=== design 1 ===
**Design 1: metal layers overlaid**

Scale bar: 50 um. Only two layers are drawn.
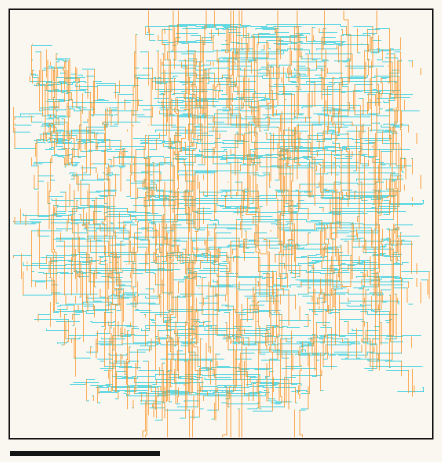
**Design 1: metal 2**

Scale bar: 50 um.
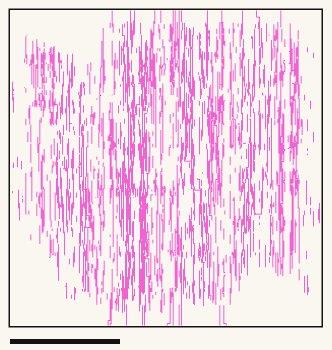
## src/rtl/gtxe2_chnl_tx_pkg.sv

```systemverilog
// Shared definitions for the GTXE2 TX channel model: buffer FSM encodings
// and TXBUFSTATUS bit positions.
package gtxe2_chnl_tx_pkg;

    typedef enum logic [1:0] {
        ST_FILL = 2'd0,
        ST_RUN  = 2'd1,
        ST_ERR  = 2'd2
    } buf_state_e;

    localparam int BUFSTAT_ERR  = 1;
    localparam int BUFSTAT_HALF = 0;

endpackage

```

## src/rtl/gtxe2_chnl_tx_buf_ram.sv

```systemverilog
// Storage array for the TX elastic buffer: one synchronous write port and
// one asynchronous read port; contents cleared by reset.
module gtxe2_chnl_tx_buf_ram #(
    parameter int DEPTH = 8,
    parameter int WIDTH = 24
) (
    input  logic                     clk,
    input  logic                     reset_n,
    input  logic                     we,
    input  logic [$clog2(DEPTH)-1:0] waddr,
    input  logic [WIDTH-1:0]         wdata,
    input  logic [$clog2(DEPTH)-1:0] raddr,
    output logic [WIDTH-1:0]         rdata
);

    logic [WIDTH-1:0] mem_q [DEPTH];

    // Array write; reset clears every entry so the show-ahead head reads 0.
    always_ff @(posedge clk or negedge reset_n) begin
        if (!reset_n) begin
            for (int i = 0; i < DEPTH; i++) begin
                mem_q[i] <= '0;
            end
        end else if (we) begin
            mem_q[waddr] <= wdata;
        end
    end

    assign rdata = mem_q[raddr];

endmodule

```

## src/rtl/gtxe2_chnl_tx_buf.sv

```systemverilog
// Single-clock TX elastic buffer between the fabric TX inputs and the
// 8b/10b encoder. Holds off reads until half full after reset or flush.
//
// state   | meaning
// --------+-------------------------------------------------------------
// ST_FILL | accepting writes, no pops; moves to RUN once half full
// ST_RUN  | normal streaming; overflow/underflow move to ERR
// ST_ERR  | output invalid, writes/pops ignored until flush or reset
module gtxe2_chnl_tx_buf
    import gtxe2_chnl_tx_pkg::*;
#(
    parameter int DATA_WIDTH = 16,
    parameter int DEPTH      = 8
) (
    input  logic                      TXUSRCLK,
    input  logic                      reset_n,
    input  logic                      buf_flush,
    input  logic [DATA_WIDTH-1:0]     TXDATA,
    input  logic [DATA_WIDTH/8-1:0]   TXCHARISK,
    input  logic [DATA_WIDTH/8-1:0]   TXCHARDISPMODE,
    input  logic [DATA_WIDTH/8-1:0]   TXCHARDISPVAL,
    input  logic [DATA_WIDTH/8-1:0]   TX8B10BBYPASS,
    input  logic                      in_val,
    input  logic                      out_rdy,
    output logic [DATA_WIDTH-1:0]     out_data,
    output logic [DATA_WIDTH/8-1:0]   out_charisk,
    output logic [DATA_WIDTH/8-1:0]   out_dispmode,
    output logic [DATA_WIDTH/8-1:0]   out_dispval,
    output logic [DATA_WIDTH/8-1:0]   out_bypass,
    output logic                      out_val,
    output logic [1:0]                TXBUFSTATUS
);

    localparam int NB = DATA_WIDTH / 8;
    localparam int EW = DATA_WIDTH + 4 * NB;
    localparam int AW = $clog2(DEPTH);
    localparam int CW = AW + 1;
    localparam logic [CW-1:0] CNT_FULL = CW'(DEPTH);
    localparam logic [CW-1:0] CNT_HALF = CW'(DEPTH / 2);
    localparam logic [CW-1:0] CNT_ONE  = CW'(1);
    localparam logic [AW-1:0] PTR_ONE  = AW'(1);

    buf_state_e    state_q, state_d;
    logic [AW-1:0] wr_ptr_q, wr_ptr_d;
    logic [AW-1:0] rd_ptr_q, rd_ptr_d;
    logic [CW-1:0] cnt_q, cnt_d;
    logic          err_q, err_d;
    logic          do_wr, do_pop;
    logic [EW-1:0] wr_word, rd_word;

    assign wr_word = {TX8B10BBYPASS, TXCHARDISPVAL, TXCHARDISPMODE, TXCHARISK, TXDATA};

    // Next-state, pointer and occupancy update; flush overrides any traffic.
    always_comb begin
        state_d  = state_q;
        wr_ptr_d = wr_ptr_q;
        rd_ptr_d = rd_ptr_q;
        cnt_d    = cnt_q;
        err_d    = err_q;
        do_wr    = 1'b0;
        do_pop   = 1'b0;
        if (buf_flush) begin
            state_d  = ST_FILL;
            wr_ptr_d = '0;
            rd_ptr_d = '0;
            cnt_d    = '0;
            err_d    = 1'b0;
        end else begin
            unique case (state_q)
                ST_FILL: begin
                    if (in_val) begin
                        if (cnt_q == CNT_FULL) begin
                            state_d = ST_ERR;
                            err_d   = 1'b1;
                        end else begin
                            do_wr = 1'b1;
                            if ((cnt_q + CNT_ONE) >= CNT_HALF) begin
                                state_d = ST_RUN;
                            end
                        end
                    end
                end
                ST_RUN: begin
                    do_pop = out_rdy && (cnt_q != '0);
                    if (out_rdy && (cnt_q == '0)) begin
                        // underflow still keeps a same-cycle write
                        state_d = ST_ERR;
                        err_d   = 1'b1;
                        do_wr   = in_val;
                    end else if (in_val && (cnt_q == CNT_FULL) && !do_pop) begin
                        state_d = ST_ERR;
                        err_d   = 1'b1;
                    end else begin
                        do_wr = in_val;
                    end
                end
                ST_ERR: begin
                end
                default: begin
                    state_d = ST_ERR;
                    err_d   = 1'b1;
                end
            endcase
            if (do_wr) begin
                wr_ptr_d = wr_ptr_q + PTR_ONE;
            end
            if (do_pop) begin
                rd_ptr_d = rd_ptr_q + PTR_ONE;
            end
            cnt_d = cnt_q + {{(CW-1){1'b0}}, do_wr} - {{(CW-1){1'b0}}, do_pop};
        end
    end

    // Control registers.
    always_ff @(posedge TXUSRCLK or negedge reset_n) begin
        if (!reset_n) begin
            state_q  <= ST_FILL;
            wr_ptr_q <= '0;
            rd_ptr_q <= '0;
            cnt_q    <= '0;
            err_q    <= 1'b0;
        end else begin
            state_q  <= state_d;
            wr_ptr_q <= wr_ptr_d;
            rd_ptr_q <= rd_ptr_d;
            cnt_q    <= cnt_d;
            err_q    <= err_d;
        end
    end

    gtxe2_chnl_tx_buf_ram #(
        .DEPTH (DEPTH),
        .WIDTH (EW)
    ) u_ram (
        .clk     (TXUSRCLK),
        .reset_n (reset_n),
        .we      (do_wr),
        .waddr   (wr_ptr_q),
        .wdata   (wr_word),
        .raddr   (rd_ptr_q),
        .rdata   (rd_word)
    );

    assign {out_bypass, out_dispval, out_dispmode, out_charisk, out_data} = rd_word;
    assign out_val = (state_q == ST_RUN) && (cnt_q != '0);
    assign TXBUFSTATUS[BUFSTAT_ERR]  = err_q;
    assign TXBUFSTATUS[BUFSTAT_HALF] = (cnt_q >= CNT_HALF);

endmodule
```

## config.mk

```make
export PLATFORM = sky130hd
export DESIGN_NAME = gtxe2_chnl_tx_buf
export DESIGN_NICKNAME = d
export VERILOG_FILES = /design/src/rtl/gtxe2_chnl_tx_pkg.sv /design/src/rtl/gtxe2_chnl_tx_buf_ram.sv /design/src/rtl/gtxe2_chnl_tx_buf.sv
export SDC_FILE = /design/constraint.sdc
export NUM_CORES = 1
export LEC_CHECK = 0
export ABC_AREA = 0
export CAP_MARGIN = 40
export CORE_AREA = 3 3 138 140
export CTS_CLUSTER_DIAMETER = 30
export DETAILED_ROUTE_END_ITERATION = 8
export DIE_AREA = 0 0 141 143
export HOLD_SLACK_MARGIN = 0.12
export PLACE_DENSITY = 0.75
export SLEW_MARGIN = 5
export SYNTH_ARGS = -nofsm -noshare
export SYNTH_HDL_FRONTEND = slang
export SYNTH_HIERARCHICAL = 1
export SYNTH_SLANG_ARGS = --single-unit
```

## constraint.sdc

```tcl
create_clock -name TXUSRCLK -period 2.6 [get_ports TXUSRCLK]
set_input_delay 0.39 -clock TXUSRCLK [delete_from_list [all_inputs] [get_ports TXUSRCLK]]
set_output_delay 0.39 -clock TXUSRCLK [all_outputs]
set_load 0.05 [all_outputs]
```

==> results.json <==
{
  "antenna_cells": 0,
  "cts_sinks": 205,
  "synth.most_common_cell": "dfrtp_1",
  "powerDensity_nw_per_um2": 1110,
  "r2r-end": "u_ram/mem_q[16]$_DFFE_PN0P_",
  "common_cells": "dfrtp_1 (205), mux2_2 (120), mux2_1 (84), mux4_2 (48), buf_2 (21)",
  "setup_ws_ns": 0.0128,
  "layout_top_cells": "dfrtp_1 (203), mux2_2 (113), mux2_1 (84), mux4_2 (48), clkbuf_16 (42)",
  "powerClk_mw": 5.10,
  "finalClockPeriodUsage": 0.995,
  "drtIter0Drc": 255,
  "dpl.hpwl_um": 12300,
  "die_area_sq_um": 20200,
  "regMostFlops": "u_ram/mem_q",
  "cp_num_buf_inv": 3,
  "reg_top3": "u_ram/mem_q: 192 flops, cnt_q: 4 flops",
  "async_reset_ff_frac": 1.00,
  "yosys.area_share.xor_xnor": 0.00641,
  "finalSetupTns_ns": 0,
  "clockBufferDepth": 3,
  "grt_max_degree": 72,
  "wl_met3_um": 764,
  "min_delay_path_depth": 1,
  "path_depth": 5,
  "critPathMostFrequentCell": "buf_12",
  "fin_nets": 727,
  "cts_tree": "done",
  "layout.cells.most_common": "dfrtp_1",
  "tightest_slew_ns": 0.592,
  "synth_area_sq_um": 9570,
  "vdd_drop_max_v": 0.000737,
  "synth-main-ff-cell": "dfrtp_1",
  "dieHeight_um": 143,
  "whs_endpoint": "u_ram/mem_q[83]$_DFFE_PN0P_",
  "cp-end-kind": "output port",
  "fa_ha_area_frac": 0.0139,
  "critPathRequiredTime_ns": 2.21,
  "fp_nets": 624,
  "compound_area_frac": 0.0111,
  "fin_area_sq_um": 12200,
  "drive_gt1_frac": 0.460,
  "setup_viol": 0,
  "status": "finished clean",
  "cpLargestDelayFamily": "multiplexers",
  "netSwitchingFraction": 0.292,
  "worst_setup_path_start_kind": "flip-flop",
  "dr.pass1.iters": 4,
  "io_pins": 56,
  "hold_viol_final": 0,
  "critPathKind": "flip-flop to output port"
}
About 'metal layers overlaid' of design 1:
M1 -> cyan  # wire length 8770 um
M2 -> orange  # wire length 10000 um

About 'metal 2' of design 1:
share of all routed wire = 50%
nets with wire on the layer = 694
wire length on this layer = 10000 um
main direction = vertical
longest straight run = 70.7 um
GR Util met2: 0.341
vias after detailed routing: 5444
Post-Route WL: 19900 um

==> stage by stage <==
| stage | instances | total power, mW |
|---|---|---|
| 2_1_floorplan | 585 | 7.11 |
| 3_3_place_gp | 867 | 7.98 |
| 3_5_place_dp | 867 | 8.18 |
| 4_1_cts | 946 | 13.6 |
| 5_1_grt | 947 | 14.1 |
| 6_report | 947 | 13.5 |
==> final cells by class <==
type	count	area (sq um)
multi-input cells	334	4230
repair buffers	99	1110
clock inverters	18	214
well taps	229	287
flip-flops and latches	205	5130
clock buffers	54	1150
inverters	8	30.0
fillers	1174	5800

=== design 2 ===
===== src/rtl/cd_pkg.sv =====
// -----------------------------------------------------------------------------
// cd_pkg -- shared definitions for the coherence-domain request initiator.
//
// Contents:
//   - flit field offsets (64-bit flit: llc id, src id, tag, payload)
//   - FSM state encoding of cd_req_initiator
//   - watchdog limit used when CD_INIT_TIMEOUT_EN is defined
//   - make_req_flit(): builds a request flit from a source id and tag
// -----------------------------------------------------------------------------
package cd_pkg;

  localparam int FLIT_W = 64;

  localparam int LLC_HI = 63;
  localparam int LLC_LO = 62;
  localparam int SRC_HI = 61;
  localparam int SRC_LO = 58;
  localparam int TAG_HI = 57;
  localparam int TAG_LO = 50;
  localparam int PAY_HI = 49;
  localparam int PAY_LO = 0;

  localparam logic [15:0] WD_LIMIT = 16'd1000;

  typedef enum logic [1:0] {
    ST_IDLE  = 2'd0,
    ST_ISSUE = 2'd1,
    ST_DRAIN = 2'd2,
    ST_DONE  = 2'd3
  } state_e;

  // The llc id is the low two bits of the tag; the payload carries the tag too.
  function automatic logic [FLIT_W-1:0] make_req_flit(input logic [3:0] src,
                                                      input logic [7:0] tag);
    logic [FLIT_W-1:0] f;
    f                = '0;
    f[LLC_HI:LLC_LO] = tag[1:0];
    f[SRC_HI:SRC_LO] = src;
    f[TAG_HI:TAG_LO] = tag;
    f[PAY_HI:PAY_LO] = {42'b0, tag};
    return f;
  endfunction

endpackage


===== src/rtl/cd_init_slot_tracker.sv =====
// -----------------------------------------------------------------------------
// cd_init_slot_tracker -- per-slot pending flag and reply-flit counter.
//
// A slot becomes pending with count 0 when a request is issued into it. Each
// reply flit for a pending slot bumps its count; the flit that brings the count
// to BURST retires the slot. The caller only issues into non-pending slots and
// only forwards replies for pending slots, so an issue and a retire in the same
// cycle always touch different slots.
//
// Ports:
//   clk, reset        clock, synchronous active-low reset
//   clear_i           drop every slot (watchdog expiry)
//   issue_i           request transferred this cycle into issue_slot_i
//   reply_i           accepted reply flit for reply_slot_i
//   pending_o         pending flag per slot
//   outstanding_o     number of pending slots
// -----------------------------------------------------------------------------
module cd_init_slot_tracker #(
  parameter int MAX_OUT = 4,
  parameter int BURST   = 2,
  parameter int SLOT_W  = 2
) (
  input  logic               clk,
  input  logic               reset,
  input  logic               clear_i,
  input  logic               issue_i,
  input  logic [SLOT_W-1:0]  issue_slot_i,
  input  logic               reply_i,
  input  logic [SLOT_W-1:0]  reply_slot_i,
  output logic [MAX_OUT-1:0] pending_o,
  output logic [4:0]         outstanding_o
);

  localparam int CNT_W = $clog2(BURST + 1);

  logic [MAX_OUT-1:0] pending_q, pending_d;
  logic [CNT_W-1:0]   cnt_q [MAX_OUT];
  logic [CNT_W-1:0]   cnt_d [MAX_OUT];

  always_comb begin
    pending_d = pending_q;
    for (int s = 0; s < MAX_OUT; s++) cnt_d[s] = cnt_q[s];

    if (reply_i) begin
      if (cnt_q[reply_slot_i] == CNT_W'(BURST - 1)) begin
        pending_d[reply_slot_i] = 1'b0;
        cnt_d[reply_slot_i]     = '0;
      end else begin
        cnt_d[reply_slot_i] = cnt_q[reply_slot_i] + 1'b1;
      end
    end

    if (issue_i) begin
      pending_d[issue_slot_i] = 1'b1;
      cnt_d[issue_slot_i]     = '0;
    end

    if (clear_i) begin
      pending_d = '0;
      for (int s = 0; s < MAX_OUT; s++) cnt_d[s] = '0;
    end
  end

  always_ff @(posedge clk) begin
    if (!reset) begin
      pending_q <= '0;
      for (int s = 0; s < MAX_OUT; s++) cnt_q[s] <= '0;
    end else begin
      pending_q <= pending_d;
      for (int s = 0; s < MAX_OUT; s++) cnt_q[s] <= cnt_d[s];
    end
  end

  always_comb begin
    outstanding_o = '0;
    for (int s = 0; s < MAX_OUT; s++) outstanding_o = outstanding_o + 5'(pending_q[s]);
  end

  assign pending_o = pending_q;

endmodule


===== src/rtl/cd_req_initiator.sv =====
// -----------------------------------------------------------------------------
// cd_req_initiator -- issues a run of tagged requests and tracks their replies.
//
// A start pulse latches num_req and issues requests with tags 0..num_req-1 in
// order. A request only goes out when the slot (tag mod MAX_OUT) for its tag
// has no reply burst pending. Each request expects BURST reply flits; replies
// may interleave between slots. Malformed replies set the sticky err flag and
// are dropped.
//
// Handshake (both channels): a flit moves on a cycle where valid and ready are
// both high; valid never depends on ready, and the request flit is held stable
// while so is high and ro is low.
//
// Optional build macro: CD_INIT_TIMEOUT_EN adds a 16-bit reply watchdog that
// abandons the run (clears all slots, sets timeout, goes to DONE) after
// WD_LIMIT cycles without a reply flit while requests are outstanding.
// Without it, timeout is tied low.
//
// Ports:
//   clk, reset             clock, synchronous active-low reset
//   start, num_req         run start pulse, number of requests in the run
//   so, ro, do_o           request valid / ready / flit ('do' is reserved)
//   si_r, ri_r, di_r       reply valid / ready / flit
//   busy, done             in ISSUE or DRAIN / in DONE
//   outstanding            number of pending slots
//   err, timeout           sticky protocol error / sticky watchdog expiry
//   dbg_state_o            current FSM state
// -----------------------------------------------------------------------------
module cd_req_initiator
  import cd_pkg::*;
#(
  parameter int DATA_W  = 64,
  parameter int SRC_ID  = 0,
  parameter int MAX_OUT = 4,
  parameter int BURST   = 2
) (
  input  logic              clk,
  input  logic              reset,
  input  logic              start,
  input  logic [7:0]        num_req,
  output logic              so,
  input  logic              ro,
  output logic [DATA_W-1:0] do_o,
  input  logic              si_r,
  output logic              ri_r,
  input  logic [DATA_W-1:0] di_r,
  output logic              busy,
  output logic              done,
  output logic [4:0]        outstanding,
  output logic              err,
  output logic              timeout,
  output logic [1:0]        dbg_state_o
);

  localparam int          SLOT_W = (MAX_OUT > 1) ? $clog2(MAX_OUT) : 1;
  localparam logic [3:0]  SRC    = SRC_ID[3:0];

  state_e            state_q, state_d;
  logic [7:0]        next_tag_q, next_tag_d;
  logic [7:0]        num_req_q, num_req_d;
  logic              err_q;
  logic [MAX_OUT-1:0] pending;
  logic [4:0]        outstanding_w;
  logic              so_w;
  logic              req_fire;
  logic              wd_expire;
  logic [DATA_W-1:0] req_flit;

  // Reply decode
  logic              reply_fire;
  logic [7:0]        reply_tag;
  logic [3:0]        reply_src;
  logic [SLOT_W-1:0] reply_slot;
  logic              reply_bad;
  logic              reply_ok;
  logic              unused_reply_bits;

  // Ready follows reset directly: replies are accepted in every state.
  assign ri_r       = reset;
  assign reply_fire = si_r && ri_r;
  assign reply_tag  = di_r[TAG_HI:TAG_LO];
  assign reply_src  = di_r[SRC_HI:SRC_LO];
  assign reply_slot = reply_tag[SLOT_W-1:0];
  // Tags at or above next_tag_q were never issued in this run.
  assign reply_bad  = (reply_src != SRC) || (reply_tag >= next_tag_q) || !pending[reply_slot];
  assign reply_ok   = reply_fire && !reply_bad;
  // llc id and payload of replies carry nothing the initiator needs.
  assign unused_reply_bits = ^di_r;

  always_comb begin
    req_flit         = '0;
    req_flit[63:0]   = make_req_flit(SRC, next_tag_q);
  end

  assign req_fire = so_w && ro;

  // ---------------------------------------------------------------------------
  // FSM: next state and request valid
  // ---------------------------------------------------------------------------
  always_comb begin
    state_d    = state_q;
    next_tag_d = next_tag_q;
    num_req_d  = num_req_q;
    // Gated on watchdog expiry so no request slips into a slot being cleared.
    so_w       = (state_q == ST_ISSUE) && !pending[next_tag_q[SLOT_W-1:0]] && !wd_expire;

    case (state_q)
      ST_IDLE, ST_DONE: begin
        if (start) begin
          num_req_d  = num_req;
          next_tag_d = '0;
          state_d    = (num_req == 8'd0) ? ST_DONE : ST_ISSUE;
        end
      end
      ST_ISSUE: begin
        if (req_fire) begin
          next_tag_d = next_tag_q + 8'd1;
          if (next_tag_d == num_req_q) state_d = ST_DRAIN;
        end
      end
      ST_DRAIN: begin
        if (outstanding_w == 5'd0) state_d = ST_DONE;
      end
      default: state_d = ST_IDLE;
    endcase

    if (wd_expire) state_d = ST_DONE;
  end

  always_ff @(posedge clk) begin
    if (!reset) begin
      state_q    <= ST_IDLE;
      next_tag_q <= '0;
      num_req_q  <= '0;
      err_q      <= 1'b0;
    end else begin
      state_q    <= state_d;
      next_tag_q <= next_tag_d;
      num_req_q  <= num_req_d;
      err_q      <= err_q || (reply_fire && reply_bad);
    end
  end

  // ---------------------------------------------------------------------------
  // Optional reply watchdog
  // ---------------------------------------------------------------------------
`ifdef CD_INIT_TIMEOUT_EN
  logic [15:0] wd_q;
  logic        wd_run;
  logic        timeout_q;

  // Counts only while waiting on replies; any reply flit or idle period reloads it.
  assign wd_run    = ((state_q == ST_ISSUE) || (state_q == ST_DRAIN)) &&
                     (outstanding_w != 5'd0) && !reply_fire;
  assign wd_expire = wd_run && (wd_q == WD_LIMIT - 16'd1);

  always_ff @(posedge clk) begin
    if (!reset) begin
      wd_q      <= '0;
      timeout_q <= 1'b0;
    end else begin
      wd_q      <= (wd_run && !wd_expire) ? wd_q + 16'd1 : 16'd0;
      timeout_q <= timeout_q || wd_expire;
    end
  end

  assign timeout = timeout_q;
`else
  assign wd_expire = 1'b0;
  assign timeout   = 1'b0;
`endif

  // ---------------------------------------------------------------------------
  // Slot tracking
  // ---------------------------------------------------------------------------
  cd_init_slot_tracker #(
    .MAX_OUT (MAX_OUT),
    .BURST   (BURST),
    .SLOT_W  (SLOT_W)
  ) u_slots (
    .clk           (clk),
    .reset         (reset),
    .clear_i       (wd_expire),
    .issue_i       (req_fire),
    .issue_slot_i  (next_tag_q[SLOT_W-1:0]),
    .reply_i       (reply_ok),
    .reply_slot_i  (reply_slot),
    .pending_o     (pending),
    .outstanding_o (outstanding_w)
  );

  assign so          = so_w;
  assign do_o        = so_w ? req_flit : '0;
  assign busy        = (state_q == ST_ISSUE) || (state_q == ST_DRAIN);
  assign done        = (state_q == ST_DONE);
  assign outstanding = outstanding_w;
  assign err         = err_q;
  assign dbg_state_o = state_q;

endmodule


===== config.mk =====
export PLATFORM = sky130hd
export DESIGN_NAME = cd_req_initiator
export DESIGN_NICKNAME = d
export VERILOG_FILES = /design/src/rtl/cd_pkg.sv /design/src/rtl/cd_init_slot_tracker.sv /design/src/rtl/cd_req_initiator.sv
export SDC_FILE = /design/constraint.sdc
export NUM_CORES = 1
export LEC_CHECK = 0
export ABC_AREA = 1
export CAP_MARGIN = 20
export CELL_PAD_IN_SITES_DETAIL_PLACEMENT = 1
export CELL_PAD_IN_SITES_GLOBAL_PLACEMENT = 2
export CORE_MARGIN = 2
export CORE_UTILIZATION = 20
export CTS_BUF_LIST = sky130_fd_sc_hd__clkbuf_4 sky130_fd_sc_hd__clkbuf_8
export DETAILED_ROUTE_END_ITERATION = 8
export PLACE_DENSITY = 0.94
export SLEW_MARGIN = 25
export SYNTH_ARGS = -nofsm -noshare
export SYNTH_HDL_FRONTEND = slang
export SYNTH_SLANG_ARGS = --single-unit

===== constraint.sdc =====
create_clock -name clk -period 2.8 [get_ports clk]
set_input_delay 0.56 -clock clk [delete_from_list [all_inputs] [get_ports clk]]
set_output_delay 0.56 -clock clk [all_outputs]
set_load 0.01 [all_outputs]

**Design 2: metal 2**

Scale bar: 20 um.
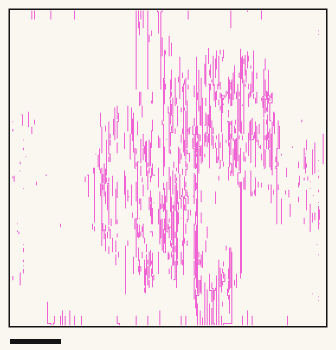
main direction = vertical
nets with wire on the layer = 449
GR Util met2: 0.194
vias after detailed routing: 2715
Post-Route WL: 8000 um

**Design 2: PDN straps and rails**

Scale bar: 20 um. Pins as bars on the die edge.
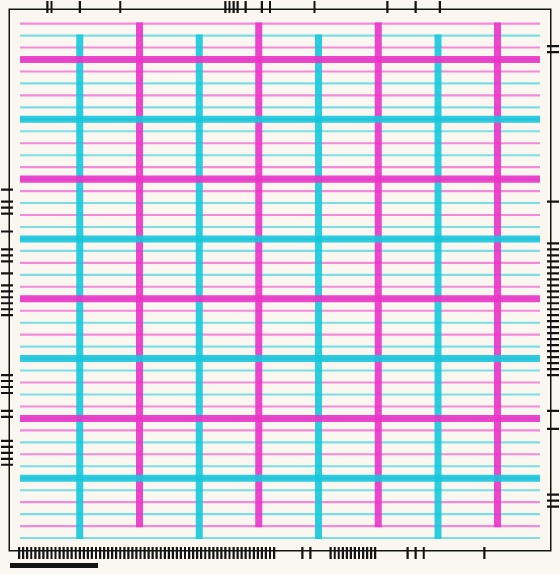
VDD -> magenta
VSS -> cyan
rows = 43
met5 straps = 8
Chip Height: 123 um
Max rail drop VDD: 0.000223 V

==> results.json <==
{
  "status": "finished clean",
  "common_cells": "nand2_1 (85), buf_4 (61), a21oi_1 (44), nand3_1 (43), inv_1 (42)",
  "reg2reg_depth": 12,
  "route.met2.wl_um": 3810,
  "syn2layout_area_growth_pct": 21.1,
  "synth_cells": 424,
  "io_pins": 154,
  "grt_pass1_wl_um": 13000,
  "whs_endpoint": "u_slots.cnt_q[2][0]$_SDFF_PN0_",
  "critPathMaxStageDelay_ns": 0.55,
  "fin_cells": 652,
  "finalSetupTns_ns": 0,
  "fin_skew_ns": 0.00731,
  "setup_ws_ns": 0.104,
  "fin_nets": 568,
  "gp_congestion": 0.827,
  "synth-main-ff-cell": "dfxtp_1",
  "min_from": "u_slots.cnt_q[2][0]$_SDFF_PN0_",
  "hold_viol_final": 0
}
## power by group through the flow
stage,clock (mW),combinational (mW),sequential [mW]
6_report,0.406,0.854,0.561
5_1_grt,0.439,0.960,0.574
4_1_cts,0.418,0.856,0.563
3_5_place_dp,0,0.850,0.572
3_3_place_gp,0,0.821,0.567
2_1_floorplan,0,0.619,0.554
## final cells by class
class                           instances  area, sq um  area share
Sequential cell                        31          622       0.182
Multi-Input combinational cell        326         1700       0.497
Clock buffer                            8          104      0.0304
Timing Repair Buffer                   61          588       0.172
Tap cell                              180          225      0.0659
Inverter                               46          178      0.0520

=== design 3 ===
**Design 3: PDN straps and rails**

Scale bar: 20 um. Pins as bars on the die edge.
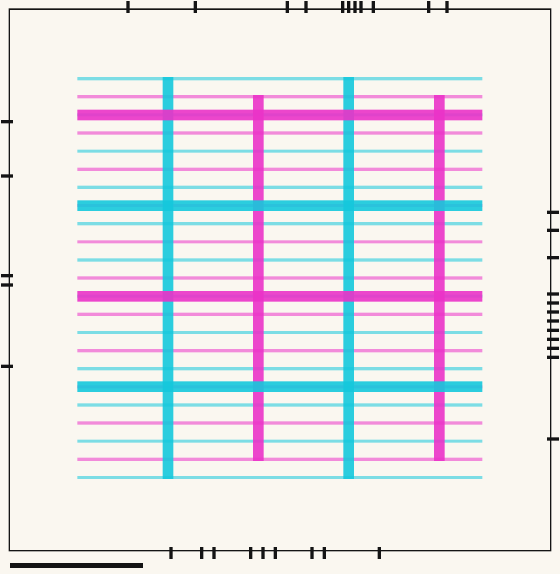
**Design 3: clock wiring as the flow saved it**

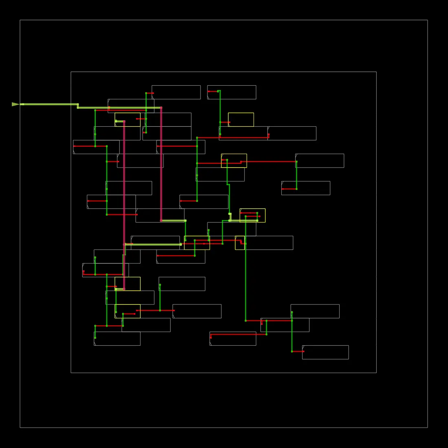
**Design 3: metal 3**

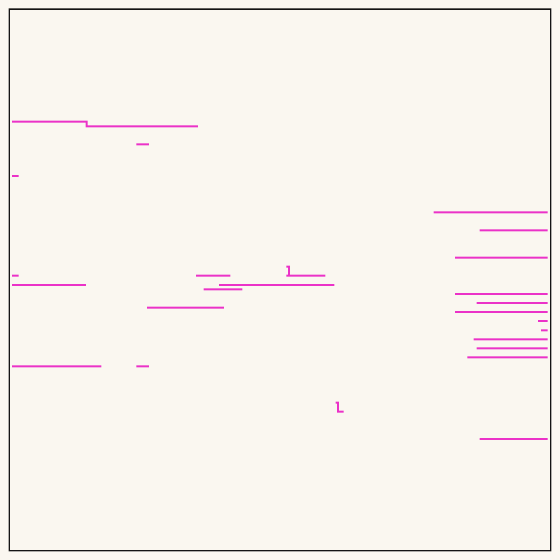
--- config.mk ---
export PLATFORM = sky130hd
export DESIGN_NAME = irq_controller
export DESIGN_NICKNAME = d
export VERILOG_FILES = /design/src/rtl/irq_controller.sv
export SDC_FILE = /design/constraint.sdc
export NUM_CORES = 1
export LEC_CHECK = 0
export ABC_CLOCK_PERIOD_IN_PS = 1500
export CAP_MARGIN = 20
export CELL_PAD_IN_SITES_DETAIL_PLACEMENT = 0
export CELL_PAD_IN_SITES_GLOBAL_PLACEMENT = 1
export CORE_MARGIN = 10
export CORE_UTILIZATION = 37
export DETAILED_ROUTE_END_ITERATION = 10
export GPL_ROUTABILITY_DRIVEN = 0
export PLACE_DENSITY_LB_ADDON = 0.2
export SETUP_SLACK_MARGIN = 0.5
export SLEW_MARGIN = 20
export SYNTH_ARGS = -nofsm -noshare
export SYNTH_HDL_FRONTEND = slang
export SYNTH_SLANG_ARGS = --single-unit
--- constraint.sdc ---
create_clock -name clk -period 1.5 [get_ports clk]
set_input_delay 0.3 -clock clk [delete_from_list [all_inputs] [get_ports clk]]
set_output_delay 0.3 -clock clk [all_outputs]
set_load 0.03 [all_outputs]
--- src/rtl/irq_controller.sv ---
// Prioritised interrupt controller: synchronised edge/level capture, per-channel mask,
// and a one-at-a-time request/service handshake toward the CPU.
module irq_controller #(
    parameter int unsigned NUM_IRQ     = 4,
    parameter int unsigned VEC_WIDTH   = 10,
    parameter int unsigned BASE_VECTOR = 'h3F0,
    parameter int unsigned VEC_STRIDE  = 2
) (
    input  logic                 clk,
    input  logic                 reset,
    input  logic [NUM_IRQ-1:0]   irq_in,
    input  logic                 cfg_we,
    input  logic [NUM_IRQ-1:0]   cfg_mask,
    input  logic [NUM_IRQ-1:0]   cfg_mode,
    input  logic                 irq_ack,
    input  logic                 irq_ret,
    output logic                 irq_req,
    output logic [VEC_WIDTH-1:0] irq_vec,
    output logic [3:0]           irq_id,
    output logic                 in_service,
    output logic [NUM_IRQ-1:0]   pending
);

    typedef enum logic [1:0] {StIdle, StRequest, StService} state_e;

    state_e               state_q;
    logic [NUM_IRQ-1:0]   sync1_q, sync2_q, prev_q;
    logic [NUM_IRQ-1:0]   mask_q, mode_q, pending_q, pending_d;
    logic [NUM_IRQ-1:0]   rise, ack_clr, eligible;
    logic [1:0]           warm_q;
    logic                 irq_req_q, in_service_q;
    logic [VEC_WIDTH-1:0] irq_vec_q, sel_vec;
    logic [3:0]           irq_id_q, sel_id;

    // prev_q resets high and freezes until the synchroniser has refilled, so a line that
    // is already high at reset release never looks like a fresh edge.
    always_comb begin
        rise      = sync2_q & ~prev_q;
        eligible  = pending_q & mask_q;
        ack_clr   = '0;
        pending_d = '0;
        for (int i = 0; i < int'(NUM_IRQ); i++) begin
            ack_clr[i]   = (state_q == StRequest) && irq_ack && (irq_id_q == 4'(i));
            pending_d[i] = mode_q[i] ? (rise[i] | (pending_q[i] & ~ack_clr[i])) : sync2_q[i];
        end
        sel_id = 4'd0;
        for (int i = int'(NUM_IRQ) - 1; i >= 0; i--) begin
            if (eligible[i]) sel_id = 4'(i);
        end
        sel_vec = VEC_WIDTH'(BASE_VECTOR + 32'(sel_id) * VEC_STRIDE);
    end

    always_ff @(posedge clk or negedge reset) begin
        if (!reset) begin
            sync1_q   <= '0;
            sync2_q   <= '0;
            prev_q    <= '1;
            warm_q    <= 2'b00;
            mask_q    <= '1;
            mode_q    <= '1;
            pending_q <= '0;
        end else begin
            sync1_q   <= irq_in;
            sync2_q   <= sync1_q;
            warm_q    <= {warm_q[0], 1'b1};
            prev_q    <= warm_q[1] ? sync2_q : prev_q;
            pending_q <= pending_d;
            if (cfg_we) begin
                mask_q <= cfg_mask;
                mode_q <= cfg_mode;
            end
        end
    end

    always_ff @(posedge clk or negedge reset) begin
        if (!reset) begin
            state_q      <= StIdle;
            irq_req_q    <= 1'b0;
            in_service_q <= 1'b0;
            irq_vec_q    <= '0;
            irq_id_q     <= 4'd0;
        end else begin
            unique case (state_q)
                StIdle: begin
                    if (eligible != '0) begin
                        state_q   <= StRequest;
                        irq_req_q <= 1'b1;
                        irq_id_q  <= sel_id;
                        irq_vec_q <= sel_vec;
                    end
                end
                StRequest: begin
                    if (irq_ack) begin
                        state_q      <= StService;
                        irq_req_q    <= 1'b0;
                        in_service_q <= 1'b1;
                    end
                end
                StService: begin
                    if (irq_ret) begin
                        state_q      <= StIdle;
                        in_service_q <= 1'b0;
                        irq_vec_q    <= '0;
                        irq_id_q     <= 4'd0;
                    end
                end
                default: state_q <= StIdle;
            endcase
        end
    end

    assign irq_req    = irq_req_q;
    assign irq_vec    = irq_vec_q;
    assign irq_id     = irq_id_q;
    assign in_service = in_service_q;
    assign pending    = pending_q;

endmodule
==> results.json <==
{
  "status": "finished clean",
  "top_logic_kind": "AND-OR/OR-AND gates",
  "power_mw": 3.82,
  "clkPwrFrac": 0.190,
  "combPwrFrac": 0.465,
  "topRoutingLayerUsed": "met4",
  "warnings": 29,
  "layout.cells.most_common": "buf_6",
  "grt_pass1_vias": 1101,
  "grt_usage": 0.104,
  "fin_area_sq_um": 2130,
  "ys_seq_frac": 0.610,
  "ff_count": 33,
  "route.met2.wl_um": 1780,
  "cts_resized": 119,
  "port_buffers": 32,
  "antenna_cells": 0,
  "grt_pass1_wl_um": 5300,
  "top_area_frac": 0.381,
  "ys_area_sq_um": 1380,
  "io_pins": 37,
  "ant_nets": 0,
  "sh_seq_area": 0.401
}
## Picture notes: 'PDN straps and rails' of design 3
VDD -> magenta
VSS -> cyan
met4 straps = 4
met5 straps = 4
signal pins = 37
met1 rails = 23

## Picture notes: 'clock wiring as the flow saved it' of design 3
clock sinks: 33
Layout Skew: 0.00716 ns
cts bufs inserted: 5
number of clock buffers in the layout: 7
clock latency on the worst-skew pair: 0.28 ns

## Picture notes: 'metal 3' of design 3
wire length on this layer = 227 um
main direction = horizontal
vias after detailed routing: 1021
GR Util met3: 0.0353
Post-Route WL: 3330 um

[cell usage after synthesis, types with 2 or more instances]
master	instances
dfrtp_1	21
dfstp_2	12
mux2_2	12
buf_4	11
nand2_1	11
a21oi_1	8
a32o_1	5
inv_1	5
nor2_1	3
conb_1	2
nand3_1	2
o21ai_0	2
[metrics by stage]
| stage | TNS, ns | util | std cells |
|---|---|---|---|
| finish | 0 | 0.585 | 212 |
| global route | 0 | 0.585 | 212 |
| CTS | 0 | 0.544 | 204 |
| detailed placement | -0.374 | 0.486 | 185 |
| global placement | -0.244 | 0.486 | 185 |
| floorplan | 0 | - | 111 |

=== design 4 ===
File: config.mk
export PLATFORM = sky130hd
export DESIGN_NAME = fp_div_hs
export DESIGN_NICKNAME = d
export VERILOG_FILES = /design/src/rtl/fp_div_hs.sv
export SDC_FILE = /design/constraint.sdc
export NUM_CORES = 1
export LEC_CHECK = 0
export ABC_AREA = 1
export CAP_MARGIN = 20
export CORE_ASPECT_RATIO = 1.75
export CORE_UTILIZATION = 28
export CTS_CLUSTER_DIAMETER = 30
export DETAILED_ROUTE_END_ITERATION = 7
export PLACE_DENSITY = 0.49
export SYNTH_ARGS = -nofsm -noshare
export SYNTH_HDL_FRONTEND = slang
export SYNTH_SLANG_ARGS = --single-unit
File: constraint.sdc
create_clock -name clk -period 5.92 [get_ports clk]
set_input_delay 0.888 -clock clk [delete_from_list [all_inputs] [get_ports clk]]
set_output_delay 0.888 -clock clk [all_outputs]
set_load 0.02 [all_outputs]
File: src/rtl/fp_div_hs.sv
// Signed fixed-point divider q = trunc((x << FBITS) / y) with valid/ready on both sides.
// Latency: N = (WIDTH+FBITS)/STEPS cycles after accept (1 cycle for a zero divisor).
// Backpressure: result held in DONE until out_ready; in_ready only in IDLE. Optional macro: FP_DIV_SAT_EN.
module fp_div_hs #(
  parameter int WIDTH = 32,
  parameter int FBITS = 24,
  parameter int STEPS = 1
) (
  input  logic             clk,
  input  logic             rst_n,
  input  logic             in_valid,
  output logic             in_ready,
  input  logic [WIDTH-1:0] x,
  input  logic [WIDTH-1:0] y,
  output logic             out_valid,
  input  logic             out_ready,
  output logic [WIDTH-1:0] q,
  output logic [WIDTH-1:0] r,
  output logic             dbz,
  output logic             ovf
);

  localparam int ITER = WIDTH + FBITS;
  localparam int N    = ITER / STEPS;
  localparam int CW   = $clog2(N + 1);
  localparam logic [CW-1:0]    LAST = CW'(N - 1);
  localparam logic [WIDTH-1:0] QMAX = {1'b0, {(WIDTH-1){1'b1}}};
  localparam logic [WIDTH-1:0] QMIN = {1'b1, {(WIDTH-1){1'b0}}};

  typedef enum logic [1:0] {
    S_IDLE = 2'd0,
    S_RUN  = 2'd1,
    S_DONE = 2'd2
  } state_t;

  state_t state, state_nx;

  logic [CW-1:0]    cnt;
  logic [WIDTH:0]   acc;      // partial remainder, always < 2*|y| after a shift
  logic [ITER-1:0]  dq;       // dividend bits shift out the top, quotient bits shift in at the bottom
  logic [WIDTH-1:0] ymag;
  logic             neg;      // quotient sign
  logic             xneg;     // remainder sign
  logic             zdiv;     // divisor was zero: finish after one pass through RUN

  // Magnitudes as unsigned WIDTH-bit values; the most negative input maps to 2^(WIDTH-1)
  logic [WIDTH-1:0] xmag_in;
  logic [WIDTH-1:0] ymag_in;
  assign xmag_in = x[WIDTH-1] ? -x : x;
  assign ymag_in = y[WIDTH-1] ? -y : y;

  // Combinational result of the next STEPS restoring shift-subtract steps
  logic [WIDTH:0]   acc_w;
  logic [ITER-1:0]  dq_w;
  logic [WIDTH:0]   sh;

  // STEPS unrolled restoring division steps
  always_comb begin
    acc_w = acc;
    dq_w  = dq;
    sh    = '0;
    for (int i = 0; i < STEPS; i++) begin
      sh   = {acc_w[WIDTH-1:0], dq_w[ITER-1]};
      dq_w = {dq_w[ITER-2:0], 1'b0};
      if (sh >= {1'b0, ymag}) begin
        acc_w   = sh - {1'b0, ymag};
        dq_w[0] = 1'b1;
      end else begin
        acc_w = sh;
      end
    end
  end

  // Final-result formatting, used only on the last RUN cycle
  logic [WIDTH-1:0] ql;
  logic             hi_nz;    // any quotient bit landed above the result width
  logic             ovf_w;
  logic [WIDTH-1:0] q_w;
  logic [WIDTH-1:0] r_w;

  // Overflow detection and sign restoration of quotient and remainder
  always_comb begin
    ql    = dq_w[WIDTH-1:0];
    hi_nz = |(dq_w >> WIDTH);
    if (neg) begin
      ovf_w = hi_nz || (ql[WIDTH-1] && (|ql[WIDTH-2:0]));
    end else begin
      ovf_w = hi_nz || ql[WIDTH-1];
    end
    q_w = neg  ? -ql : ql;
    r_w = xneg ? -acc_w[WIDTH-1:0] : acc_w[WIDTH-1:0];
  end

  // State register
  always_ff @(posedge clk or negedge rst_n) begin
    if (!rst_n) begin
      state <= S_IDLE;
    end else begin
      state <= state_nx;
    end
  end

  // Next-state logic and handshake outputs decoded from state
  always_comb begin
    state_nx  = state;
    in_ready  = 1'b0;
    out_valid = 1'b0;
    case (state)
      S_IDLE: begin
        in_ready = 1'b1;
        if (in_valid) state_nx = S_RUN;
      end
      S_RUN: begin
        if (zdiv || (cnt == LAST)) state_nx = S_DONE;
      end
      S_DONE: begin
        out_valid = 1'b1;
        if (out_ready) state_nx = S_IDLE;
      end
      default: state_nx = S_IDLE;
    endcase
  end

  // Operand capture, iteration and registered results
  always_ff @(posedge clk or negedge rst_n) begin
    if (!rst_n) begin
      cnt  <= '0;
      acc  <= '0;
      dq   <= '0;
      ymag <= '0;
      neg  <= 1'b0;
      xneg <= 1'b0;
      zdiv <= 1'b0;
      q    <= '0;
      r    <= '0;
      dbz  <= 1'b0;
      ovf  <= 1'b0;
    end else begin
      case (state)
        S_IDLE: begin
          if (in_valid) begin
            neg  <= x[WIDTH-1] ^ y[WIDTH-1];
            xneg <= x[WIDTH-1];
            zdiv <= (y == '0);
            ymag <= ymag_in;
            acc  <= '0;
            dq   <= ITER'(xmag_in) << FBITS;
            cnt  <= '0;
            q    <= '0;
            r    <= '0;
            dbz  <= 1'b0;
            ovf  <= 1'b0;
          end
        end
        S_RUN: begin
          if (zdiv) begin
            dbz <= 1'b1;
            ovf <= 1'b0;
            r   <= '0;
`ifdef FP_DIV_SAT_EN
            q   <= xneg ? QMIN : QMAX;
`else
            q   <= '0;
`endif
          end else begin
            acc <= acc_w;
            dq  <= dq_w;
            cnt <= cnt + CW'(1);
            if (cnt == LAST) begin
              dbz <= 1'b0;
              ovf <= ovf_w;
              if (ovf_w) begin
                r <= '0;
`ifdef FP_DIV_SAT_EN
                q <= neg ? QMIN : QMAX;
`else
                q <= '0;
`endif
              end else begin
                q <= q_w;
                r <= r_w;
              end
            end
          end
        end
        default: ;
      endcase
    end
  end

endmodule

**Design 4: PDN straps and rails**

Scale bar: 50 um. Pins as bars on the die edge.
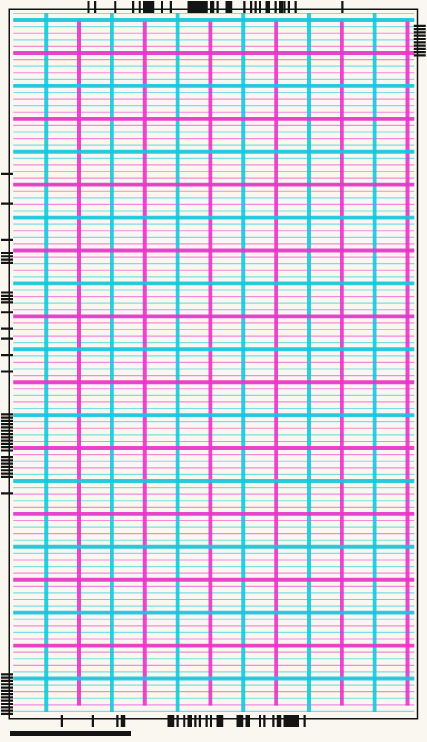
VDD -> magenta
VSS -> cyan
met1 rails = 107
rows = 106
met5 straps = 21
die width: 168 um
Max rail drop VDD: 0.000246 V
Chip Height: 292 um
core area: 47700 sq um

==> results.json <==
{
  "status": "finished clean",
  "cts_resized": 0,
  "seqPwrFrac": 0.198,
  "core_util_floorplan": 0.283,
  "clkTransAtPathRegs_ns": 0.08,
  "logic_area_sq_um": 7420,
  "sh_comb_area": 0.463,
  "power.group.top": "combinational cells",
  "netSwitchingFraction": 0.578,
  "clkPwrFrac": 0.122,
  "hold_viol_final": 0,
  "rsz0062_at_grt": "no",
  "ff_count": 197,
  "maxCapViolCount": 0,
  "fillCellCount": 5261,
  "common_cells": "nand2_1 (520), inv_1 (211), dfrtp_1 (197), o21ai_0 (180), nor2_1 (172)",
  "p_seq_mw": 1.99,
  "die_area_sq_um": 49100,
  "finalClockPeriodUsage": 0.839,
  "r2r_start": "acc[25]$_DFFE_PN0P_",
  "routed-via-count": 13112,
  "async_reset_ff_frac": 1.00,
  "grt_usage": 0.212,
  "cp_max_fo": 44,
  "finalCriticalPeriod_ns": 4.97,
  "hp-class": "input port to async pin",
  "holdBufCountCts": 0,
  "power_mw": 10.1,
  "ys_seq_frac": 0.365,
  "overflow": 0,
  "setup_ws_ns": 0.954,
  "reg2reg_depth": 25,
  "nonClkBufAreaFrac": 0.0930,
  "tightest_slew_ns": 0.917,
  "sh_seq_area": 0.307,
  "clkCellAreaFrac": 0.0373,
  "fin_skew_ns": 0.0173,
  "grt_pass1_wl_um": 77900,
  "antenna_found_initial": 0,
  "regArea_sq_um": 4930,
  "edf_count": 0,
  "synth.avg_cell_area_sq_um": 7.02,
  "largest_reg_flops": 56,
  "compound_area_frac": 0.162,
  "cp_num_buf_inv": 5,
  "grt_pass1_vias": 13663,
  "ys_ff": 197,
  "fa_ha_area_frac": 0.0367,
  "grt_max_degree": 132,
  "clkLatencyLatePin_ns": 0.47,
  "synth-main-ff-cell": "dfrtp_1",
  "finalSetupTns_ns": 0,
  "synth-simple-area-share": 0.310,
  "fin_cells": 2632
}
-- metal layers --
layer,GRT usage,wire length [um]
met5,0,0
met4,0.119,2800
met2,0.437,29500
met3,0.0182,959
met1,0.198,17300
-- cells by family (layout without fill, tap and decap cells) --
logic type / count (synthesis) / after routing
flip-flops: 197 / 197
XOR/XNOR: 61 / 61
adder cells (fa/ha/maj): 39 / 39
buffers and inverters: 295 / 410
AND/OR/NAND/NOR: 952 / 952
AND-OR/OR-AND: 379 / 379

=== design 5 ===
**Design 5: PDN straps and rails**

Scale bar: 50 um. Pins as bars on the die edge.
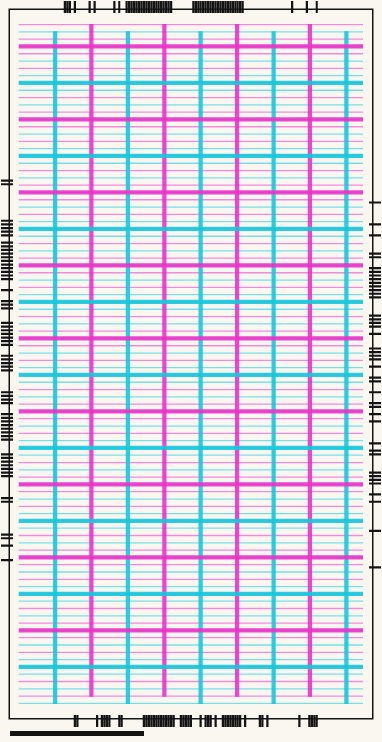
**Design 5: metal 3**

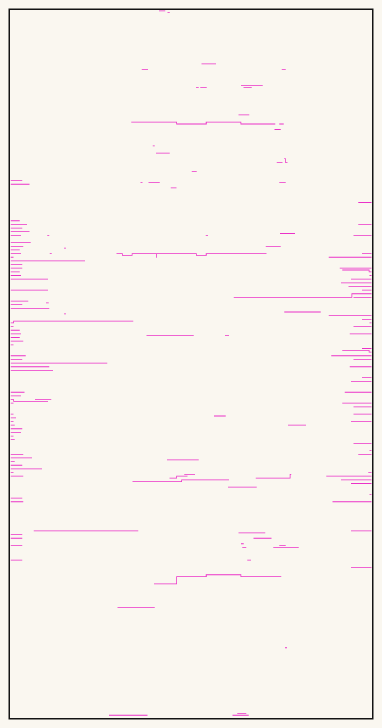
[src/rtl/csla_pkg.sv]
// Shared configuration helpers for the pipelined carry-select adder.
package csla_pkg;

    localparam int CSLA_WIDTH_DEF  = 64;
    localparam int CSLA_SEG_W_DEF  = 8;
    localparam int CSLA_STAGES_DEF = 2;

    function automatic int csla_segs(input int width, input int seg_w);
        return width / seg_w;
    endfunction

    // Segments handled by each pipeline slice in the default build.
    localparam int SEGS_PER_STAGE = csla_segs(CSLA_WIDTH_DEF, CSLA_SEG_W_DEF) / CSLA_STAGES_DEF;

    function automatic bit csla_cfg_ok(input int width, input int seg_w, input int stages);
        if (seg_w < 1 || stages < 1 || width < seg_w) begin
            return 1'b0;
        end
        return ((width % seg_w) == 0) && (((width / seg_w) % stages) == 0);
    endfunction

endpackage

[src/rtl/csla_segment.sv]
// One carry-select segment: two ripple adders (carry-in 0 and 1) and a 2:1 select.
module csla_segment
    import csla_pkg::*;
#(
    parameter int SEG_W = CSLA_SEG_W_DEF
) (
    input  logic [SEG_W-1:0] a,
    input  logic [SEG_W-1:0] b,
    input  logic             sel_cin,
    output logic [SEG_W-1:0] sum,
    output logic             cout
);

    logic [SEG_W:0] sum0;
    logic [SEG_W:0] sum1;

    assign sum0 = {1'b0, a} + {1'b0, b};
    assign sum1 = {1'b0, a} + {1'b0, b} + {{SEG_W{1'b0}}, 1'b1};

    assign {cout, sum} = sel_cin ? sum1 : sum0;

endmodule

[src/rtl/csla_pipe_adder.sv]
// Pipelined carry-select adder/subtractor with a whole-pipe valid/ready stall.
// Define CSLA_PIPE_OVF_EN to add the registered signed-overflow output out_ovf.
module csla_pipe_adder
    import csla_pkg::*;
#(
    parameter int WIDTH  = CSLA_WIDTH_DEF,
    parameter int SEG_W  = CSLA_SEG_W_DEF,
    parameter int STAGES = CSLA_STAGES_DEF
) (
    input  logic             clk,
    input  logic             rst_n,
    input  logic             in_valid,
    output logic             in_ready,
    input  logic [WIDTH-1:0] in_a,
    input  logic [WIDTH-1:0] in_b,
    input  logic             in_cin,
    input  logic             in_sub,
    output logic             out_valid,
    input  logic             out_ready,
    output logic [WIDTH-1:0] out_sum,
    output logic             out_cout
`ifdef CSLA_PIPE_OVF_EN
    ,
    output logic             out_ovf
`endif
);

    localparam int SEGS    = csla_segs(WIDTH, SEG_W);
    localparam int SPS     = SEGS / STAGES;
    localparam int SLICE_W = SPS * SEG_W;

    if (!csla_cfg_ok(WIDTH, SEG_W, STAGES)) begin : g_bad_cfg
        $error("csla_pipe_adder: WIDTH, SEG_W and STAGES do not divide evenly");
    end

    typedef struct packed {
        logic             valid;
        logic             carry;
`ifdef CSLA_PIPE_OVF_EN
        logic             ovf;
`endif
        logic [WIDTH-1:0] sum;
        logic [WIDTH-1:0] a;
        logic [WIDTH-1:0] b;
    } stage_t;

    stage_t in_s;
    stage_t src_s   [STAGES];
    stage_t stage_q [STAGES];
    logic   advance;

    // Operand conditioning: subtraction becomes A + ~B + 1 before slice 0.
    always_comb begin
        in_s       = '0;
        in_s.valid = in_valid;
        in_s.carry = in_sub | in_cin;
        in_s.a     = in_a;
        in_s.b     = in_sub ? ~in_b : in_b;
    end

    assign advance  = !stage_q[STAGES-1].valid || out_ready;
    assign in_ready = advance;

    for (genvar k = 0; k < STAGES; k++) begin : g_stage
        logic [SLICE_W-1:0] slice_sum;
        logic               slice_cout;
        stage_t             stg_d;
        stage_t             stg_q;

        if (k == 0) begin : g_src_in
            assign src_s[k] = in_s;
        end else begin : g_src_reg
            assign src_s[k] = stage_q[k-1];
        end

        for (genvar j = 0; j < SPS; j++) begin : g_seg
            localparam int LSB = (k * SPS + j) * SEG_W;
            logic ci;
            logic co;

            if (j == 0) begin : g_ci_slice
                assign ci = src_s[k].carry;
            end else begin : g_ci_chain
                assign ci = g_seg[j-1].co;
            end

            csla_segment #(
                .SEG_W(SEG_W)
            ) u_seg (
                .a      (src_s[k].a[LSB +: SEG_W]),
                .b      (src_s[k].b[LSB +: SEG_W]),
                .sel_cin(ci),
                .sum    (slice_sum[j*SEG_W +: SEG_W]),
                .cout   (co)
            );
        end

        assign slice_cout = g_seg[SPS-1].co;

        always_comb begin
            stg_d                            = src_s[k];
            stg_d.sum[k*SLICE_W +: SLICE_W]  = slice_sum;
            stg_d.carry                      = slice_cout;
`ifdef CSLA_PIPE_OVF_EN
            // Carry into the MSB is recovered from the MSB sum bit of the last slice.
            if (k == STAGES - 1) begin
                stg_d.ovf = slice_cout ^ src_s[k].a[WIDTH-1] ^ src_s[k].b[WIDTH-1]
                            ^ slice_sum[SLICE_W-1];
            end
`endif
        end

        // Stage k register boundary; the whole pipe freezes when advance is low.
        always_ff @(posedge clk or negedge rst_n) begin
            if (!rst_n) begin
                stg_q <= '0;
            end else if (advance) begin
                stg_q <= stg_d;
            end
        end

        assign stage_q[k] = stg_q;
    end

    assign out_valid = stage_q[STAGES-1].valid;
    assign out_sum   = stage_q[STAGES-1].sum;
    assign out_cout  = stage_q[STAGES-1].carry;
`ifdef CSLA_PIPE_OVF_EN
    assign out_ovf   = stage_q[STAGES-1].ovf;
`endif

endmodule

[config.mk]
export PLATFORM = sky130hd
export DESIGN_NAME = csla_pipe_adder
export DESIGN_NICKNAME = d
export VERILOG_FILES = /design/src/rtl/csla_pkg.sv /design/src/rtl/csla_segment.sv /design/src/rtl/csla_pipe_adder.sv
export SDC_FILE = /design/constraint.sdc
export NUM_CORES = 1
export LEC_CHECK = 0
export ABC_AREA = 0
export CORE_ASPECT_RATIO = 2
export CORE_MARGIN = 3
export CORE_UTILIZATION = 32
export DETAILED_ROUTE_END_ITERATION = 7
export GPL_TIMING_DRIVEN = 0
export PLACE_DENSITY = 0.55
export SLEW_MARGIN = 20
export SYNTH_ARGS = -nofsm -noshare
export SYNTH_HDL_FRONTEND = slang
export SYNTH_SLANG_ARGS = --single-unit
[constraint.sdc]
create_clock -name clk -period 3.8 [get_ports clk]
set_input_delay 0.76 -clock clk [delete_from_list [all_inputs] [get_ports clk]]
set_output_delay 0.76 -clock clk [all_outputs]
set_load 0.005 [all_outputs]
==> results.json <==
{
  "status": "complete, but fails checks",
  "violations": "negative setup slack",
  "mux_area_frac": 0.0148,
  "top_area_frac": 0.386,
  "setup_viol": 9,
  "dominant_cells": "logic gates",
  "hold_viol_final": 0,
  "finalSetupTns_ns": -0.982,
  "die_area_sq_um": 35600,
  "cp_cell_sequence": "clkbuf_16 > clkbuf_16 > xor2_1 > ha_2 > inv_2 > fa_1 > inv_1 > ha_2 > o21ai_4 > nor2_2 > and2_1 > and4bb_1 > xnor2_2 > buf_6 > nand4_1 > and4_4 > a31oi_4 > buf_6 > a31oi_4 > a221o_1",
  "worst_setup_path_start_kind": "input port",
  "gp_congestion": 0.841,
  "reg2reg_depth": 12,
  "nonClkBufAreaFrac": 0.174,
  "clockBufferCount": 22,
  "h-tree-depth": 4,
  "seqPwrFrac": 0.332,
  "async_reset_ff_frac": 1.00,
  "viasPerCell": 4.86,
  "postPlaceCellArea_sq_um": 13300,
  "ys_ff": 164,
  "routed_wl_um": 32600,
  "setup_ws_ns": -0.155,
  "yosysWarningCount": 0,
  "busiest_layer": "met2",
  "clock_tree.root_cell": "clkbuf_16",
  "wl_met3_um": 1190,
  "ff_count": 164,
  "yosys.area_share.xor_xnor": 0.132,
  "maxCapViolCount": 0,
  "io_pins": 201,
  "grt_pass1_wl_um": 51100,
  "cts_sinks": 164,
  "whs_ns": 0.285
}
About 'PDN straps and rails' of design 5:
VDD -> magenta
VSS -> cyan
met1 rails = 94
met5 straps = 18
met4 straps = 9
signal pins = 201
rows = 93
die width: 135 um
core area: 32500 sq um

About 'metal 3' of design 5:
nets with wire on the layer = 131
main direction = horizontal
share of all routed wire = 3.7%

-- power groups by stage --
stage / registers (mW) / logic, mW / clock network, mW
floorplan: 2.58 / 1.93 / 0
global placement: 2.65 / 3.26 / 0
detailed placement: 2.65 / 3.32 / 0
CTS: 2.62 / 3.40 / 1.90
global route: 2.68 / 3.79 / 1.97
finish: 2.61 / 3.41 / 1.84
-- flip-flops by register name, summed over array words and instances, names as in the netlist --
register	cells
g_stage.stg_q	97
out_sum	64
g_stage.g_seg.ci	1
out_cout	1
out_valid	1

=== design 6 ===
**Design 6: metal layers overlaid**

Scale bar: 20 um. Only two layers are drawn.
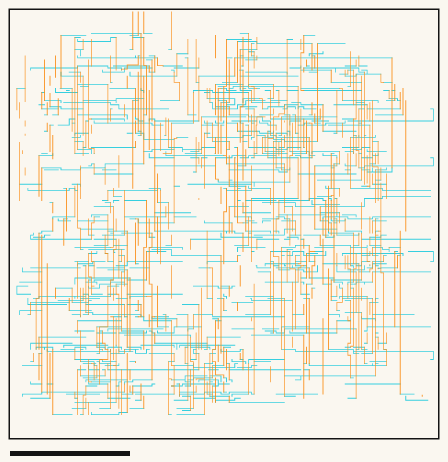
**Design 6: PDN straps and rails**

Scale bar: 20 um. Pins as bars on the die edge.
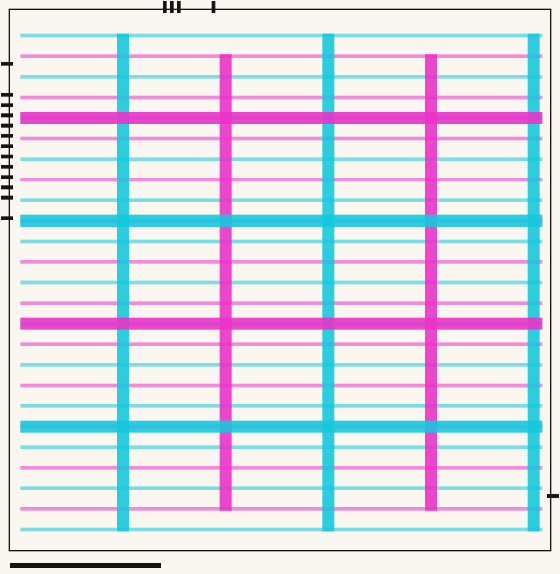
**Design 6: metal 2**

Scale bar: 20 um.
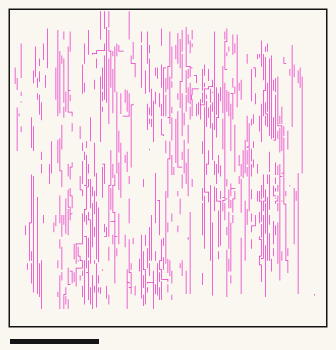
## config.mk

```make
export PLATFORM = sky130hd
export DESIGN_NAME = orangecrab_reset_req
export DESIGN_NICKNAME = d
export VERILOG_FILES = /design/src/rtl/orangecrab_reset_pkg.sv /design/src/rtl/btn_debounce.sv /design/src/rtl/orangecrab_reset_req.sv
export SDC_FILE = /design/constraint.sdc
export NUM_CORES = 1
export LEC_CHECK = 0
export CAP_MARGIN = 20
export CORE_UTILIZATION = 58
export DETAILED_ROUTE_END_ITERATION = 10
export GPL_ROUTABILITY_DRIVEN = 0
export PLACE_DENSITY = 0.78
export SETUP_SLACK_MARGIN = 0.3
export SLEW_MARGIN = 20
export SYNTH_ARGS = -nofsm -noshare
export SYNTH_HDL_FRONTEND = slang
export SYNTH_SLANG_ARGS = --single-unit
```

## constraint.sdc

```tcl
create_clock -name clk -period 4.3 [get_ports clk]
set_input_delay 0.43 -clock clk [delete_from_list [all_inputs] [get_ports clk]]
set_output_delay 0.43 -clock clk [all_outputs]
set_load 0.005 [all_outputs]
```

## src/rtl/orangecrab_reset_pkg.sv

```systemverilog
// Shared types and constants for the OrangeCrab board-reset request path.
package orangecrab_reset_pkg;

    typedef enum logic [1:0] {
        IDLE = 2'd0,
        KEY1 = 2'd1,
        FIRE = 2'd2
    } state_t;

    localparam logic [7:0] UNLOCK_KEY0 = 8'h52;
    localparam logic [7:0] UNLOCK_KEY1 = 8'h53;

endpackage

```

## src/rtl/btn_debounce.sv

```systemverilog
// Two-flop synchronizer and stability-count debouncer for the active-low user button.
module btn_debounce #(
    parameter int DEBOUNCE_CYCLES = 480000
) (
    input  logic clk,
    input  logic nreset,
    input  logic btn_n,
    output logic pressed
);

    localparam int CW = $clog2(DEBOUNCE_CYCLES + 1);

    logic          sync0;
    logic          sync1;
    logic          deb_n;
    logic [CW-1:0] cnt;

    always_ff @(posedge clk or negedge nreset) begin
        if (!nreset) begin
            sync0 <= 1'b1;
            sync1 <= 1'b1;
        end else begin
            sync0 <= btn_n;
            sync1 <= sync0;
        end
    end

    // The count is of consecutive samples disagreeing with the debounced level;
    // the flip happens on the sample that brings it to DEBOUNCE_CYCLES.
    always_ff @(posedge clk or negedge nreset) begin
        if (!nreset) begin
            deb_n <= 1'b1;
            cnt   <= '0;
        end else if (sync1 == deb_n) begin
            cnt <= '0;
        end else if (cnt == CW'(DEBOUNCE_CYCLES - 1)) begin
            deb_n <= sync1;
            cnt   <= '0;
        end else begin
            cnt <= cnt + 1'b1;
        end
    end

    assign pressed = !deb_n;

endmodule

```

## src/rtl/orangecrab_reset_req.sv

```systemverilog
// Board-reset request: long-press button path plus two-byte unlock command FSM.
module orangecrab_reset_req
    import orangecrab_reset_pkg::*;
#(
    parameter int DEBOUNCE_CYCLES  = 480000,
    parameter int LONGPRESS_CYCLES = 96000000
) (
    input  logic       clk,
    input  logic       nreset,
    input  logic       btn_n,
    input  logic       cmd_valid,
    input  logic [7:0] cmd_data,
    output logic       cmd_ready,
    output logic       do_reset,
    output logic       armed,
    output logic       cmd_err,
    output state_t     dbg_state
);

    localparam int PW = $clog2(LONGPRESS_CYCLES + 1);

    logic          pressed;
    logic [PW-1:0] press_cnt;
    logic          btn_trig;
    logic          accept;
    state_t        state;

    btn_debounce #(
        .DEBOUNCE_CYCLES(DEBOUNCE_CYCLES)
    ) u_debounce (
        .clk    (clk),
        .nreset (nreset),
        .btn_n  (btn_n),
        .pressed(pressed)
    );

    always_ff @(posedge clk or negedge nreset) begin
        if (!nreset) begin
            press_cnt <= '0;
        end else if (!pressed) begin
            press_cnt <= '0;
        end else if (press_cnt != PW'(LONGPRESS_CYCLES)) begin
            press_cnt <= press_cnt + 1'b1;
        end
    end

    // Trigger on the edge where the press count reaches LONGPRESS_CYCLES, so the
    // FSM commits on that same edge.
    assign btn_trig = pressed && (press_cnt == PW'(LONGPRESS_CYCLES - 1));

    // Command stream: a byte transfers on any rising edge where cmd_valid and
    // cmd_ready are both high; cmd_ready depends only on state, never on cmd_valid.
    assign cmd_ready = (state != FIRE);
    assign accept    = cmd_valid && cmd_ready;

    always_ff @(posedge clk or negedge nreset) begin
        if (!nreset) begin
            state    <= IDLE;
            do_reset <= 1'b0;
            cmd_err  <= 1'b0;
        end else begin
            cmd_err <= 1'b0;
            if (state != FIRE) begin
                if (btn_trig) begin
                    state    <= FIRE;
                    do_reset <= 1'b1;
                end else if (accept) begin
                    unique case (state)
                        IDLE: begin
                            if (cmd_data == UNLOCK_KEY0) state <= KEY1;
                            else cmd_err <= 1'b1;
                        end
                        KEY1: begin
                            if (cmd_data == UNLOCK_KEY1) begin
                                state    <= FIRE;
                                do_reset <= 1'b1;
                            end else if (cmd_data != UNLOCK_KEY0) begin
                                state   <= IDLE;
                                cmd_err <= 1'b1;
                            end
                        end
                        default: state <= state;
                    endcase
                end
            end
        end
    end

    assign armed     = (pressed || state == KEY1) && (state != FIRE);
    assign dbg_state = state;

endmodule

```

==> results.json <==
{
  "status": "finished clean",
  "finalCriticalPeriod_ns": 2.26,
  "row_count": 24,
  "routedWlPerCell_um": 14.9,
  "clock_tree.root_cell": "clkbuf_8",
  "holdBufCountCts": 0,
  "compound_area_frac": 0.0954,
  "synth_cells": 283,
  "clkLatencyLatePin_ns": 0.31,
  "die_width_um": 71.4,
  "taps": 52,
  "port_buffers": 17,
  "fin_skew_ns": 0.00743,
  "placed_cells": 342,
  "warnings": 27,
  "relSlewSlack": 0.520,
  "rsz0062_at_grt": "no",
  "yosys.area_share.xor_xnor": 0.0784,
  "cp_max_fo": 31,
  "synth.most_common_cell": "dfrtp_1",
  "fin_area_sq_um": 3080,
  "yosysWarningCount": 0,
  "cp_slowest_cell": "dfstp_2",
  "drtIter0Drc": 155,
  "post_cts_buffers": 0,
  "intPower_mw": 0.663,
  "critPathRequiredTime_ns": 3.87,
  "critPathMaxStageDelay_ns": 0.89,
  "overflow": 0,
  "logic_gate_count": 209,
  "ys_area_sq_um": 2790,
  "nonClkBufAreaFrac": 0.0561,
  "cts_tree": "done",
  "r2r-end": "do_reset$_DFFE_PN0P_",
  "drive_gt1_frac": 0.0872,
  "nonClockInverterCount": 10,
  "clkPwrFrac": 0.371,
  "mux_area_frac": 0.0116,
  "synth-simple-area-share": 0.290,
  "setup_ws_ns": 2.04,
  "viasPerCell": 6.25,
  "dp_slack_ns": 2.25,
  "grt_pass1_vias": 2097,
  "top_area_frac": 0.448,
  "logic_area_sq_um": 1370,
  "critPathKind": "flip-flop to output port",
  "cp-end-kind": "output port",
  "dieHeight_um": 71.4,
  "crit_path_end": "armed",
  "ff_count": 53,
  "cts_resized": 0,
  "grt_pass1_wl_um": 9300,
  "cp_cell_sequence": "a21oi_1 > clkdlybuf4s50_1"
}
About 'metal layers overlaid' of design 6:
M1 -> cyan  # wire length 2420 um
M2 -> orange  # wire length 2480 um
aggregate global-route resource usage: 0.233
vias after detailed routing: 2189
Post-Route WL: 5210 um

About 'PDN straps and rails' of design 6:
VSS -> cyan
VDD -> magenta
rows = 24
signal pins = 18
met4 straps = 5
met1 rails = 25

About 'metal 2' of design 6:
share of all routed wire = 48%
wire length on this layer = 2480 um
main direction = vertical
longest straight run = 27.2 um
GR Util met2: 0.384

state kept, by name, summed over array words and instances, names as in the netlist:
register          count
u_debounce.sync1      1
do_reset              1
u_debounce.sync0      1
dbg_state             2
u_debounce.cnt       19
press_cnt            27
cmd_err               1
u_debounce.deb_n      1
per-layer routing:
metal,global-route usage,up-vias,share of wire
met4,0.0844,0,0.013
li1,-,1071,-
met1,0.295,1064,0.47
met5,0,-,0
met3,0.0633,5,0.046
met2,0.384,49,0.48

=== design 7 ===
**Design 7: metal 2**

Scale bar: 20 um.
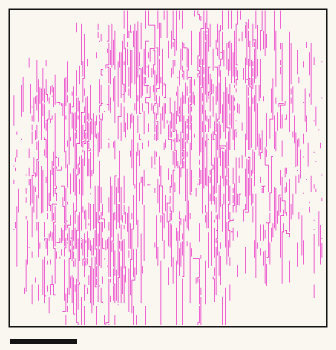
**Design 7: PDN straps and rails**

Scale bar: 20 um. Pins as bars on the die edge.
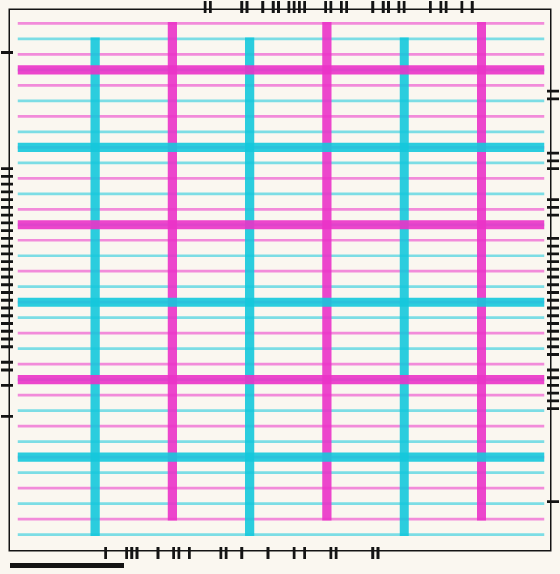
File: src/rtl/evt_delay_scheduler_if.sv
// evt_delay_scheduler_if: request/event bundle between a requester and the delay scheduler.
interface evt_delay_scheduler_if #(
    parameter int DELAY_W = 8,
    parameter int TS_W    = 32,
    parameter int CNT_W   = 16
);
    logic [DELAY_W-1:0] delay_cfg;
    logic               req_delayed;
    logic               req_direct;
    logic               evt_out;
    logic [TS_W-1:0]    evt_time;
    logic               coincide;
    logic               busy;
    logic [DELAY_W-1:0] remaining;
    logic [CNT_W-1:0]   dropped_cnt;
    logic [TS_W-1:0]    ts;

    modport master (
        output delay_cfg, req_delayed, req_direct,
        input  evt_out, evt_time, coincide, busy, remaining, dropped_cnt, ts
    );
    modport slave (
        input  delay_cfg, req_delayed, req_direct,
        output evt_out, evt_time, coincide, busy, remaining, dropped_cnt, ts
    );
endinterface

File: src/rtl/evt_delay_scheduler.sv
// evt_delay_scheduler: merges delayed and direct event requests into one timestamped pulse stream.
module evt_delay_scheduler #(
    parameter int DELAY_W = 8,
    parameter int TS_W    = 32,
    parameter int CNT_W   = 16
) (
    input logic clk,
    input logic rst_n,
    evt_delay_scheduler_if.slave bus
);
    typedef enum logic {IDLE, ARMED} state_t;
    state_t             state, state_nx;
    logic [DELAY_W-1:0] remaining, remaining_nx, d_eff;
    logic [TS_W-1:0]    ts, evt_time;
    logic [CNT_W-1:0]   dropped_cnt;
    logic               evt_out, coincide, drop, dly_fire_nx, fire_nx;

    always_comb begin
        state_nx     = state;
        remaining_nx = remaining;
        drop         = 1'b0;
        dly_fire_nx  = 1'b0;
        d_eff        = (bus.delay_cfg == '0) ? DELAY_W'(1) : bus.delay_cfg;
        if (state == IDLE) begin
            state_nx     = bus.req_delayed ? ARMED : IDLE;
            remaining_nx = bus.req_delayed ? d_eff : '0;
            dly_fire_nx  = bus.req_delayed && d_eff == DELAY_W'(1);
        end else begin
            drop         = bus.req_delayed;
            remaining_nx = remaining - 1'b1;
            // pulse is registered, so it is launched one count before expiry
            dly_fire_nx  = remaining == DELAY_W'(2);
            state_nx     = (remaining == DELAY_W'(1)) ? IDLE : ARMED;
        end
    end

    assign fire_nx = dly_fire_nx || bus.req_direct;

    always_ff @(posedge clk or negedge rst_n) begin
        if (!rst_n) begin
            state       <= IDLE;
            remaining   <= '0;
            ts          <= '0;
            evt_time    <= '0;
            evt_out     <= 1'b0;
            coincide    <= 1'b0;
            dropped_cnt <= '0;
        end else begin
            state       <= state_nx;
            remaining   <= remaining_nx;
            ts          <= ts + 1'b1;
            evt_out     <= fire_nx;
            coincide    <= dly_fire_nx && bus.req_direct;
            evt_time    <= fire_nx ? ts + 1'b1 : evt_time;
            dropped_cnt <= (drop && dropped_cnt != '1) ? dropped_cnt + 1'b1 : dropped_cnt;
        end
    end

    assign bus.busy        = state == ARMED;
    assign bus.remaining   = remaining;
    assign bus.ts          = ts;
    assign bus.evt_time    = evt_time;
    assign bus.evt_out     = evt_out;
    assign bus.coincide    = coincide;
    assign bus.dropped_cnt = dropped_cnt;
endmodule

File: src/flat_wrapper.sv
// flat-port wrapper written by rule: the top's interface ports become plain ports
module evt_delay_scheduler_flat 
#(
    parameter int DELAY_W = 8,
    parameter int TS_W    = 32,
    parameter int CNT_W   = 16
)
  (clk, rst_n, bus_delay_cfg, bus_req_delayed, bus_req_direct, bus_evt_out, bus_evt_time, bus_coincide, bus_busy, bus_remaining, bus_dropped_cnt, bus_ts);
  evt_delay_scheduler_if #(.DELAY_W(DELAY_W), .TS_W(TS_W), .CNT_W(CNT_W)) bus_i ();
  input logic clk;
  input logic rst_n;
  input wire logic [$bits(bus_i.delay_cfg)-1:0] bus_delay_cfg;
  input wire logic [$bits(bus_i.req_delayed)-1:0] bus_req_delayed;
  input wire logic [$bits(bus_i.req_direct)-1:0] bus_req_direct;
  output wire logic [$bits(bus_i.evt_out)-1:0] bus_evt_out;
  output wire logic [$bits(bus_i.evt_time)-1:0] bus_evt_time;
  output wire logic [$bits(bus_i.coincide)-1:0] bus_coincide;
  output wire logic [$bits(bus_i.busy)-1:0] bus_busy;
  output wire logic [$bits(bus_i.remaining)-1:0] bus_remaining;
  output wire logic [$bits(bus_i.dropped_cnt)-1:0] bus_dropped_cnt;
  output wire logic [$bits(bus_i.ts)-1:0] bus_ts;
  assign bus_i.delay_cfg = bus_delay_cfg;
  assign bus_i.req_delayed = bus_req_delayed;
  assign bus_i.req_direct = bus_req_direct;
  assign bus_evt_out = bus_i.evt_out;
  assign bus_evt_time = bus_i.evt_time;
  assign bus_coincide = bus_i.coincide;
  assign bus_busy = bus_i.busy;
  assign bus_remaining = bus_i.remaining;
  assign bus_dropped_cnt = bus_i.dropped_cnt;
  assign bus_ts = bus_i.ts;
  evt_delay_scheduler #(.DELAY_W(DELAY_W), .TS_W(TS_W), .CNT_W(CNT_W)) u_core (.clk(clk), .rst_n(rst_n), .bus(bus_i));
endmodule
File: config.mk
export PLATFORM = sky130hd
export DESIGN_NAME = evt_delay_scheduler_flat
export DESIGN_NICKNAME = d
export VERILOG_FILES = /design/src/rtl/evt_delay_scheduler_if.sv /design/src/rtl/evt_delay_scheduler.sv /design/src/flat_wrapper.sv
export SDC_FILE = /design/constraint.sdc
export NUM_CORES = 1
export LEC_CHECK = 0
export ABC_AREA = 1
export CAP_MARGIN = 20
export CORE_UTILIZATION = 55
export DETAILED_ROUTE_END_ITERATION = 10
export PLACE_DENSITY = 0.9
export SLEW_MARGIN = 20
export SYNTH_ARGS = -nofsm -noshare
export SYNTH_HDL_FRONTEND = slang
export SYNTH_SLANG_ARGS = --single-unit
File: constraint.sdc
create_clock -name clk -period 2.7 [get_ports clk]
set_input_delay 0.54 -clock clk [delete_from_list [all_inputs] [get_ports clk]]
set_output_delay 0.54 -clock clk [all_outputs]
set_load 0.01 [all_outputs]
==> results.json <==
{
  "clock_tree.root_cell": "clkbuf_8",
  "status": "finished clean",
  "routed_wl_um": 11200,
  "drt-met1-wl_um": 4690,
  "antenna_cells": 0,
  "cp-end-kind": "output port",
  "route.met2.wl_um": 5700,
  "cp_slowest_cell": "clkdlybuf4s50_1",
  "gp_congestion": 0.901,
  "h-tree-depth": 3,
  "critPathKind": "flip-flop to output port",
  "holdBufCountCts": 0,
  "cts_tree": "done",
  "numCtsBuffers": 9,
  "ys_area_sq_um": 4740,
  "core_util_floorplan": 0.571,
  "antenna_found_initial": 0,
  "clkPwrFrac": 0.369,
  "powerClk_mw": 1.08,
  "critPathRequiredTime_ns": 2.16,
  "clockBufferDepth": 2,
  "seqPwrFrac": 0.506,
  "grt_pass1_vias": 4002,
  "synth-main-ff-cell": "dfrtp_1",
  "dpl.hpwl_um": 8280,
  "finalClockPeriodUsage": 0.764,
  "top_area_cell": "dfrtp_1",
  "async_reset_ff_frac": 1.00,
  "crit_start": "u_core.bus.busy$_DFF_PN0_",
  "leakage_nw": 2.88,
  "grt_pass1_wl_um": 18600,
  "yosysWarningCount": 0,
  "rsz0062_at_grt": "no",
  "top_area_frac": 0.480,
  "r2r_start": "u_core.bus.remaining[0]$_DFF_PN0_",
  "busiest_layer": "met2",
  "overflow": 0,
  "common_cells": "nand2_1 (248), dfrtp_1 (91), inv_1 (47), nor2_1 (46), nand3_1 (18)",
  "dr.pass1.iters": 5,
  "fp_nets": 592,
  "clkLatencyLatePin_ns": 0.36
}
About 'metal 2' of design 7:
wire length on this layer = 5700 um
main direction = vertical
longest straight run = 33.3 um
nets with wire on the layer = 588
vias after detailed routing: 4062
GR Util met2: 0.475

About 'PDN straps and rails' of design 7:
VSS -> cyan
VDD -> magenta
rows = 33
signal pins = 103
met4 straps = 6
met1 rails = 34
met5 straps = 6
Max rail drop VDD: 0.000371 V
Chip Height: 94.8 um

## final cells by class
class | instances | area share
Sequential cell | 91 | 0.377
Multi-Input combinational cell | 426 | 0.359
Timing Repair Buffer | 105 | 0.174
Inverter | 48 | 0.0302
Tap cell | 105 | 0.0217
Clock buffer | 10 | 0.0211
Clock inverter | 5 | 0.0170
## kinds of logic after synthesis
family | count (synthesis) | synth area share
buf+inv | 58 | 0.0615
simple gates | 371 | 0.352
xor+xnor | 29 | 0.0631
compound gates | 21 | 0.0298
flops | 91 | 0.480
fa+ha+maj | 5 | 0.0132

=== design 8 ===
--- config.mk ---
export PLATFORM = sky130hd
export DESIGN_NAME = aes_ark_stage_flat
export DESIGN_NICKNAME = d
export VERILOG_FILES = /design/src/rtl/aes_pkg.sv /design/src/rtl/aes_ark_stage_if.sv /design/src/rtl/aes_skid_buf.sv /design/src/rtl/aes_ark_stage.sv /design/src/flat_wrapper.sv
export SDC_FILE = /design/constraint.sdc
export NUM_CORES = 1
export LEC_CHECK = 0
export ABC_CLOCK_PERIOD_IN_PS = 1950
export CORE_ASPECT_RATIO = 1.75
export CORE_MARGIN = 5
export CORE_UTILIZATION = 28
export DETAILED_ROUTE_END_ITERATION = 8
export GPL_TIMING_DRIVEN = 0
export PLACE_DENSITY = 0.51
export SLEW_MARGIN = 5
export SYNTH_ARGS = -nofsm -noshare
export SYNTH_HDL_FRONTEND = slang
export SYNTH_SLANG_ARGS = --single-unit
--- constraint.sdc ---
create_clock -name clk -period 1.95 [get_ports clk]
set_input_delay 0.195 -clock clk [delete_from_list [all_inputs] [get_ports clk]]
set_output_delay 0.195 -clock clk [all_outputs]
set_load 0.005 [all_outputs]
--- src/rtl/aes_pkg.sv ---
// Shared AES definitions: state type, byte layout constants, round counts
// for each key size, and the per-byte parity helper.
package aes_pkg;

  localparam int BYTE_W  = 8;
  localparam int N_BYTES = 16;
  localparam int STATE_W = BYTE_W * N_BYTES;

  // Byte 0 sits in the top byte lane; byte i occupies
  // [BYTE0_MSB - BYTE_W*i -: BYTE_W] (column-major order).
  localparam int BYTE0_MSB = STATE_W - 1;

  localparam int NR_AES128 = 10;
  localparam int NR_AES192 = 12;
  localparam int NR_AES256 = 14;

  typedef logic [STATE_W-1:0] aes_state_t;

  // Even parity bit per byte. Bit N_BYTES-1 covers byte 0 ([127:120]),
  // bit 0 covers byte 15 ([7:0]).
  function automatic logic [N_BYTES-1:0] byte_parity(input aes_state_t s);
    logic [N_BYTES-1:0] p;
    p = '0;
    for (int i = 0; i < N_BYTES; i++) begin
      p[N_BYTES-1-i] = ^s[BYTE0_MSB - BYTE_W*i -: BYTE_W];
    end
    return p;
  endfunction

endpackage

--- src/rtl/aes_ark_stage_if.sv ---
// Handshake and data bundle of the AddRoundKey stage. The stage itself uses
// the slave modport; the upstream/downstream driver uses master.
// Optional out_parity exists only when AES_ARK_PARITY_EN is defined.
interface aes_ark_stage_if #(
  parameter int RND_W = 4
);
  import aes_pkg::*;

  logic             in_valid;
  logic             in_ready;
  aes_state_t       in_mc_state;
  aes_state_t       in_sr_state;
  logic [RND_W-1:0] in_round;
  logic             in_last;
  aes_state_t       round_key;

  logic             out_valid;
  logic             out_ready;
  aes_state_t       out_state;
  logic [RND_W-1:0] out_round;
  logic             out_last;
  logic             err_round;
`ifdef AES_ARK_PARITY_EN
  logic [N_BYTES-1:0] out_parity;
`endif

  modport master (
    output in_valid, in_mc_state, in_sr_state, in_round, in_last, round_key,
    output out_ready,
    input  in_ready,
    input  out_valid, out_state, out_round, out_last, err_round
`ifdef AES_ARK_PARITY_EN
    , out_parity
`endif
  );

  modport slave (
    input  in_valid, in_mc_state, in_sr_state, in_round, in_last, round_key,
    input  out_ready,
    output in_ready,
    output out_valid, out_state, out_round, out_last, err_round
`ifdef AES_ARK_PARITY_EN
    , out_parity
`endif
  );

endinterface

--- src/rtl/aes_skid_buf.sv ---
// Generic 2-entry valid/ready skid buffer. in_ready is a plain register so
// the upstream ready path never sees downstream combinational logic.
// States: EMPTY, ONE (main full), TWO (main and skid full). Strict FIFO.
module aes_skid_buf #(
  parameter int DATA_W = 8
) (
  input  logic              clk,
  input  logic              rst_n,
  input  logic              in_valid,
  output logic              in_ready,
  input  logic [DATA_W-1:0] in_data,
  output logic              out_valid,
  input  logic              out_ready,
  output logic [DATA_W-1:0] out_data
);

  localparam logic [1:0] ST_EMPTY = 2'd0;
  localparam logic [1:0] ST_ONE   = 2'd1;
  localparam logic [1:0] ST_TWO   = 2'd2;

  logic [1:0]        state_q;
  logic [1:0]        state_nxt;
  logic              acc;
  logic              pop;
  logic              load_main;
  logic              main_from_skid;
  logic              load_skid;
  logic [DATA_W-1:0] main_p0;
  logic [DATA_W-1:0] skid_p0;

  assign acc       = in_valid & in_ready;
  assign out_valid = (state_q != ST_EMPTY);
  assign pop       = out_valid & out_ready;
  assign out_data  = main_p0;

  // Next-state and register load selection.
  always_comb begin
    state_nxt      = state_q;
    load_main      = 1'b0;
    main_from_skid = 1'b0;
    load_skid      = 1'b0;
    case (state_q)
      ST_EMPTY: begin
        if (acc) begin
          load_main = 1'b1;
          state_nxt = ST_ONE;
        end
      end
      ST_ONE: begin
        if (acc && pop) begin
          load_main = 1'b1;
        end else if (acc) begin
          load_skid = 1'b1;
          state_nxt = ST_TWO;
        end else if (pop) begin
          state_nxt = ST_EMPTY;
        end
      end
      ST_TWO: begin
        if (pop) begin
          load_main      = 1'b1;
          main_from_skid = 1'b1;
          state_nxt      = ST_ONE;
        end
      end
      default: state_nxt = ST_EMPTY;
    endcase
  end

  // Occupancy state and registered ready.
  always_ff @(posedge clk or negedge rst_n) begin
    if (!rst_n) begin
      state_q  <= ST_EMPTY;
      in_ready <= 1'b1;
    end else begin
      state_q  <= state_nxt;
      in_ready <= (state_nxt != ST_TWO);
    end
  end

  // Main and skid payload registers.
  always_ff @(posedge clk or negedge rst_n) begin
    if (!rst_n) begin
      main_p0 <= '0;
      skid_p0 <= '0;
    end else begin
      if (load_main) main_p0 <= main_from_skid ? skid_p0 : in_data;
      if (load_skid) skid_p0 <= in_data;
    end
  end

endmodule

--- src/rtl/aes_ark_stage.sv ---
// Registered AddRoundKey stage of the pipelined AES round. Selects the
// MixColumns result, or the ShiftRows state on the final round, XORs it with
// the round key and buffers the beat in a 2-entry skid buffer. A sticky
// err_round flags illegal round indices without altering the data.
// Optional feature macro: AES_ARK_PARITY_EN adds per-byte even parity
// (out_parity) stored alongside the state.
module aes_ark_stage
  import aes_pkg::*;
#(
  parameter int NR    = 10,
  parameter int RND_W = 4
) (
  input  logic              clk,
  input  logic              rst_n,
  aes_ark_stage_if.slave    bus
);

`ifdef AES_ARK_PARITY_EN
  localparam int PAR_W = N_BYTES;
`else
  localparam int PAR_W = 0;
`endif
  localparam int PAY_W = STATE_W + RND_W + 1 + PAR_W;

  localparam logic [RND_W-1:0] NR_L = RND_W'(NR);

  logic             acc_p0;
  aes_state_t       sel_p0;
  aes_state_t       xor_p0;
  logic             rnd_bad_p0;
  logic             err_q;
  logic [PAY_W-1:0] pay_in;
  logic [PAY_W-1:0] pay_out;

  // ---- stage p0: select, key addition and round check at acceptance ----
  assign acc_p0 = bus.in_valid & bus.in_ready;
  assign sel_p0 = bus.in_last ? bus.in_sr_state : bus.in_mc_state;
  assign xor_p0 = sel_p0 ^ bus.round_key;

  assign rnd_bad_p0 = (bus.in_round == '0)
                    | (bus.in_round > NR_L)
                    | ( bus.in_last & (bus.in_round != NR_L))
                    | (!bus.in_last & (bus.in_round == NR_L));

`ifdef AES_ARK_PARITY_EN
  assign pay_in = {xor_p0, bus.in_round, bus.in_last, byte_parity(xor_p0)};
`else
  assign pay_in = {xor_p0, bus.in_round, bus.in_last};
`endif

  // Sticky round-legality flag; only reset clears it.
  always_ff @(posedge clk or negedge rst_n) begin
    if (!rst_n) begin
      err_q <= 1'b0;
    end else if (acc_p0 && rnd_bad_p0) begin
      err_q <= 1'b1;
    end
  end

  // ---- stage p1: registered output through the skid buffer ----
  aes_skid_buf #(
    .DATA_W (PAY_W)
  ) u_skid (
    .clk       (clk),
    .rst_n     (rst_n),
    .in_valid  (bus.in_valid),
    .in_ready  (bus.in_ready),
    .in_data   (pay_in),
    .out_valid (bus.out_valid),
    .out_ready (bus.out_ready),
    .out_data  (pay_out)
  );

`ifdef AES_ARK_PARITY_EN
  assign {bus.out_state, bus.out_round, bus.out_last, bus.out_parity} = pay_out;
`else
  assign {bus.out_state, bus.out_round, bus.out_last} = pay_out;
`endif

  assign bus.err_round = err_q;

endmodule
--- src/flat_wrapper.sv ---
// flat-port wrapper written by rule: the top's interface ports become plain ports
module aes_ark_stage_flat import aes_pkg::*;
#(
  parameter int NR    = 10,
  parameter int RND_W = 4
)
  (clk, rst_n, bus_in_valid, bus_in_mc_state, bus_in_sr_state, bus_in_round, bus_in_last, bus_round_key, bus_out_ready, bus_in_ready, bus_out_valid, bus_out_state, bus_out_round, bus_out_last, bus_err_round);
  aes_ark_stage_if #(.RND_W(RND_W)) bus_i ();
  input  logic clk;
  input  logic rst_n;
  input wire logic [$bits(bus_i.in_valid)-1:0] bus_in_valid;
  input wire logic [$bits(bus_i.in_mc_state)-1:0] bus_in_mc_state;
  input wire logic [$bits(bus_i.in_sr_state)-1:0] bus_in_sr_state;
  input wire logic [$bits(bus_i.in_round)-1:0] bus_in_round;
  input wire logic [$bits(bus_i.in_last)-1:0] bus_in_last;
  input wire logic [$bits(bus_i.round_key)-1:0] bus_round_key;
  input wire logic [$bits(bus_i.out_ready)-1:0] bus_out_ready;
  output wire logic [$bits(bus_i.in_ready)-1:0] bus_in_ready;
  output wire logic [$bits(bus_i.out_valid)-1:0] bus_out_valid;
  output wire logic [$bits(bus_i.out_state)-1:0] bus_out_state;
  output wire logic [$bits(bus_i.out_round)-1:0] bus_out_round;
  output wire logic [$bits(bus_i.out_last)-1:0] bus_out_last;
  output wire logic [$bits(bus_i.err_round)-1:0] bus_err_round;
  assign bus_i.in_valid = bus_in_valid;
  assign bus_i.in_mc_state = bus_in_mc_state;
  assign bus_i.in_sr_state = bus_in_sr_state;
  assign bus_i.in_round = bus_in_round;
  assign bus_i.in_last = bus_in_last;
  assign bus_i.round_key = bus_round_key;
  assign bus_i.out_ready = bus_out_ready;
  assign bus_in_ready = bus_i.in_ready;
  assign bus_out_valid = bus_i.out_valid;
  assign bus_out_state = bus_i.out_state;
  assign bus_out_round = bus_i.out_round;
  assign bus_out_last = bus_i.out_last;
  assign bus_err_round = bus_i.err_round;
  aes_ark_stage #(.NR(NR), .RND_W(RND_W)) u_core (.clk(clk), .rst_n(rst_n), .bus(bus_i));
endmodule
**Design 8: metal 2**

Scale bar: 50 um.
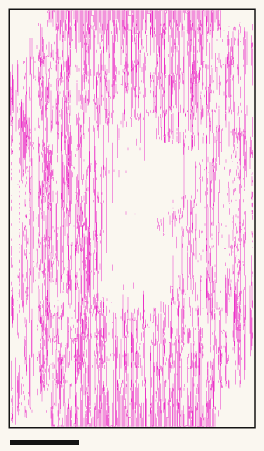
nets with wire on the layer = 1843
share of all routed wire = 55%
longest straight run = 122 um
wire length on this layer = 27.0 mm
vias after detailed routing: 11159
Post-Route WL: 49400 um

**Design 8: PDN straps and rails**

Scale bar: 50 um. Pins as bars on the die edge.
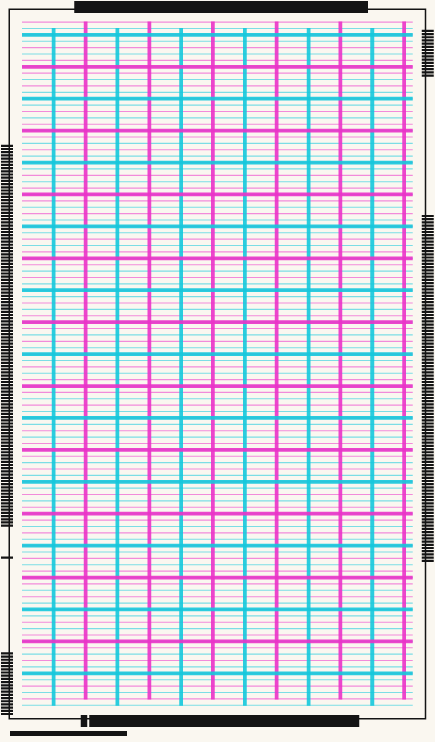
VDD -> magenta
VSS -> cyan
signal pins = 529
rows = 107
met4 straps = 12
met5 straps = 21
met1 rails = 108

==> results.json <==
{
  "regArea_sq_um": 6760,
  "common_cells": "dfrtp_1 (269), mux2i_1 (129), o211ai_1 (91)",
  "max_freq_mhz": 531,
  "sh_comb_area": 0.304,
  "setup_viol": 0,
  "busiest_layer": "met2",
  "status": "finished clean",
  "synth-main-ff-cell": "dfrtp_1",
  "path_depth": 6,
  "final_util": 0.430,
  "top_area_frac": 0.495,
  "core_region_area_sq_um": 48500,
  "vdd_drop_max_v": 0.000444,
  "grt_max_degree": 108,
  "yosys.cell_types.count": 36,
  "r2r_start": "u_core.u_skid.in_ready$_DFF_PN1_",
  "use_met2": 0.340,
  "hold_viol_final": 0,
  "grt_pass1_wl_um": 72900,
  "crit_path_end": "u_core.u_skid.out_data[65]$_DFFE_PN0P_",
  "syn2layout_area_growth_pct": 53.2,
  "synth.avg_cell_area_sq_um": 12.0,
  "dieHeight_um": 302,
  "numCtsBuffers": 29,
  "fin_cells": 2377,
  "maxCapViolCount": 0,
  "cts_tree": "done",
  "wl_met3_um": 3380,
  "crit_start": "u_core.u_skid.in_ready$_DFF_PN1_",
  "route.met2.wl_um": 27000,
  "post_cts_buffers": 2,
  "dp_slack_ns": -0.843,
  "critPathMaxStageDelay_ns": 0.58,
  "fin_area_sq_um": 20800,
  "dpl.hpwl_um": 39300,
  "antenna_found_initial": 0,
  "finalClockPeriodUsage": 0.966,
  "rrSetupSlack_ns": 0.07,
  "compound_area_frac": 0.147,
  "logic_area_sq_um": 6330,
  "powerDensity_nw_per_um2": 1200,
  "r2r-end": "u_core.u_skid.out_data[65]$_DFFE_PN0P_",
  "synth.area.top_cells": "dfrtp_1 (49%), mux2i_1 (9.5%), a221o_1 (6.3%)",
  "row_count": 107
}
## cell usage in the layout (no fill, tap or decap), types with 30 or more instances in the layout
cell type / n
xor2_1: 43
o211ai_1: 91
clkbuf_1: 30
mux2_2: 68
o21ai_0: 84
xnor2_1: 85
a221o_1: 85
dfrtp_1: 268
nand2_1: 54
clkdlybuf4s50_1: 525
and2_1: 85
mux2i_1: 129
## where the power goes
part           switching, mW  leakage [nW]  internal (mW)
sequential              1.36          3.29           8.32
clock                   2.32         0.490           3.38
combinational           3.97          4.81           5.64
total                   7.66          8.59           17.3

=== design 9 ===
**Design 9: metal 2**

Scale bar: 20 um.
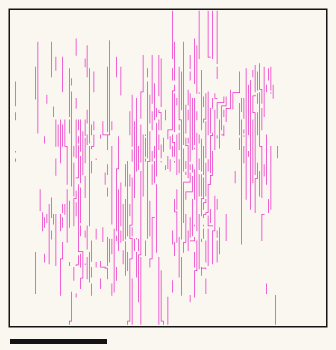
**Design 9: metal 3**

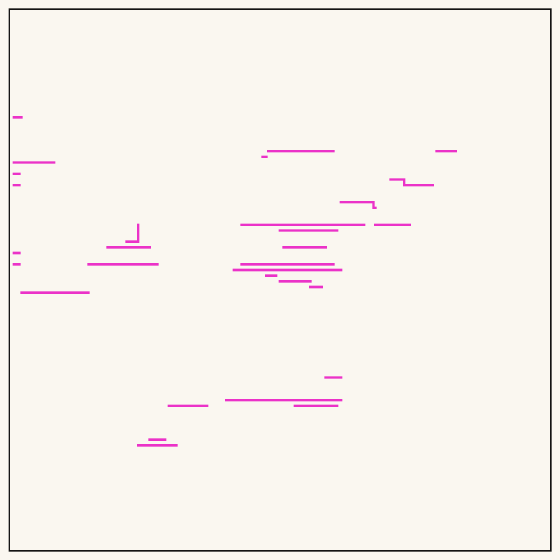
### src/rtl/lcd_msg_streamer_pkg.sv
// Shared types and message text for the LCD character streamer.
// Text constants are left-justified and padded with spaces to full width.
package lcd_pkg;

    localparam logic [7:0] CLR_CMD_DEF = 8'h01;
    localparam int         MSG_COUNT   = 8;
    localparam int         MAX_LEN     = 16;
    localparam logic [7:0] PAD         = 8'h20;

    typedef logic [2:0] msg_idx_t;

    typedef logic [8*MAX_LEN-1:0] msg_text_t;

    typedef enum logic [1:0] {
        ST_IDLE,
        ST_CLEAR,
        ST_CHARS,
        ST_DONE
    } state_t;

    localparam msg_text_t MSG_READY = {"READY", {11{PAD}}};
    localparam msg_text_t MSG_ON    = {"ON",    {14{PAD}}};
    localparam msg_text_t MSG_OFF   = {"OFF",   {13{PAD}}};
    localparam msg_text_t MSG_UP    = {"UP",    {14{PAD}}};
    localparam msg_text_t MSG_DOWN  = {"DOWN",  {12{PAD}}};
    localparam msg_text_t MSG_LEFT  = {"LEFT",  {12{PAD}}};
    localparam msg_text_t MSG_RIGHT = {"RIGHT", {11{PAD}}};
    localparam msg_text_t MSG_STOP  = {"STOP",  {12{PAD}}};

    localparam msg_text_t MSG_TEXT [MSG_COUNT] = '{
        MSG_READY, MSG_ON, MSG_OFF, MSG_UP,
        MSG_DOWN, MSG_LEFT, MSG_RIGHT, MSG_STOP
    };

endpackage

### src/rtl/lcd_msg_streamer_if.sv
// Character handshake between the streamer and lcd_driver.
// The master presents bytes; the slave accepts them with char_ready.
interface lcd_msg_streamer_if;
    logic [7:0] char_data;
    logic       char_is_cmd;
    logic       char_valid;
    logic       char_ready;

    modport master (
        output char_data,
        output char_is_cmd,
        output char_valid,
        input  char_ready
    );

    modport slave (
        input  char_data,
        input  char_is_cmd,
        input  char_valid,
        output char_ready
    );
endinterface

### src/rtl/lcd_msg_streamer_rom.sv
// Combinational message ROM: (sel, column) -> ASCII byte.
// Column 0 is the leftmost character of the line.
import lcd_pkg::*;

module lcd_msg_rom #(
    parameter int IW = 4
) (
    input  msg_idx_t        sel,
    input  logic [IW-1:0]   idx,
    output logic [7:0]      data
);
    msg_text_t  txt;
    msg_text_t  shifted;
    logic [3:0] col;

    assign txt     = MSG_TEXT[sel];
    assign col     = 4'(idx);
    // Shift the wanted byte up into the top lane.
    assign shifted = txt << {col, 3'b000};
    assign data    = shifted[8*MAX_LEN-1 -: 8];
endmodule

### src/rtl/lcd_msg_streamer.sv
// Streams a clear command plus one fixed-width text line per request.
// Requests arriving while busy are held in a 1-deep, newest-wins slot.
import lcd_pkg::*;

module lcd_msg_streamer #(
    parameter int         MSG_LEN = 16,
    parameter logic [7:0] CLR_CMD = CLR_CMD_DEF
) (
    input  logic                clk,
    input  logic                rstb,
    input  msg_idx_t            msg_sel,
    input  logic                msg_req,
    output logic                busy,
    output logic                msg_done,
    lcd_msg_streamer_if.master  ch
);
    localparam int IW = (MSG_LEN > 1) ? $clog2(MSG_LEN) : 1;
    localparam logic [IW-1:0] LAST = IW'(MSG_LEN - 1);

    state_t        state_q, state_nx;
    logic [IW-1:0] idx_q, idx_nx;
    msg_idx_t      cur_q, cur_nx;
    msg_idx_t      pend_sel_q, pend_sel_nx;
    logic          pend_q, pend_nx;
    logic          busy_q, busy_nx;
    logic          done_q, done_nx;
    logic [7:0]    data_q, data_nx;
    logic          cmd_q, cmd_nx;
    logic          valid_q, valid_nx;

    logic          xfer;
    logic [IW-1:0] rom_idx;
    logic [7:0]    rom_byte;

    assign xfer    = valid_q && ch.char_ready;
    // Address of the byte to present after the current transfer.
    assign rom_idx = (state_q == ST_CHARS) ? idx_q + 1'b1 : '0;

    lcd_msg_rom #(.IW(IW)) u_rom (
        .sel  (cur_q),
        .idx  (rom_idx),
        .data (rom_byte)
    );

    always_comb begin
        state_nx    = state_q;
        idx_nx      = idx_q;
        cur_nx      = cur_q;
        pend_sel_nx = pend_sel_q;
        pend_nx     = pend_q;
        busy_nx     = busy_q;
        done_nx     = 1'b0;
        data_nx     = data_q;
        cmd_nx      = cmd_q;
        valid_nx    = valid_q;

        unique case (state_q)
            ST_IDLE: begin
                if (msg_req) begin
                    state_nx = ST_CLEAR;
                    cur_nx   = msg_sel;
                    valid_nx = 1'b1;
                    data_nx  = CLR_CMD;
                    cmd_nx   = 1'b1;
                    busy_nx  = 1'b1;
                end
            end
            ST_CLEAR: begin
                if (msg_req) begin
                    pend_nx     = 1'b1;
                    pend_sel_nx = msg_sel;
                end
                if (xfer) begin
                    state_nx = ST_CHARS;
                    idx_nx   = '0;
                    data_nx  = rom_byte;
                    cmd_nx   = 1'b0;
                end
            end
            ST_CHARS: begin
                if (msg_req) begin
                    pend_nx     = 1'b1;
                    pend_sel_nx = msg_sel;
                end
                if (xfer) begin
                    if (idx_q == LAST) begin
                        state_nx = ST_DONE;
                        valid_nx = 1'b0;
                        done_nx  = 1'b1;
                    end else begin
                        idx_nx  = idx_q + 1'b1;
                        data_nx = rom_byte;
                    end
                end
            end
            ST_DONE: begin
                // A request in this very cycle beats the held one.
                if (msg_req || pend_q) begin
                    state_nx = ST_CLEAR;
                    cur_nx   = msg_req ? msg_sel : pend_sel_q;
                    pend_nx  = 1'b0;
                    valid_nx = 1'b1;
                    data_nx  = CLR_CMD;
                    cmd_nx   = 1'b1;
                end else begin
                    state_nx = ST_IDLE;
                    busy_nx  = 1'b0;
                end
            end
            default: begin
                state_nx = ST_IDLE;
            end
        endcase
    end

    always_ff @(posedge clk or negedge rstb) begin
        if (!rstb) begin
            state_q    <= ST_IDLE;
            idx_q      <= '0;
            cur_q      <= '0;
            pend_sel_q <= '0;
            pend_q     <= 1'b0;
            busy_q     <= 1'b0;
            done_q     <= 1'b0;
            data_q     <= 8'h00;
            cmd_q      <= 1'b0;
            valid_q    <= 1'b0;
        end else begin
            state_q    <= state_nx;
            idx_q      <= idx_nx;
            cur_q      <= cur_nx;
            pend_sel_q <= pend_sel_nx;
            pend_q     <= pend_nx;
            busy_q     <= busy_nx;
            done_q     <= done_nx;
            data_q     <= data_nx;
            cmd_q      <= cmd_nx;
            valid_q    <= valid_nx;
        end
    end

    assign busy           = busy_q;
    assign msg_done       = done_q;
    assign ch.char_data   = data_q;
    assign ch.char_is_cmd = cmd_q;
    assign ch.char_valid  = valid_q;
endmodule

### src/flat_wrapper.sv
// flat-port wrapper written by rule: the top's interface ports become plain ports
module lcd_msg_streamer_flat 
#(
    parameter int         MSG_LEN = 16,
    parameter logic [7:0] CLR_CMD = CLR_CMD_DEF
)
  (clk, rstb, msg_sel, msg_req, busy, msg_done, ch_char_data, ch_char_is_cmd, ch_char_valid, ch_char_ready);
  lcd_msg_streamer_if ch_i ();
  input  logic clk;
  input  logic rstb;
  input  msg_idx_t msg_sel;
  input  logic msg_req;
  output logic busy;
  output logic msg_done;
  output wire logic [$bits(ch_i.char_data)-1:0] ch_char_data;
  output wire logic [$bits(ch_i.char_is_cmd)-1:0] ch_char_is_cmd;
  output wire logic [$bits(ch_i.char_valid)-1:0] ch_char_valid;
  input wire logic [$bits(ch_i.char_ready)-1:0] ch_char_ready;
  assign ch_char_data = ch_i.char_data;
  assign ch_char_is_cmd = ch_i.char_is_cmd;
  assign ch_char_valid = ch_i.char_valid;
  assign ch_i.char_ready = ch_char_ready;
  lcd_msg_streamer #(.MSG_LEN(MSG_LEN), .CLR_CMD(CLR_CMD)) u_core (.clk(clk), .rstb(rstb), .msg_sel(msg_sel), .msg_req(msg_req), .busy(busy), .msg_done(msg_done), .ch(ch_i));
endmodule
### config.mk
export PLATFORM = sky130hd
export DESIGN_NAME = lcd_msg_streamer_flat
export DESIGN_NICKNAME = d
export VERILOG_FILES = /design/src/rtl/lcd_msg_streamer_pkg.sv /design/src/rtl/lcd_msg_streamer_if.sv /design/src/rtl/lcd_msg_streamer_rom.sv /design/src/rtl/lcd_msg_streamer.sv /design/src/flat_wrapper.sv
export SDC_FILE = /design/constraint.sdc
export NUM_CORES = 1
export LEC_CHECK = 0
export CORE_MARGIN = 5
export CORE_UTILIZATION = 56
export DETAILED_ROUTE_END_ITERATION = 10
export GPL_TIMING_DRIVEN = 0
export MAX_ROUTING_LAYER = met4
export PLACE_DENSITY = 0.84
export SYNTH_ARGS = -nofsm -noshare
export SYNTH_HDL_FRONTEND = slang
export SYNTH_SLANG_ARGS = --single-unit
### constraint.sdc
create_clock -name clk -period 2.6 [get_ports clk]
set_input_delay 0.39 -clock clk [delete_from_list [all_inputs] [get_ports clk]]
set_output_delay 0.39 -clock clk [all_outputs]
set_load 0.1 [all_outputs]
==> results.json <==
{
  "cpLargestDelayFamily": "buffers and inverters",
  "grt_max_degree": 25,
  "dpl.hpwl_um": 2900,
  "core_region_area_sq_um": 2980,
  "clkCellAreaFrac": 0.0187,
  "max_freq_mhz": 432,
  "io_pins": 19,
  "relSlewSlack": 0.298,
  "fp_nets": 203,
  "drive_gt1_frac": 0.118,
  "compound_area_frac": 0.207,
  "top_area_frac": 0.356,
  "final_util": 0.650,
  "worst_setup_path_start_kind": "flip-flop",
  "synth_cells": 183,
  "die_width_um": 64.9,
  "r2r_start": "u_core.state_q[0]$_DFFE_PN0P_",
  "rrSetupSlack_ns": 0.41,
  "synth-main-ff-cell": "dfrtp_1",
  "cts_resized": 0,
  "mux_area_frac": 0.106,
  "yosys.area_share.xor_xnor": 0.0104,
  "drtIter0Drc": 150,
  "whs_ns": 0.487,
  "synth-simple-area-share": 0.174,
  "buffers": 24,
  "drc": 0,
  "clockBufferCount": 4,
  "logic_gate_count": 142,
  "maxCapViolCount": 0,
  "row_count": 20,
  "async_reset_ff_frac": 1.00,
  "yosysWarningCount": 0,
  "use_met2": 0.331,
  "critPathRequiredTime_ns": 2.21,
  "min_delay_path_depth": 2,
  "nonClockInverterCount": 10,
  "common_cells": "dfrtp_1 (24), nand2_1 (23), o21ai_0 (14), ha_1 (13), nor2_1 (11)",
  "fa_ha_area_frac": 0.0963,
  "ys_ff": 24,
  "cts_sinks": 24,
  "postPlaceCellArea_sq_um": 1900,
  "grt_use_met1": 0.263,
  "antenna_cells": 0,
  "setup_ws_ns": 0.283,
  "status": "finished clean",
  "ff_count": 24,
  "cp_slowest_cell": "clkdlybuf4s50_1",
  "overflow": 0,
  "min_from": "u_core.ch.char_data[4]$_DFFE_PN0P_",
  "clock_tree.root_cell": "clkbuf_4",
  "die_area_sq_um": 4210,
  "synth.most_common_cell": "dfrtp_1",
  "cp_max_fo": 4,
  "clkTransAtPathRegs_ns": 0.13,
  "r2r-end": "u_core.ch.char_data[2]$_DFFE_PN0P_",
  "synth_area_sq_um": 1690,
  "crit_path_end": "ch_char_valid",
  "critPathMaxStageDelay_ns": 1.18,
  "rsz0062_at_grt": "no"
}
Notes on 'metal 2' of design 9 above:
main direction = vertical
nets with wire on the layer = 187

Notes on 'metal 3' of design 9 above:
main direction = horizontal
share of all routed wire = 3.9%
wire length on this layer = 147 um
longest straight run = 14.7 um
GR Util met3: 0.0191
vias after detailed routing: 1462
Post-Route WL: 3750 um

[state kept, by name, indices dropped and copies added, names as in the netlist]
signal                 cells
u_core.pend_sel_q          3
u_core.busy                1
u_core.ch.char_data        7
u_core.idx_q               4
u_core.ch.char_is_cmd      1
u_core.ch.char_valid       1
u_core.state_q             2
u_core.msg_done            1
u_core.pend_q              1
u_core.cur_q               3

=== design 10 ===
**Design 10: metal 3**

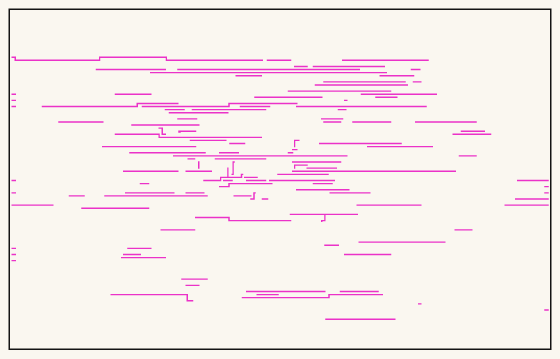
**Design 10: metal layers overlaid**

Scale bar: 20 um. Only two layers are drawn.
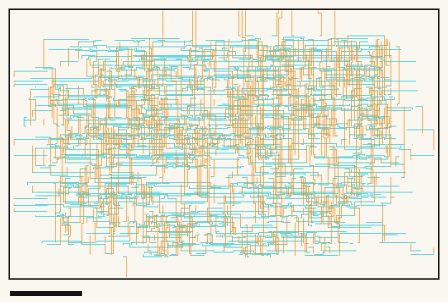
**Design 10: PDN straps and rails**

Scale bar: 20 um. Pins as bars on the die edge.
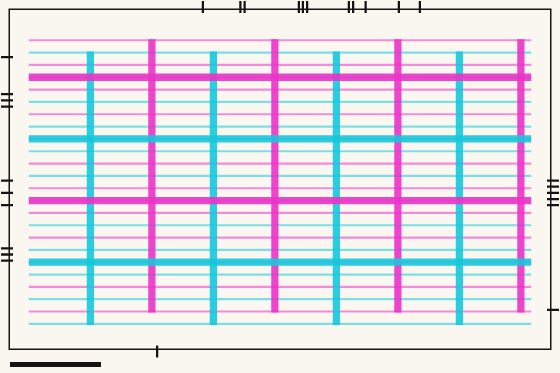
[src/rtl/canon_sequencer.sv]
// Canon sequencer: beat divider, note ROM, square-wave tone generator and PWM output.
// Define CANON_ENVELOPE_EN to add a per-crotchet decaying volume envelope on the PWM.
module canon_sequencer #(
    parameter int CROTCHET_CYCLES = 12587500,
    parameter int SONG_LEN        = 128,
    parameter int ENV_SHIFT       = 14
) (
    input  logic        clk,
    input  logic        rst_n,
    input  logic        run,
    output logic [6:0]  crotchet,
    output logic        crotchet_pulse,
    output logic [15:0] note_half,
    output logic        pwm
);

    localparam int DIV_W = (CROTCHET_CYCLES > 1) ? $clog2(CROTCHET_CYCLES) : 1;
    localparam logic [DIV_W-1:0] DIV_LAST = DIV_W'(CROTCHET_CYCLES - 1);
    localparam logic [6:0] CROT_LAST = 7'(SONG_LEN - 1);

    // Half-periods at 25.175 MHz: D5 C#5 B4 A4 G4 F#4 G4 A4 F#4 D4 E4 F#4 G4 A4 B4 C#5
    localparam logic [15:0] MELODY [16] = '{
        16'd21432, 16'd22706, 16'd25487, 16'd28608,
        16'd32111, 16'd34021, 16'd32111, 16'd28608,
        16'd34021, 16'd42864, 16'd38187, 16'd34021,
        16'd32111, 16'd28608, 16'd25487, 16'd22706
    };

    // NOTE: the ROM is pure constant decode, so it has no storage to reset.
    function automatic logic [15:0] rom_lookup(input logic [6:0] idx);
        case (idx)
            7'd0:    rom_lookup = 16'd28608;
            7'd1:    rom_lookup = 16'd0;
            default: rom_lookup = MELODY[4'(idx - 7'd2)];
        endcase
    endfunction

    logic [DIV_W-1:0] div_cnt;
    logic             armed;
    logic [15:0]      tone_cnt;
    logic             square;
    logic             advance;

    // A new crotchet begins either at the very first running cycle or at divider terminal count.
    assign advance = run && (armed || div_cnt == DIV_LAST);

    // NOTE: state registers use non-blocking assignments so every flop samples pre-edge values.
    always_ff @(posedge clk or negedge rst_n) begin
        if (!rst_n) begin
            div_cnt        <= '0;
            crotchet       <= '0;
            crotchet_pulse <= 1'b0;
            armed          <= 1'b1;
        end else begin
            crotchet_pulse <= advance;
            if (advance) begin
                div_cnt  <= '0;
                armed    <= 1'b0;
                crotchet <= (armed || crotchet == CROT_LAST) ? 7'd0 : crotchet + 7'd1;
            end else if (run) begin
                div_cnt <= div_cnt + 1'b1;
            end
        end
    end

    always_ff @(posedge clk or negedge rst_n) begin
        if (!rst_n) begin
            note_half <= '0;
            tone_cnt  <= '0;
            square    <= 1'b0;
        end else if (crotchet_pulse) begin
            note_half <= rom_lookup(crotchet);
            tone_cnt  <= '0;
            square    <= 1'b0;
        end else if (run) begin
            if (note_half == 16'd0) begin
                tone_cnt <= '0;
                square   <= 1'b0;
            end else if (tone_cnt == note_half - 16'd1) begin
                tone_cnt <= '0;
                square   <= ~square;
            end else begin
                tone_cnt <= tone_cnt + 16'd1;
            end
        end
    end

`ifdef CANON_ENVELOPE_EN
    logic [7:0]           carrier;
    logic [7:0]           volume;
    logic [ENV_SHIFT-1:0] env_cnt;

    // Volume restarts at full scale with each crotchet and decays one step per prescaler wrap.
    always_ff @(posedge clk or negedge rst_n) begin
        if (!rst_n) begin
            carrier <= '0;
            volume  <= '0;
            env_cnt <= '0;
            pwm     <= 1'b0;
        end else begin
            carrier <= carrier + 8'd1;
            pwm     <= run && square && (carrier < volume);
            if (advance) begin
                volume  <= 8'd255;
                env_cnt <= '0;
            end else if (run) begin
                env_cnt <= env_cnt + 1'b1;
                if (&env_cnt && volume != 8'd0) begin
                    volume <= volume - 8'd1;
                end
            end
        end
    end
`else
    always_ff @(posedge clk or negedge rst_n) begin
        if (!rst_n) begin
            pwm <= 1'b0;
        end else begin
            pwm <= run && square;
        end
    end
`endif

endmodule
[config.mk]
export PLATFORM = sky130hd
export DESIGN_NAME = canon_sequencer
export DESIGN_NICKNAME = d
export VERILOG_FILES = /design/src/rtl/canon_sequencer.sv
export SDC_FILE = /design/constraint.sdc
export NUM_CORES = 1
export LEC_CHECK = 0
export ABC_CLOCK_PERIOD_IN_PS = 2940
export CAP_MARGIN = 40
export CORE_ASPECT_RATIO = 0.6
export CORE_MARGIN = 4
export CORE_UTILIZATION = 56
export CTS_BUF_LIST = sky130_fd_sc_hd__clkbuf_8
export DETAILED_ROUTE_END_ITERATION = 12
export GPL_TIMING_DRIVEN = 0
export PLACE_DENSITY = 0.79
export SLEW_MARGIN = 25
export SYNTH_ARGS = -nofsm -noshare
export SYNTH_HDL_FRONTEND = slang
export SYNTH_SLANG_ARGS = --single-unit
[constraint.sdc]
create_clock -name clk -period 2.94 [get_ports clk]
set_clock_uncertainty 0.2 [all_clocks]
set_input_delay 0.441 -clock clk [delete_from_list [all_inputs] [get_ports clk]]
set_output_delay 0.441 -clock clk [all_outputs]
set_load 0.01 [all_outputs]
==> results.json <==
{
  "fin_nets": 543,
  "routed-via-count": 3908,
  "yosys.area_share.xor_xnor": 0.101,
  "fa_ha_area_frac": 0.0362,
  "cpLargestDelayFamily": "simple AND/OR/NAND/NOR gates",
  "critPathRequiredTime_ns": 2.99,
  "seqPwrFrac": 0.376,
  "regMostFlops": "div_cnt",
  "numCtsBuffers": 9,
  "syn2layout_area_growth_pct": 23.8,
  "port_buffers": 26,
  "clock_tree.root_cell": "clkbuf_8",
  "dpl.hpwl_um": 7750,
  "ys_ff": 67,
  "cts_sinks": 67,
  "reg_top3": "div_cnt: 24 flops, note_half: 16 flops, tone_cnt: 16 flops",
  "powerClk_mw": 1.06,
  "nonClkBufAreaFrac": 0.0999,
  "synth-simple-area-share": 0.243,
  "fp_nets": 489,
  "setup_ws_ns": -0.144,
  "async_reset_ff_frac": 1.00,
  "ys_cells": 474,
  "crit_start": "note_half[2]$_DFFE_PN0P_",
  "clkTransAtPathRegs_ns": 0.08,
  "logic_gate_count": 361,
  "ys_seq_frac": 0.404,
  "rrSetupSlack_ns": -0.14,
  "setup_viol": 12,
  "gp_congestion": 0.983,
  "clkCellAreaFrac": 0.0533,
  "violations": "negative setup slack",
  "power_mw": 3.24,
  "p_sw_mw": 1.09,
  "final_util": 0.741,
  "finalCriticalPeriod_ns": 3.08,
  "status": "complete, but fails checks",
  "layout_top_cells": "dfrtp_1 (61), nor2_1 (53), nand2_1 (38), xor2_1 (29), clkdlybuf4s50_1 (25)",
  "top_logic_kind": "simple AND/OR/NAND/NOR gates",
  "cts_tree": "done",
  "fin_cells": 633,
  "dominant_cells": "logic gates",
  "critPathKind": "flip-flop to flip-flop",
  "intPower_mw": 2.15,
  "post_cts_buffers": 11,
  "topRoutingLayerUsed": "met4"
}
## Picture notes: 'metal 3' of design 10
longest straight run = 52.0 um
main direction = horizontal
share of all routed wire = 10%
wire length on this layer = 1200 um
nets with wire on the layer = 90

## Picture notes: 'metal layers overlaid' of design 10
M2 -> orange  # wire length 4580 um
M1 -> cyan  # wire length 5570 um
WL/cell: 18.1 um
Post-Route WL: 11500 um
aggregate global-route resource usage: 0.273

## Picture notes: 'PDN straps and rails' of design 10
VSS -> cyan
VDD -> magenta
signal pins = 28
rows = 23
met1 rails = 24
met4 straps = 8
Max rail drop VDD: 0.000539 V
Chip Height: 74.7 um
core area: 6940 sq um
die width: 119 um

==> Yosys cell counts, drive strengths merged, types with 5 or more instances <==
master	n	area [sq um]
a21oi	24	124
nor2	62	250
nand2b	6	37.5
nor4	11	75.1
clkbuf	15	56.3
nand3	19	95.1
o221ai	7	61.3
inv	25	93.8
xnor2	19	166
o21ai	24	120
nor3	10	50.1
o22ai	10	62.6
xor2	29	254
nand2	39	146
and3	17	106
nand4	11	68.8
dfrtp	66	1650
a31oi	5	31.3
or3	5	31.3
ha	12	150
buf	6	41.3

=== design 11 ===
## src/rtl/bf_program_loader.sv

```systemverilog
// Streams ASCII Brainfuck source into the core's program memory as 3-bit
// instructions, validating bracket nesting and appending a terminator.
module bf_program_loader #(
  parameter int PRGMEM_ADDR_WIDTH = 8,
  parameter int STACK_ADDR_WIDTH  = 4,
  parameter int INSTR_WIDTH       = 3
) (
  input  logic                         i_clock,
  input  logic                         i_reset_n,
  input  logic                         i_start,
  input  logic [7:0]                   i_byte,
  input  logic                         i_byte_valid,
  output logic                         o_byte_ready,
  output logic                         o_prgmem_in,
  output logic [PRGMEM_ADDR_WIDTH-1:0] o_prgmem_addr,
  output logic [INSTR_WIDTH-1:0]       o_prgmem_data,
  output logic                         o_busy,
  output logic                         o_done,
  output logic                         o_error,
  output logic [2:0]                   o_error_code,
  output logic [PRGMEM_ADDR_WIDTH-1:0] o_length
);

  localparam logic [2:0] S_IDLE  = 3'd0;
  localparam logic [2:0] S_LOAD  = 3'd1;
  localparam logic [2:0] S_TERM  = 3'd2;
  localparam logic [2:0] S_DONE  = 3'd3;
  localparam logic [2:0] S_ERROR = 3'd4;

  localparam logic [2:0] E_NONE      = 3'd0;
  localparam logic [2:0] E_UNMATCHED = 3'd1;
  localparam logic [2:0] E_UNCLOSED  = 3'd2;
  localparam logic [2:0] E_TOO_LONG  = 3'd3;
  localparam logic [2:0] E_TOO_DEEP  = 3'd4;

  localparam logic [INSTR_WIDTH-1:0] I_END   = '0;
  localparam logic [INSTR_WIDTH-1:0] I_INC   = INSTR_WIDTH'(2);
  localparam logic [INSTR_WIDTH-1:0] I_DEC   = INSTR_WIDTH'(3);
  localparam logic [INSTR_WIDTH-1:0] I_RIGHT = INSTR_WIDTH'(4);
  localparam logic [INSTR_WIDTH-1:0] I_LEFT  = INSTR_WIDTH'(5);
  localparam logic [INSTR_WIDTH-1:0] I_OPEN  = INSTR_WIDTH'(6);
  localparam logic [INSTR_WIDTH-1:0] I_CLOSE = INSTR_WIDTH'(7);

  localparam logic [STACK_ADDR_WIDTH:0]    DEPTH_MAX = (STACK_ADDR_WIDTH+1)'(1 << STACK_ADDR_WIDTH);
  localparam logic [PRGMEM_ADDR_WIDTH-1:0] ADDR_LAST = '1;

  logic [2:0]                   r_state;
  logic [PRGMEM_ADDR_WIDTH-1:0] r_addr;
  logic [STACK_ADDR_WIDTH:0]    r_depth;
  logic                         r_we;
  logic [PRGMEM_ADDR_WIDTH-1:0] r_wa;
  logic [INSTR_WIDTH-1:0]       r_wd;
  logic                         r_done;
  logic                         r_error;
  logic [2:0]                   r_code;

  logic                   w_is_cmd;
  logic                   w_is_end;
  logic [INSTR_WIDTH-1:0] w_instr;
  logic                   w_is_open;
  logic                   w_is_close;

  always_comb begin
    w_is_cmd = 1'b1;
    w_instr  = I_END;
    case (i_byte)
      8'h2B:   w_instr = I_INC;
      8'h2D:   w_instr = I_DEC;
      8'h3E:   w_instr = I_RIGHT;
      8'h3C:   w_instr = I_LEFT;
      8'h5B:   w_instr = I_OPEN;
      8'h5D:   w_instr = I_CLOSE;
      default: w_is_cmd = 1'b0;
    endcase
  end

  assign w_is_end   = (i_byte == 8'h00) || (i_byte == 8'h21);
  assign w_is_open  = w_is_cmd && (w_instr == I_OPEN);
  assign w_is_close = w_is_cmd && (w_instr == I_CLOSE);

  // r_addr doubles as the write count: it advances only on successful writes.
  always_ff @(posedge i_clock) begin
    if (!i_reset_n) begin
      r_state <= S_IDLE;
      r_addr  <= '0;
      r_depth <= '0;
      r_we    <= 1'b0;
      r_wa    <= '0;
      r_wd    <= '0;
      r_done  <= 1'b0;
      r_error <= 1'b0;
      r_code  <= E_NONE;
    end else begin
      r_we <= 1'b0;
      case (r_state)
        S_IDLE, S_DONE, S_ERROR: begin
          if (i_start) begin
            r_state <= S_LOAD;
            r_addr  <= '0;
            r_depth <= '0;
            r_done  <= 1'b0;
            r_error <= 1'b0;
            r_code  <= E_NONE;
          end
        end
        S_LOAD: begin
          if (i_byte_valid) begin
            if (w_is_end) begin
              if (r_depth != '0) begin
                r_state <= S_ERROR;
                r_error <= 1'b1;
                r_code  <= E_UNCLOSED;
              end else begin
                // Terminator strobe is registered here so it is visible during TERM.
                r_state <= S_TERM;
                r_we    <= 1'b1;
                r_wa    <= r_addr;
                r_wd    <= I_END;
              end
            end else if (w_is_cmd) begin
              if (r_addr == ADDR_LAST) begin
                r_state <= S_ERROR;
                r_error <= 1'b1;
                r_code  <= E_TOO_LONG;
              end else if (w_is_open && (r_depth == DEPTH_MAX)) begin
                r_state <= S_ERROR;
                r_error <= 1'b1;
                r_code  <= E_TOO_DEEP;
              end else if (w_is_close && (r_depth == '0)) begin
                r_state <= S_ERROR;
                r_error <= 1'b1;
                r_code  <= E_UNMATCHED;
              end else begin
                r_we   <= 1'b1;
                r_wa   <= r_addr;
                r_wd   <= w_instr;
                r_addr <= r_addr + 1'b1;
                if (w_is_open) begin
                  r_depth <= r_depth + 1'b1;
                end else if (w_is_close) begin
                  r_depth <= r_depth - 1'b1;
                end
              end
            end
          end
        end
        S_TERM: begin
          r_state <= S_DONE;
          r_done  <= 1'b1;
        end
        default: r_state <= S_IDLE;
      endcase
    end
  end

  assign o_byte_ready  = (r_state == S_LOAD);
  assign o_busy        = (r_state == S_LOAD) || (r_state == S_TERM);
  assign o_prgmem_in   = r_we;
  assign o_prgmem_addr = r_wa;
  assign o_prgmem_data = r_wd;
  assign o_done        = r_done;
  assign o_error       = r_error;
  assign o_error_code  = r_code;
  assign o_length      = r_addr;

endmodule
```

## config.mk

```make
export PLATFORM = sky130hd
export DESIGN_NAME = bf_program_loader
export DESIGN_NICKNAME = d
export VERILOG_FILES = /design/src/rtl/bf_program_loader.sv
export SDC_FILE = /design/constraint.sdc
export NUM_CORES = 1
export LEC_CHECK = 0
export CORE_MARGIN = 3
export CORE_UTILIZATION = 55
export CTS_CLUSTER_SIZE = 40
export DETAILED_ROUTE_END_ITERATION = 8
export DONT_BUFFER_PORTS = 1
export GPL_ROUTABILITY_DRIVEN = 0
export GPL_TIMING_DRIVEN = 0
export PLACE_DENSITY = 0.72
export SYNTH_ARGS = -nofsm -noshare
export SYNTH_HDL_FRONTEND = slang
export SYNTH_SLANG_ARGS = --single-unit
export TNS_END_PERCENT = 5
```

## constraint.sdc

```tcl
create_clock -name i_clock -period 5.3 [get_ports i_clock]
set_input_delay 0.53 -clock i_clock [delete_from_list [all_inputs] [get_ports i_clock]]
set_output_delay 0.53 -clock i_clock [all_outputs]
set_load 0.005 [all_outputs]
```

==> results.json <==
{
  "port_buffers": 0,
  "common_cells": "nand2_1 (44), dfxtp_1 (33), nor2_1 (18), mux2i_1 (16), a21oi_1 (14)",
  "finalCriticalPeriod_ns": 2.41,
  "finalClockPeriodUsage": 0.454,
  "leakage_nw": 0.796,
  "worst_setup_path_start_kind": "input port",
  "fillCellCount": 319,
  "grt_max_degree": 12,
  "synth_cells": 239,
  "fin_area_sq_um": 2180,
  "top_area_frac": 0.325,
  "compound_area_frac": 0.203,
  "core_util_floorplan": 0.591,
  "fin_nets": 264,
  "wl_met3_um": 273,
  "drtIter0Drc": 159,
  "antenna_cells": 0,
  "warnings": 27,
  "power_mw": 0.607,
  "synth.avg_cell_area_sq_um": 8.52,
  "grt_usage": 0.237,
  "antenna_found_initial": 0,
  "ys_seq_frac": 0.325,
  "layout.cells.most_common": "nand2_1",
  "final_util": 0.633,
  "whs_endpoint": "o_prgmem_data[0]$_SDFFE_PN0P_",
  "ys_ff": 33,
  "critPathKind": "input port to flip-flop",
  "placed_cells": 285,
  "cpLargestDelayFamily": "AND-OR/OR-AND gates",
  "rrSetupSlack_ns": 3.13,
  "syn2layout_area_growth_pct": 7.07,
  "fin_cells": 293,
  "holdBufCountCts": 0,
  "route.met2.wl_um": 2300,
  "ant_nets": 0,
  "crit_start": "i_byte[5]",
  "relSlewSlack": 0.575,
  "reg2reg_depth": 7,
  "grt_use_met1": 0.300,
  "numCtsBuffers": 5,
  "hold_viol_final": 0,
  "layout_top_cells": "nand2_1 (44), dfxtp_1 (33), nor2_1 (18), mux2i_1 (16), a21oi_1 (14)",
  "status": "finished clean",
  "cp-end-kind": "flip-flop",
  "clock_tree.root_cell": "clkbuf_8",
  "dr.pass1.iters": 4,
  "overflow": 0,
  "topRoutingLayerUsed": "met4",
  "r2r_start": "r_state[0]$_SDFFE_PN0P_",
  "postPlaceCellArea_sq_um": 2090,
  "path_depth": 9,
  "logic_area_sq_um": 1290,
  "fin_skew_ns": 0.00347
}
-- flip-flops by register name (all words and copies together), names as in the netlist --
register / cells
o_prgmem_addr: 8
o_done: 1
o_error_code: 3
o_prgmem_in: 1
o_error: 1
r_depth: 5
r_state: 3
o_length: 8
o_prgmem_data: 3
-- power breakdown --
part	internal [mW]	total [mW]	switching, mW
Clock	0.0905	0.188	0.0979
Sequential	0.258	0.267	0.00866
Combinational	0.0598	0.152	0.0925
-- layout make-up --
type,count,area share
multi-input combinational,189,0.591
clock inverter,3,0.00804
clock buffer,5,0.0316
sequential,33,0.303
tap,46,0.0264
inverter,7,0.0121
buffer,10,0.0276
**Design 11: metal 2**

Scale bar: 20 um.
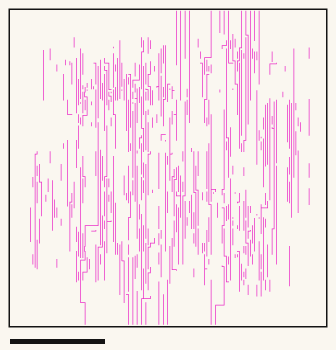
wire length on this layer = 2300 um
longest straight run = 27.2 um
GR Util met2: 0.390
vias after detailed routing: 1768
Post-Route WL: 4840 um

**Design 11: PDN straps and rails**

Scale bar: 20 um. Pins as bars on the die edge.
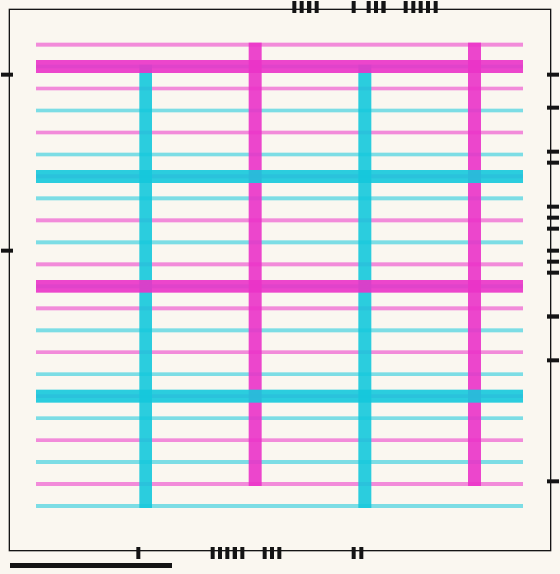
VDD -> magenta
VSS -> cyan
met1 rails = 22
rows = 21
signal pins = 39
met5 straps = 4
met4 straps = 4
core area: 3440 sq um
Chip Height: 66.8 um
Max rail drop VDD: 0.000134 V
die width: 66.8 um



==> layout pictures side by side <==
Metal 3.
image #1
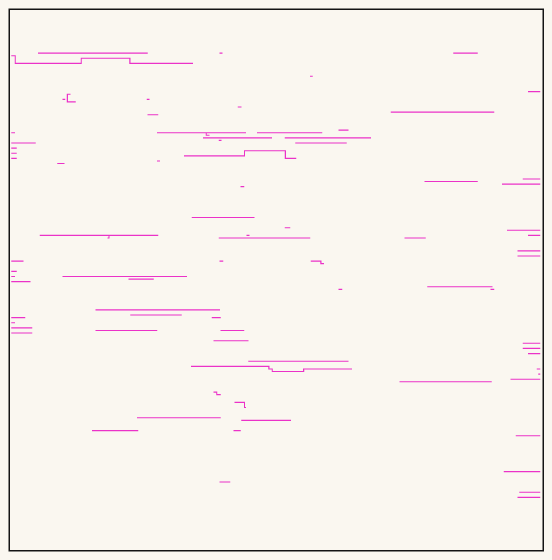
image #2
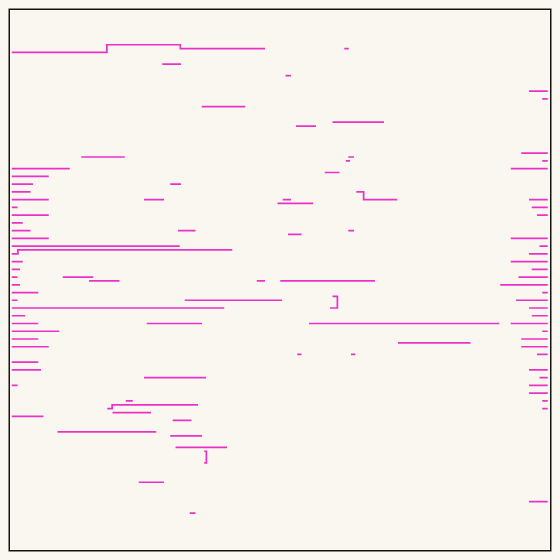
image #3
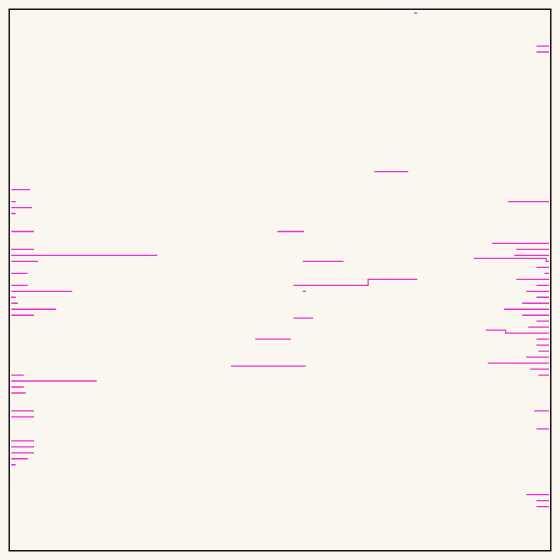
image #4
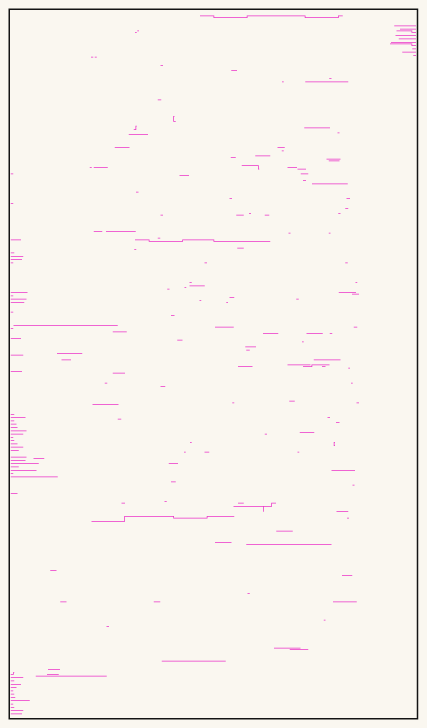
image #5
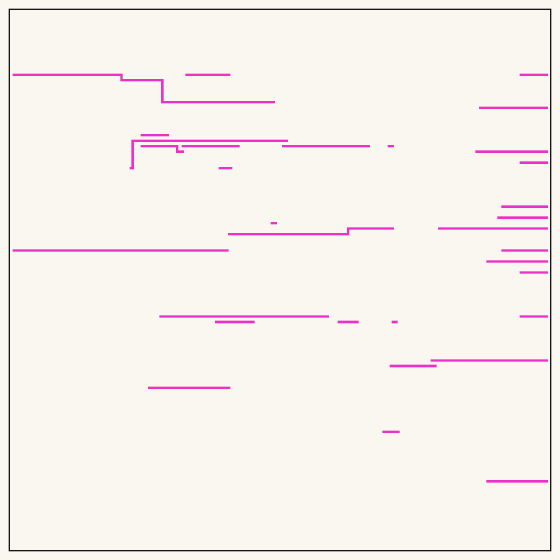
image #6
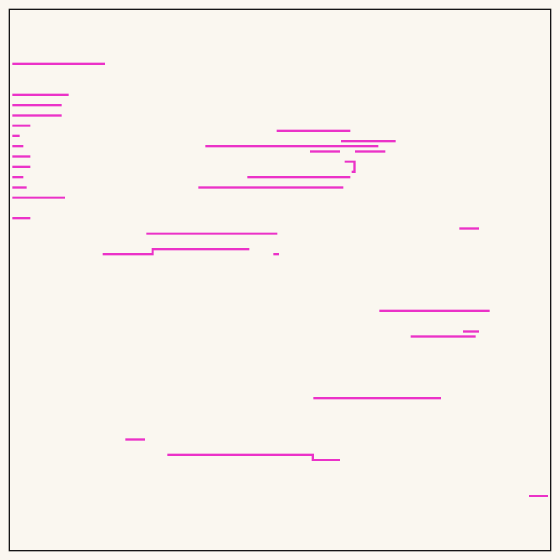
| from | picture |
|---|---|
| design 6 | image #6 |
| design 7 | image #2 |
| design 2 | image #3 |
| design 1 | image #1 |
| design 4 | image #4 |
| design 11 | image #5 |

Key to image #2:
longest straight run = 37.5 um
nets with wire on the layer = 87
share of all routed wire = 5.2%


==> notes/layouts.md <==
Pictures saved along the way, in no particular order.

Clock wiring as the flow saved it.
picture 1
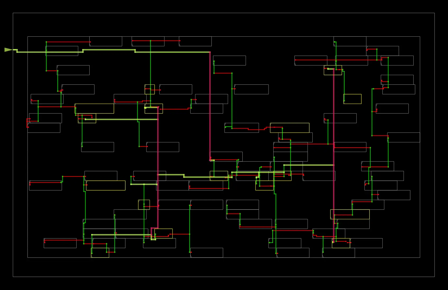
picture 2
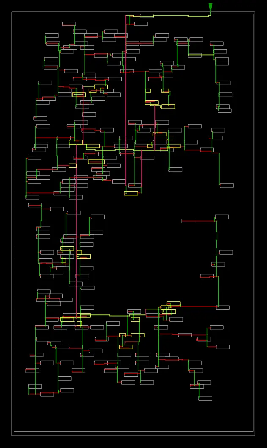
picture 3
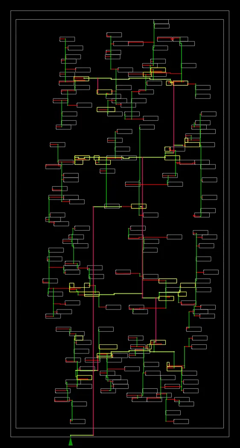
picture 4
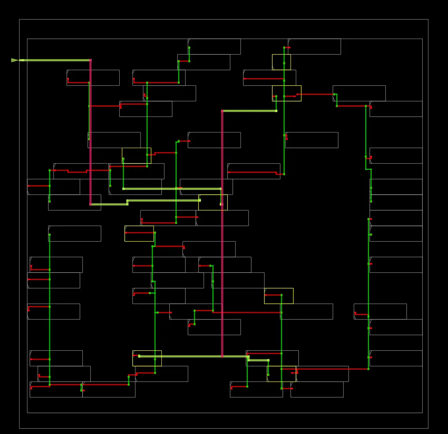
picture 5
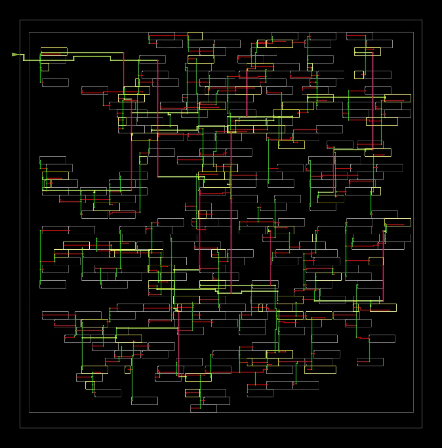
picture 6
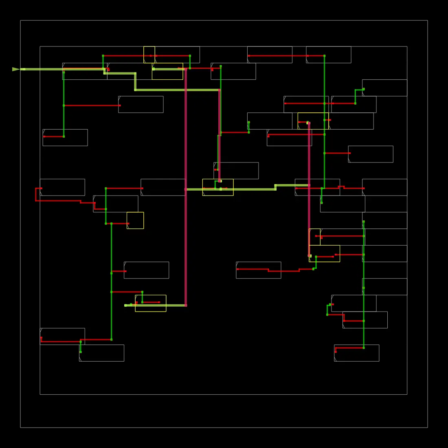
The one with the most clock buffers is picture 5.
| from | picture |
|---|---|
| design 11 | picture 6 |
| design 1 | picture 5 |
| design 5 | picture 3 |
| design 4 | picture 2 |
| design 10 | picture 1 |
| design 6 | picture 4 |

Power figures rest on the tool's default switching activity, not on a simulated workload.
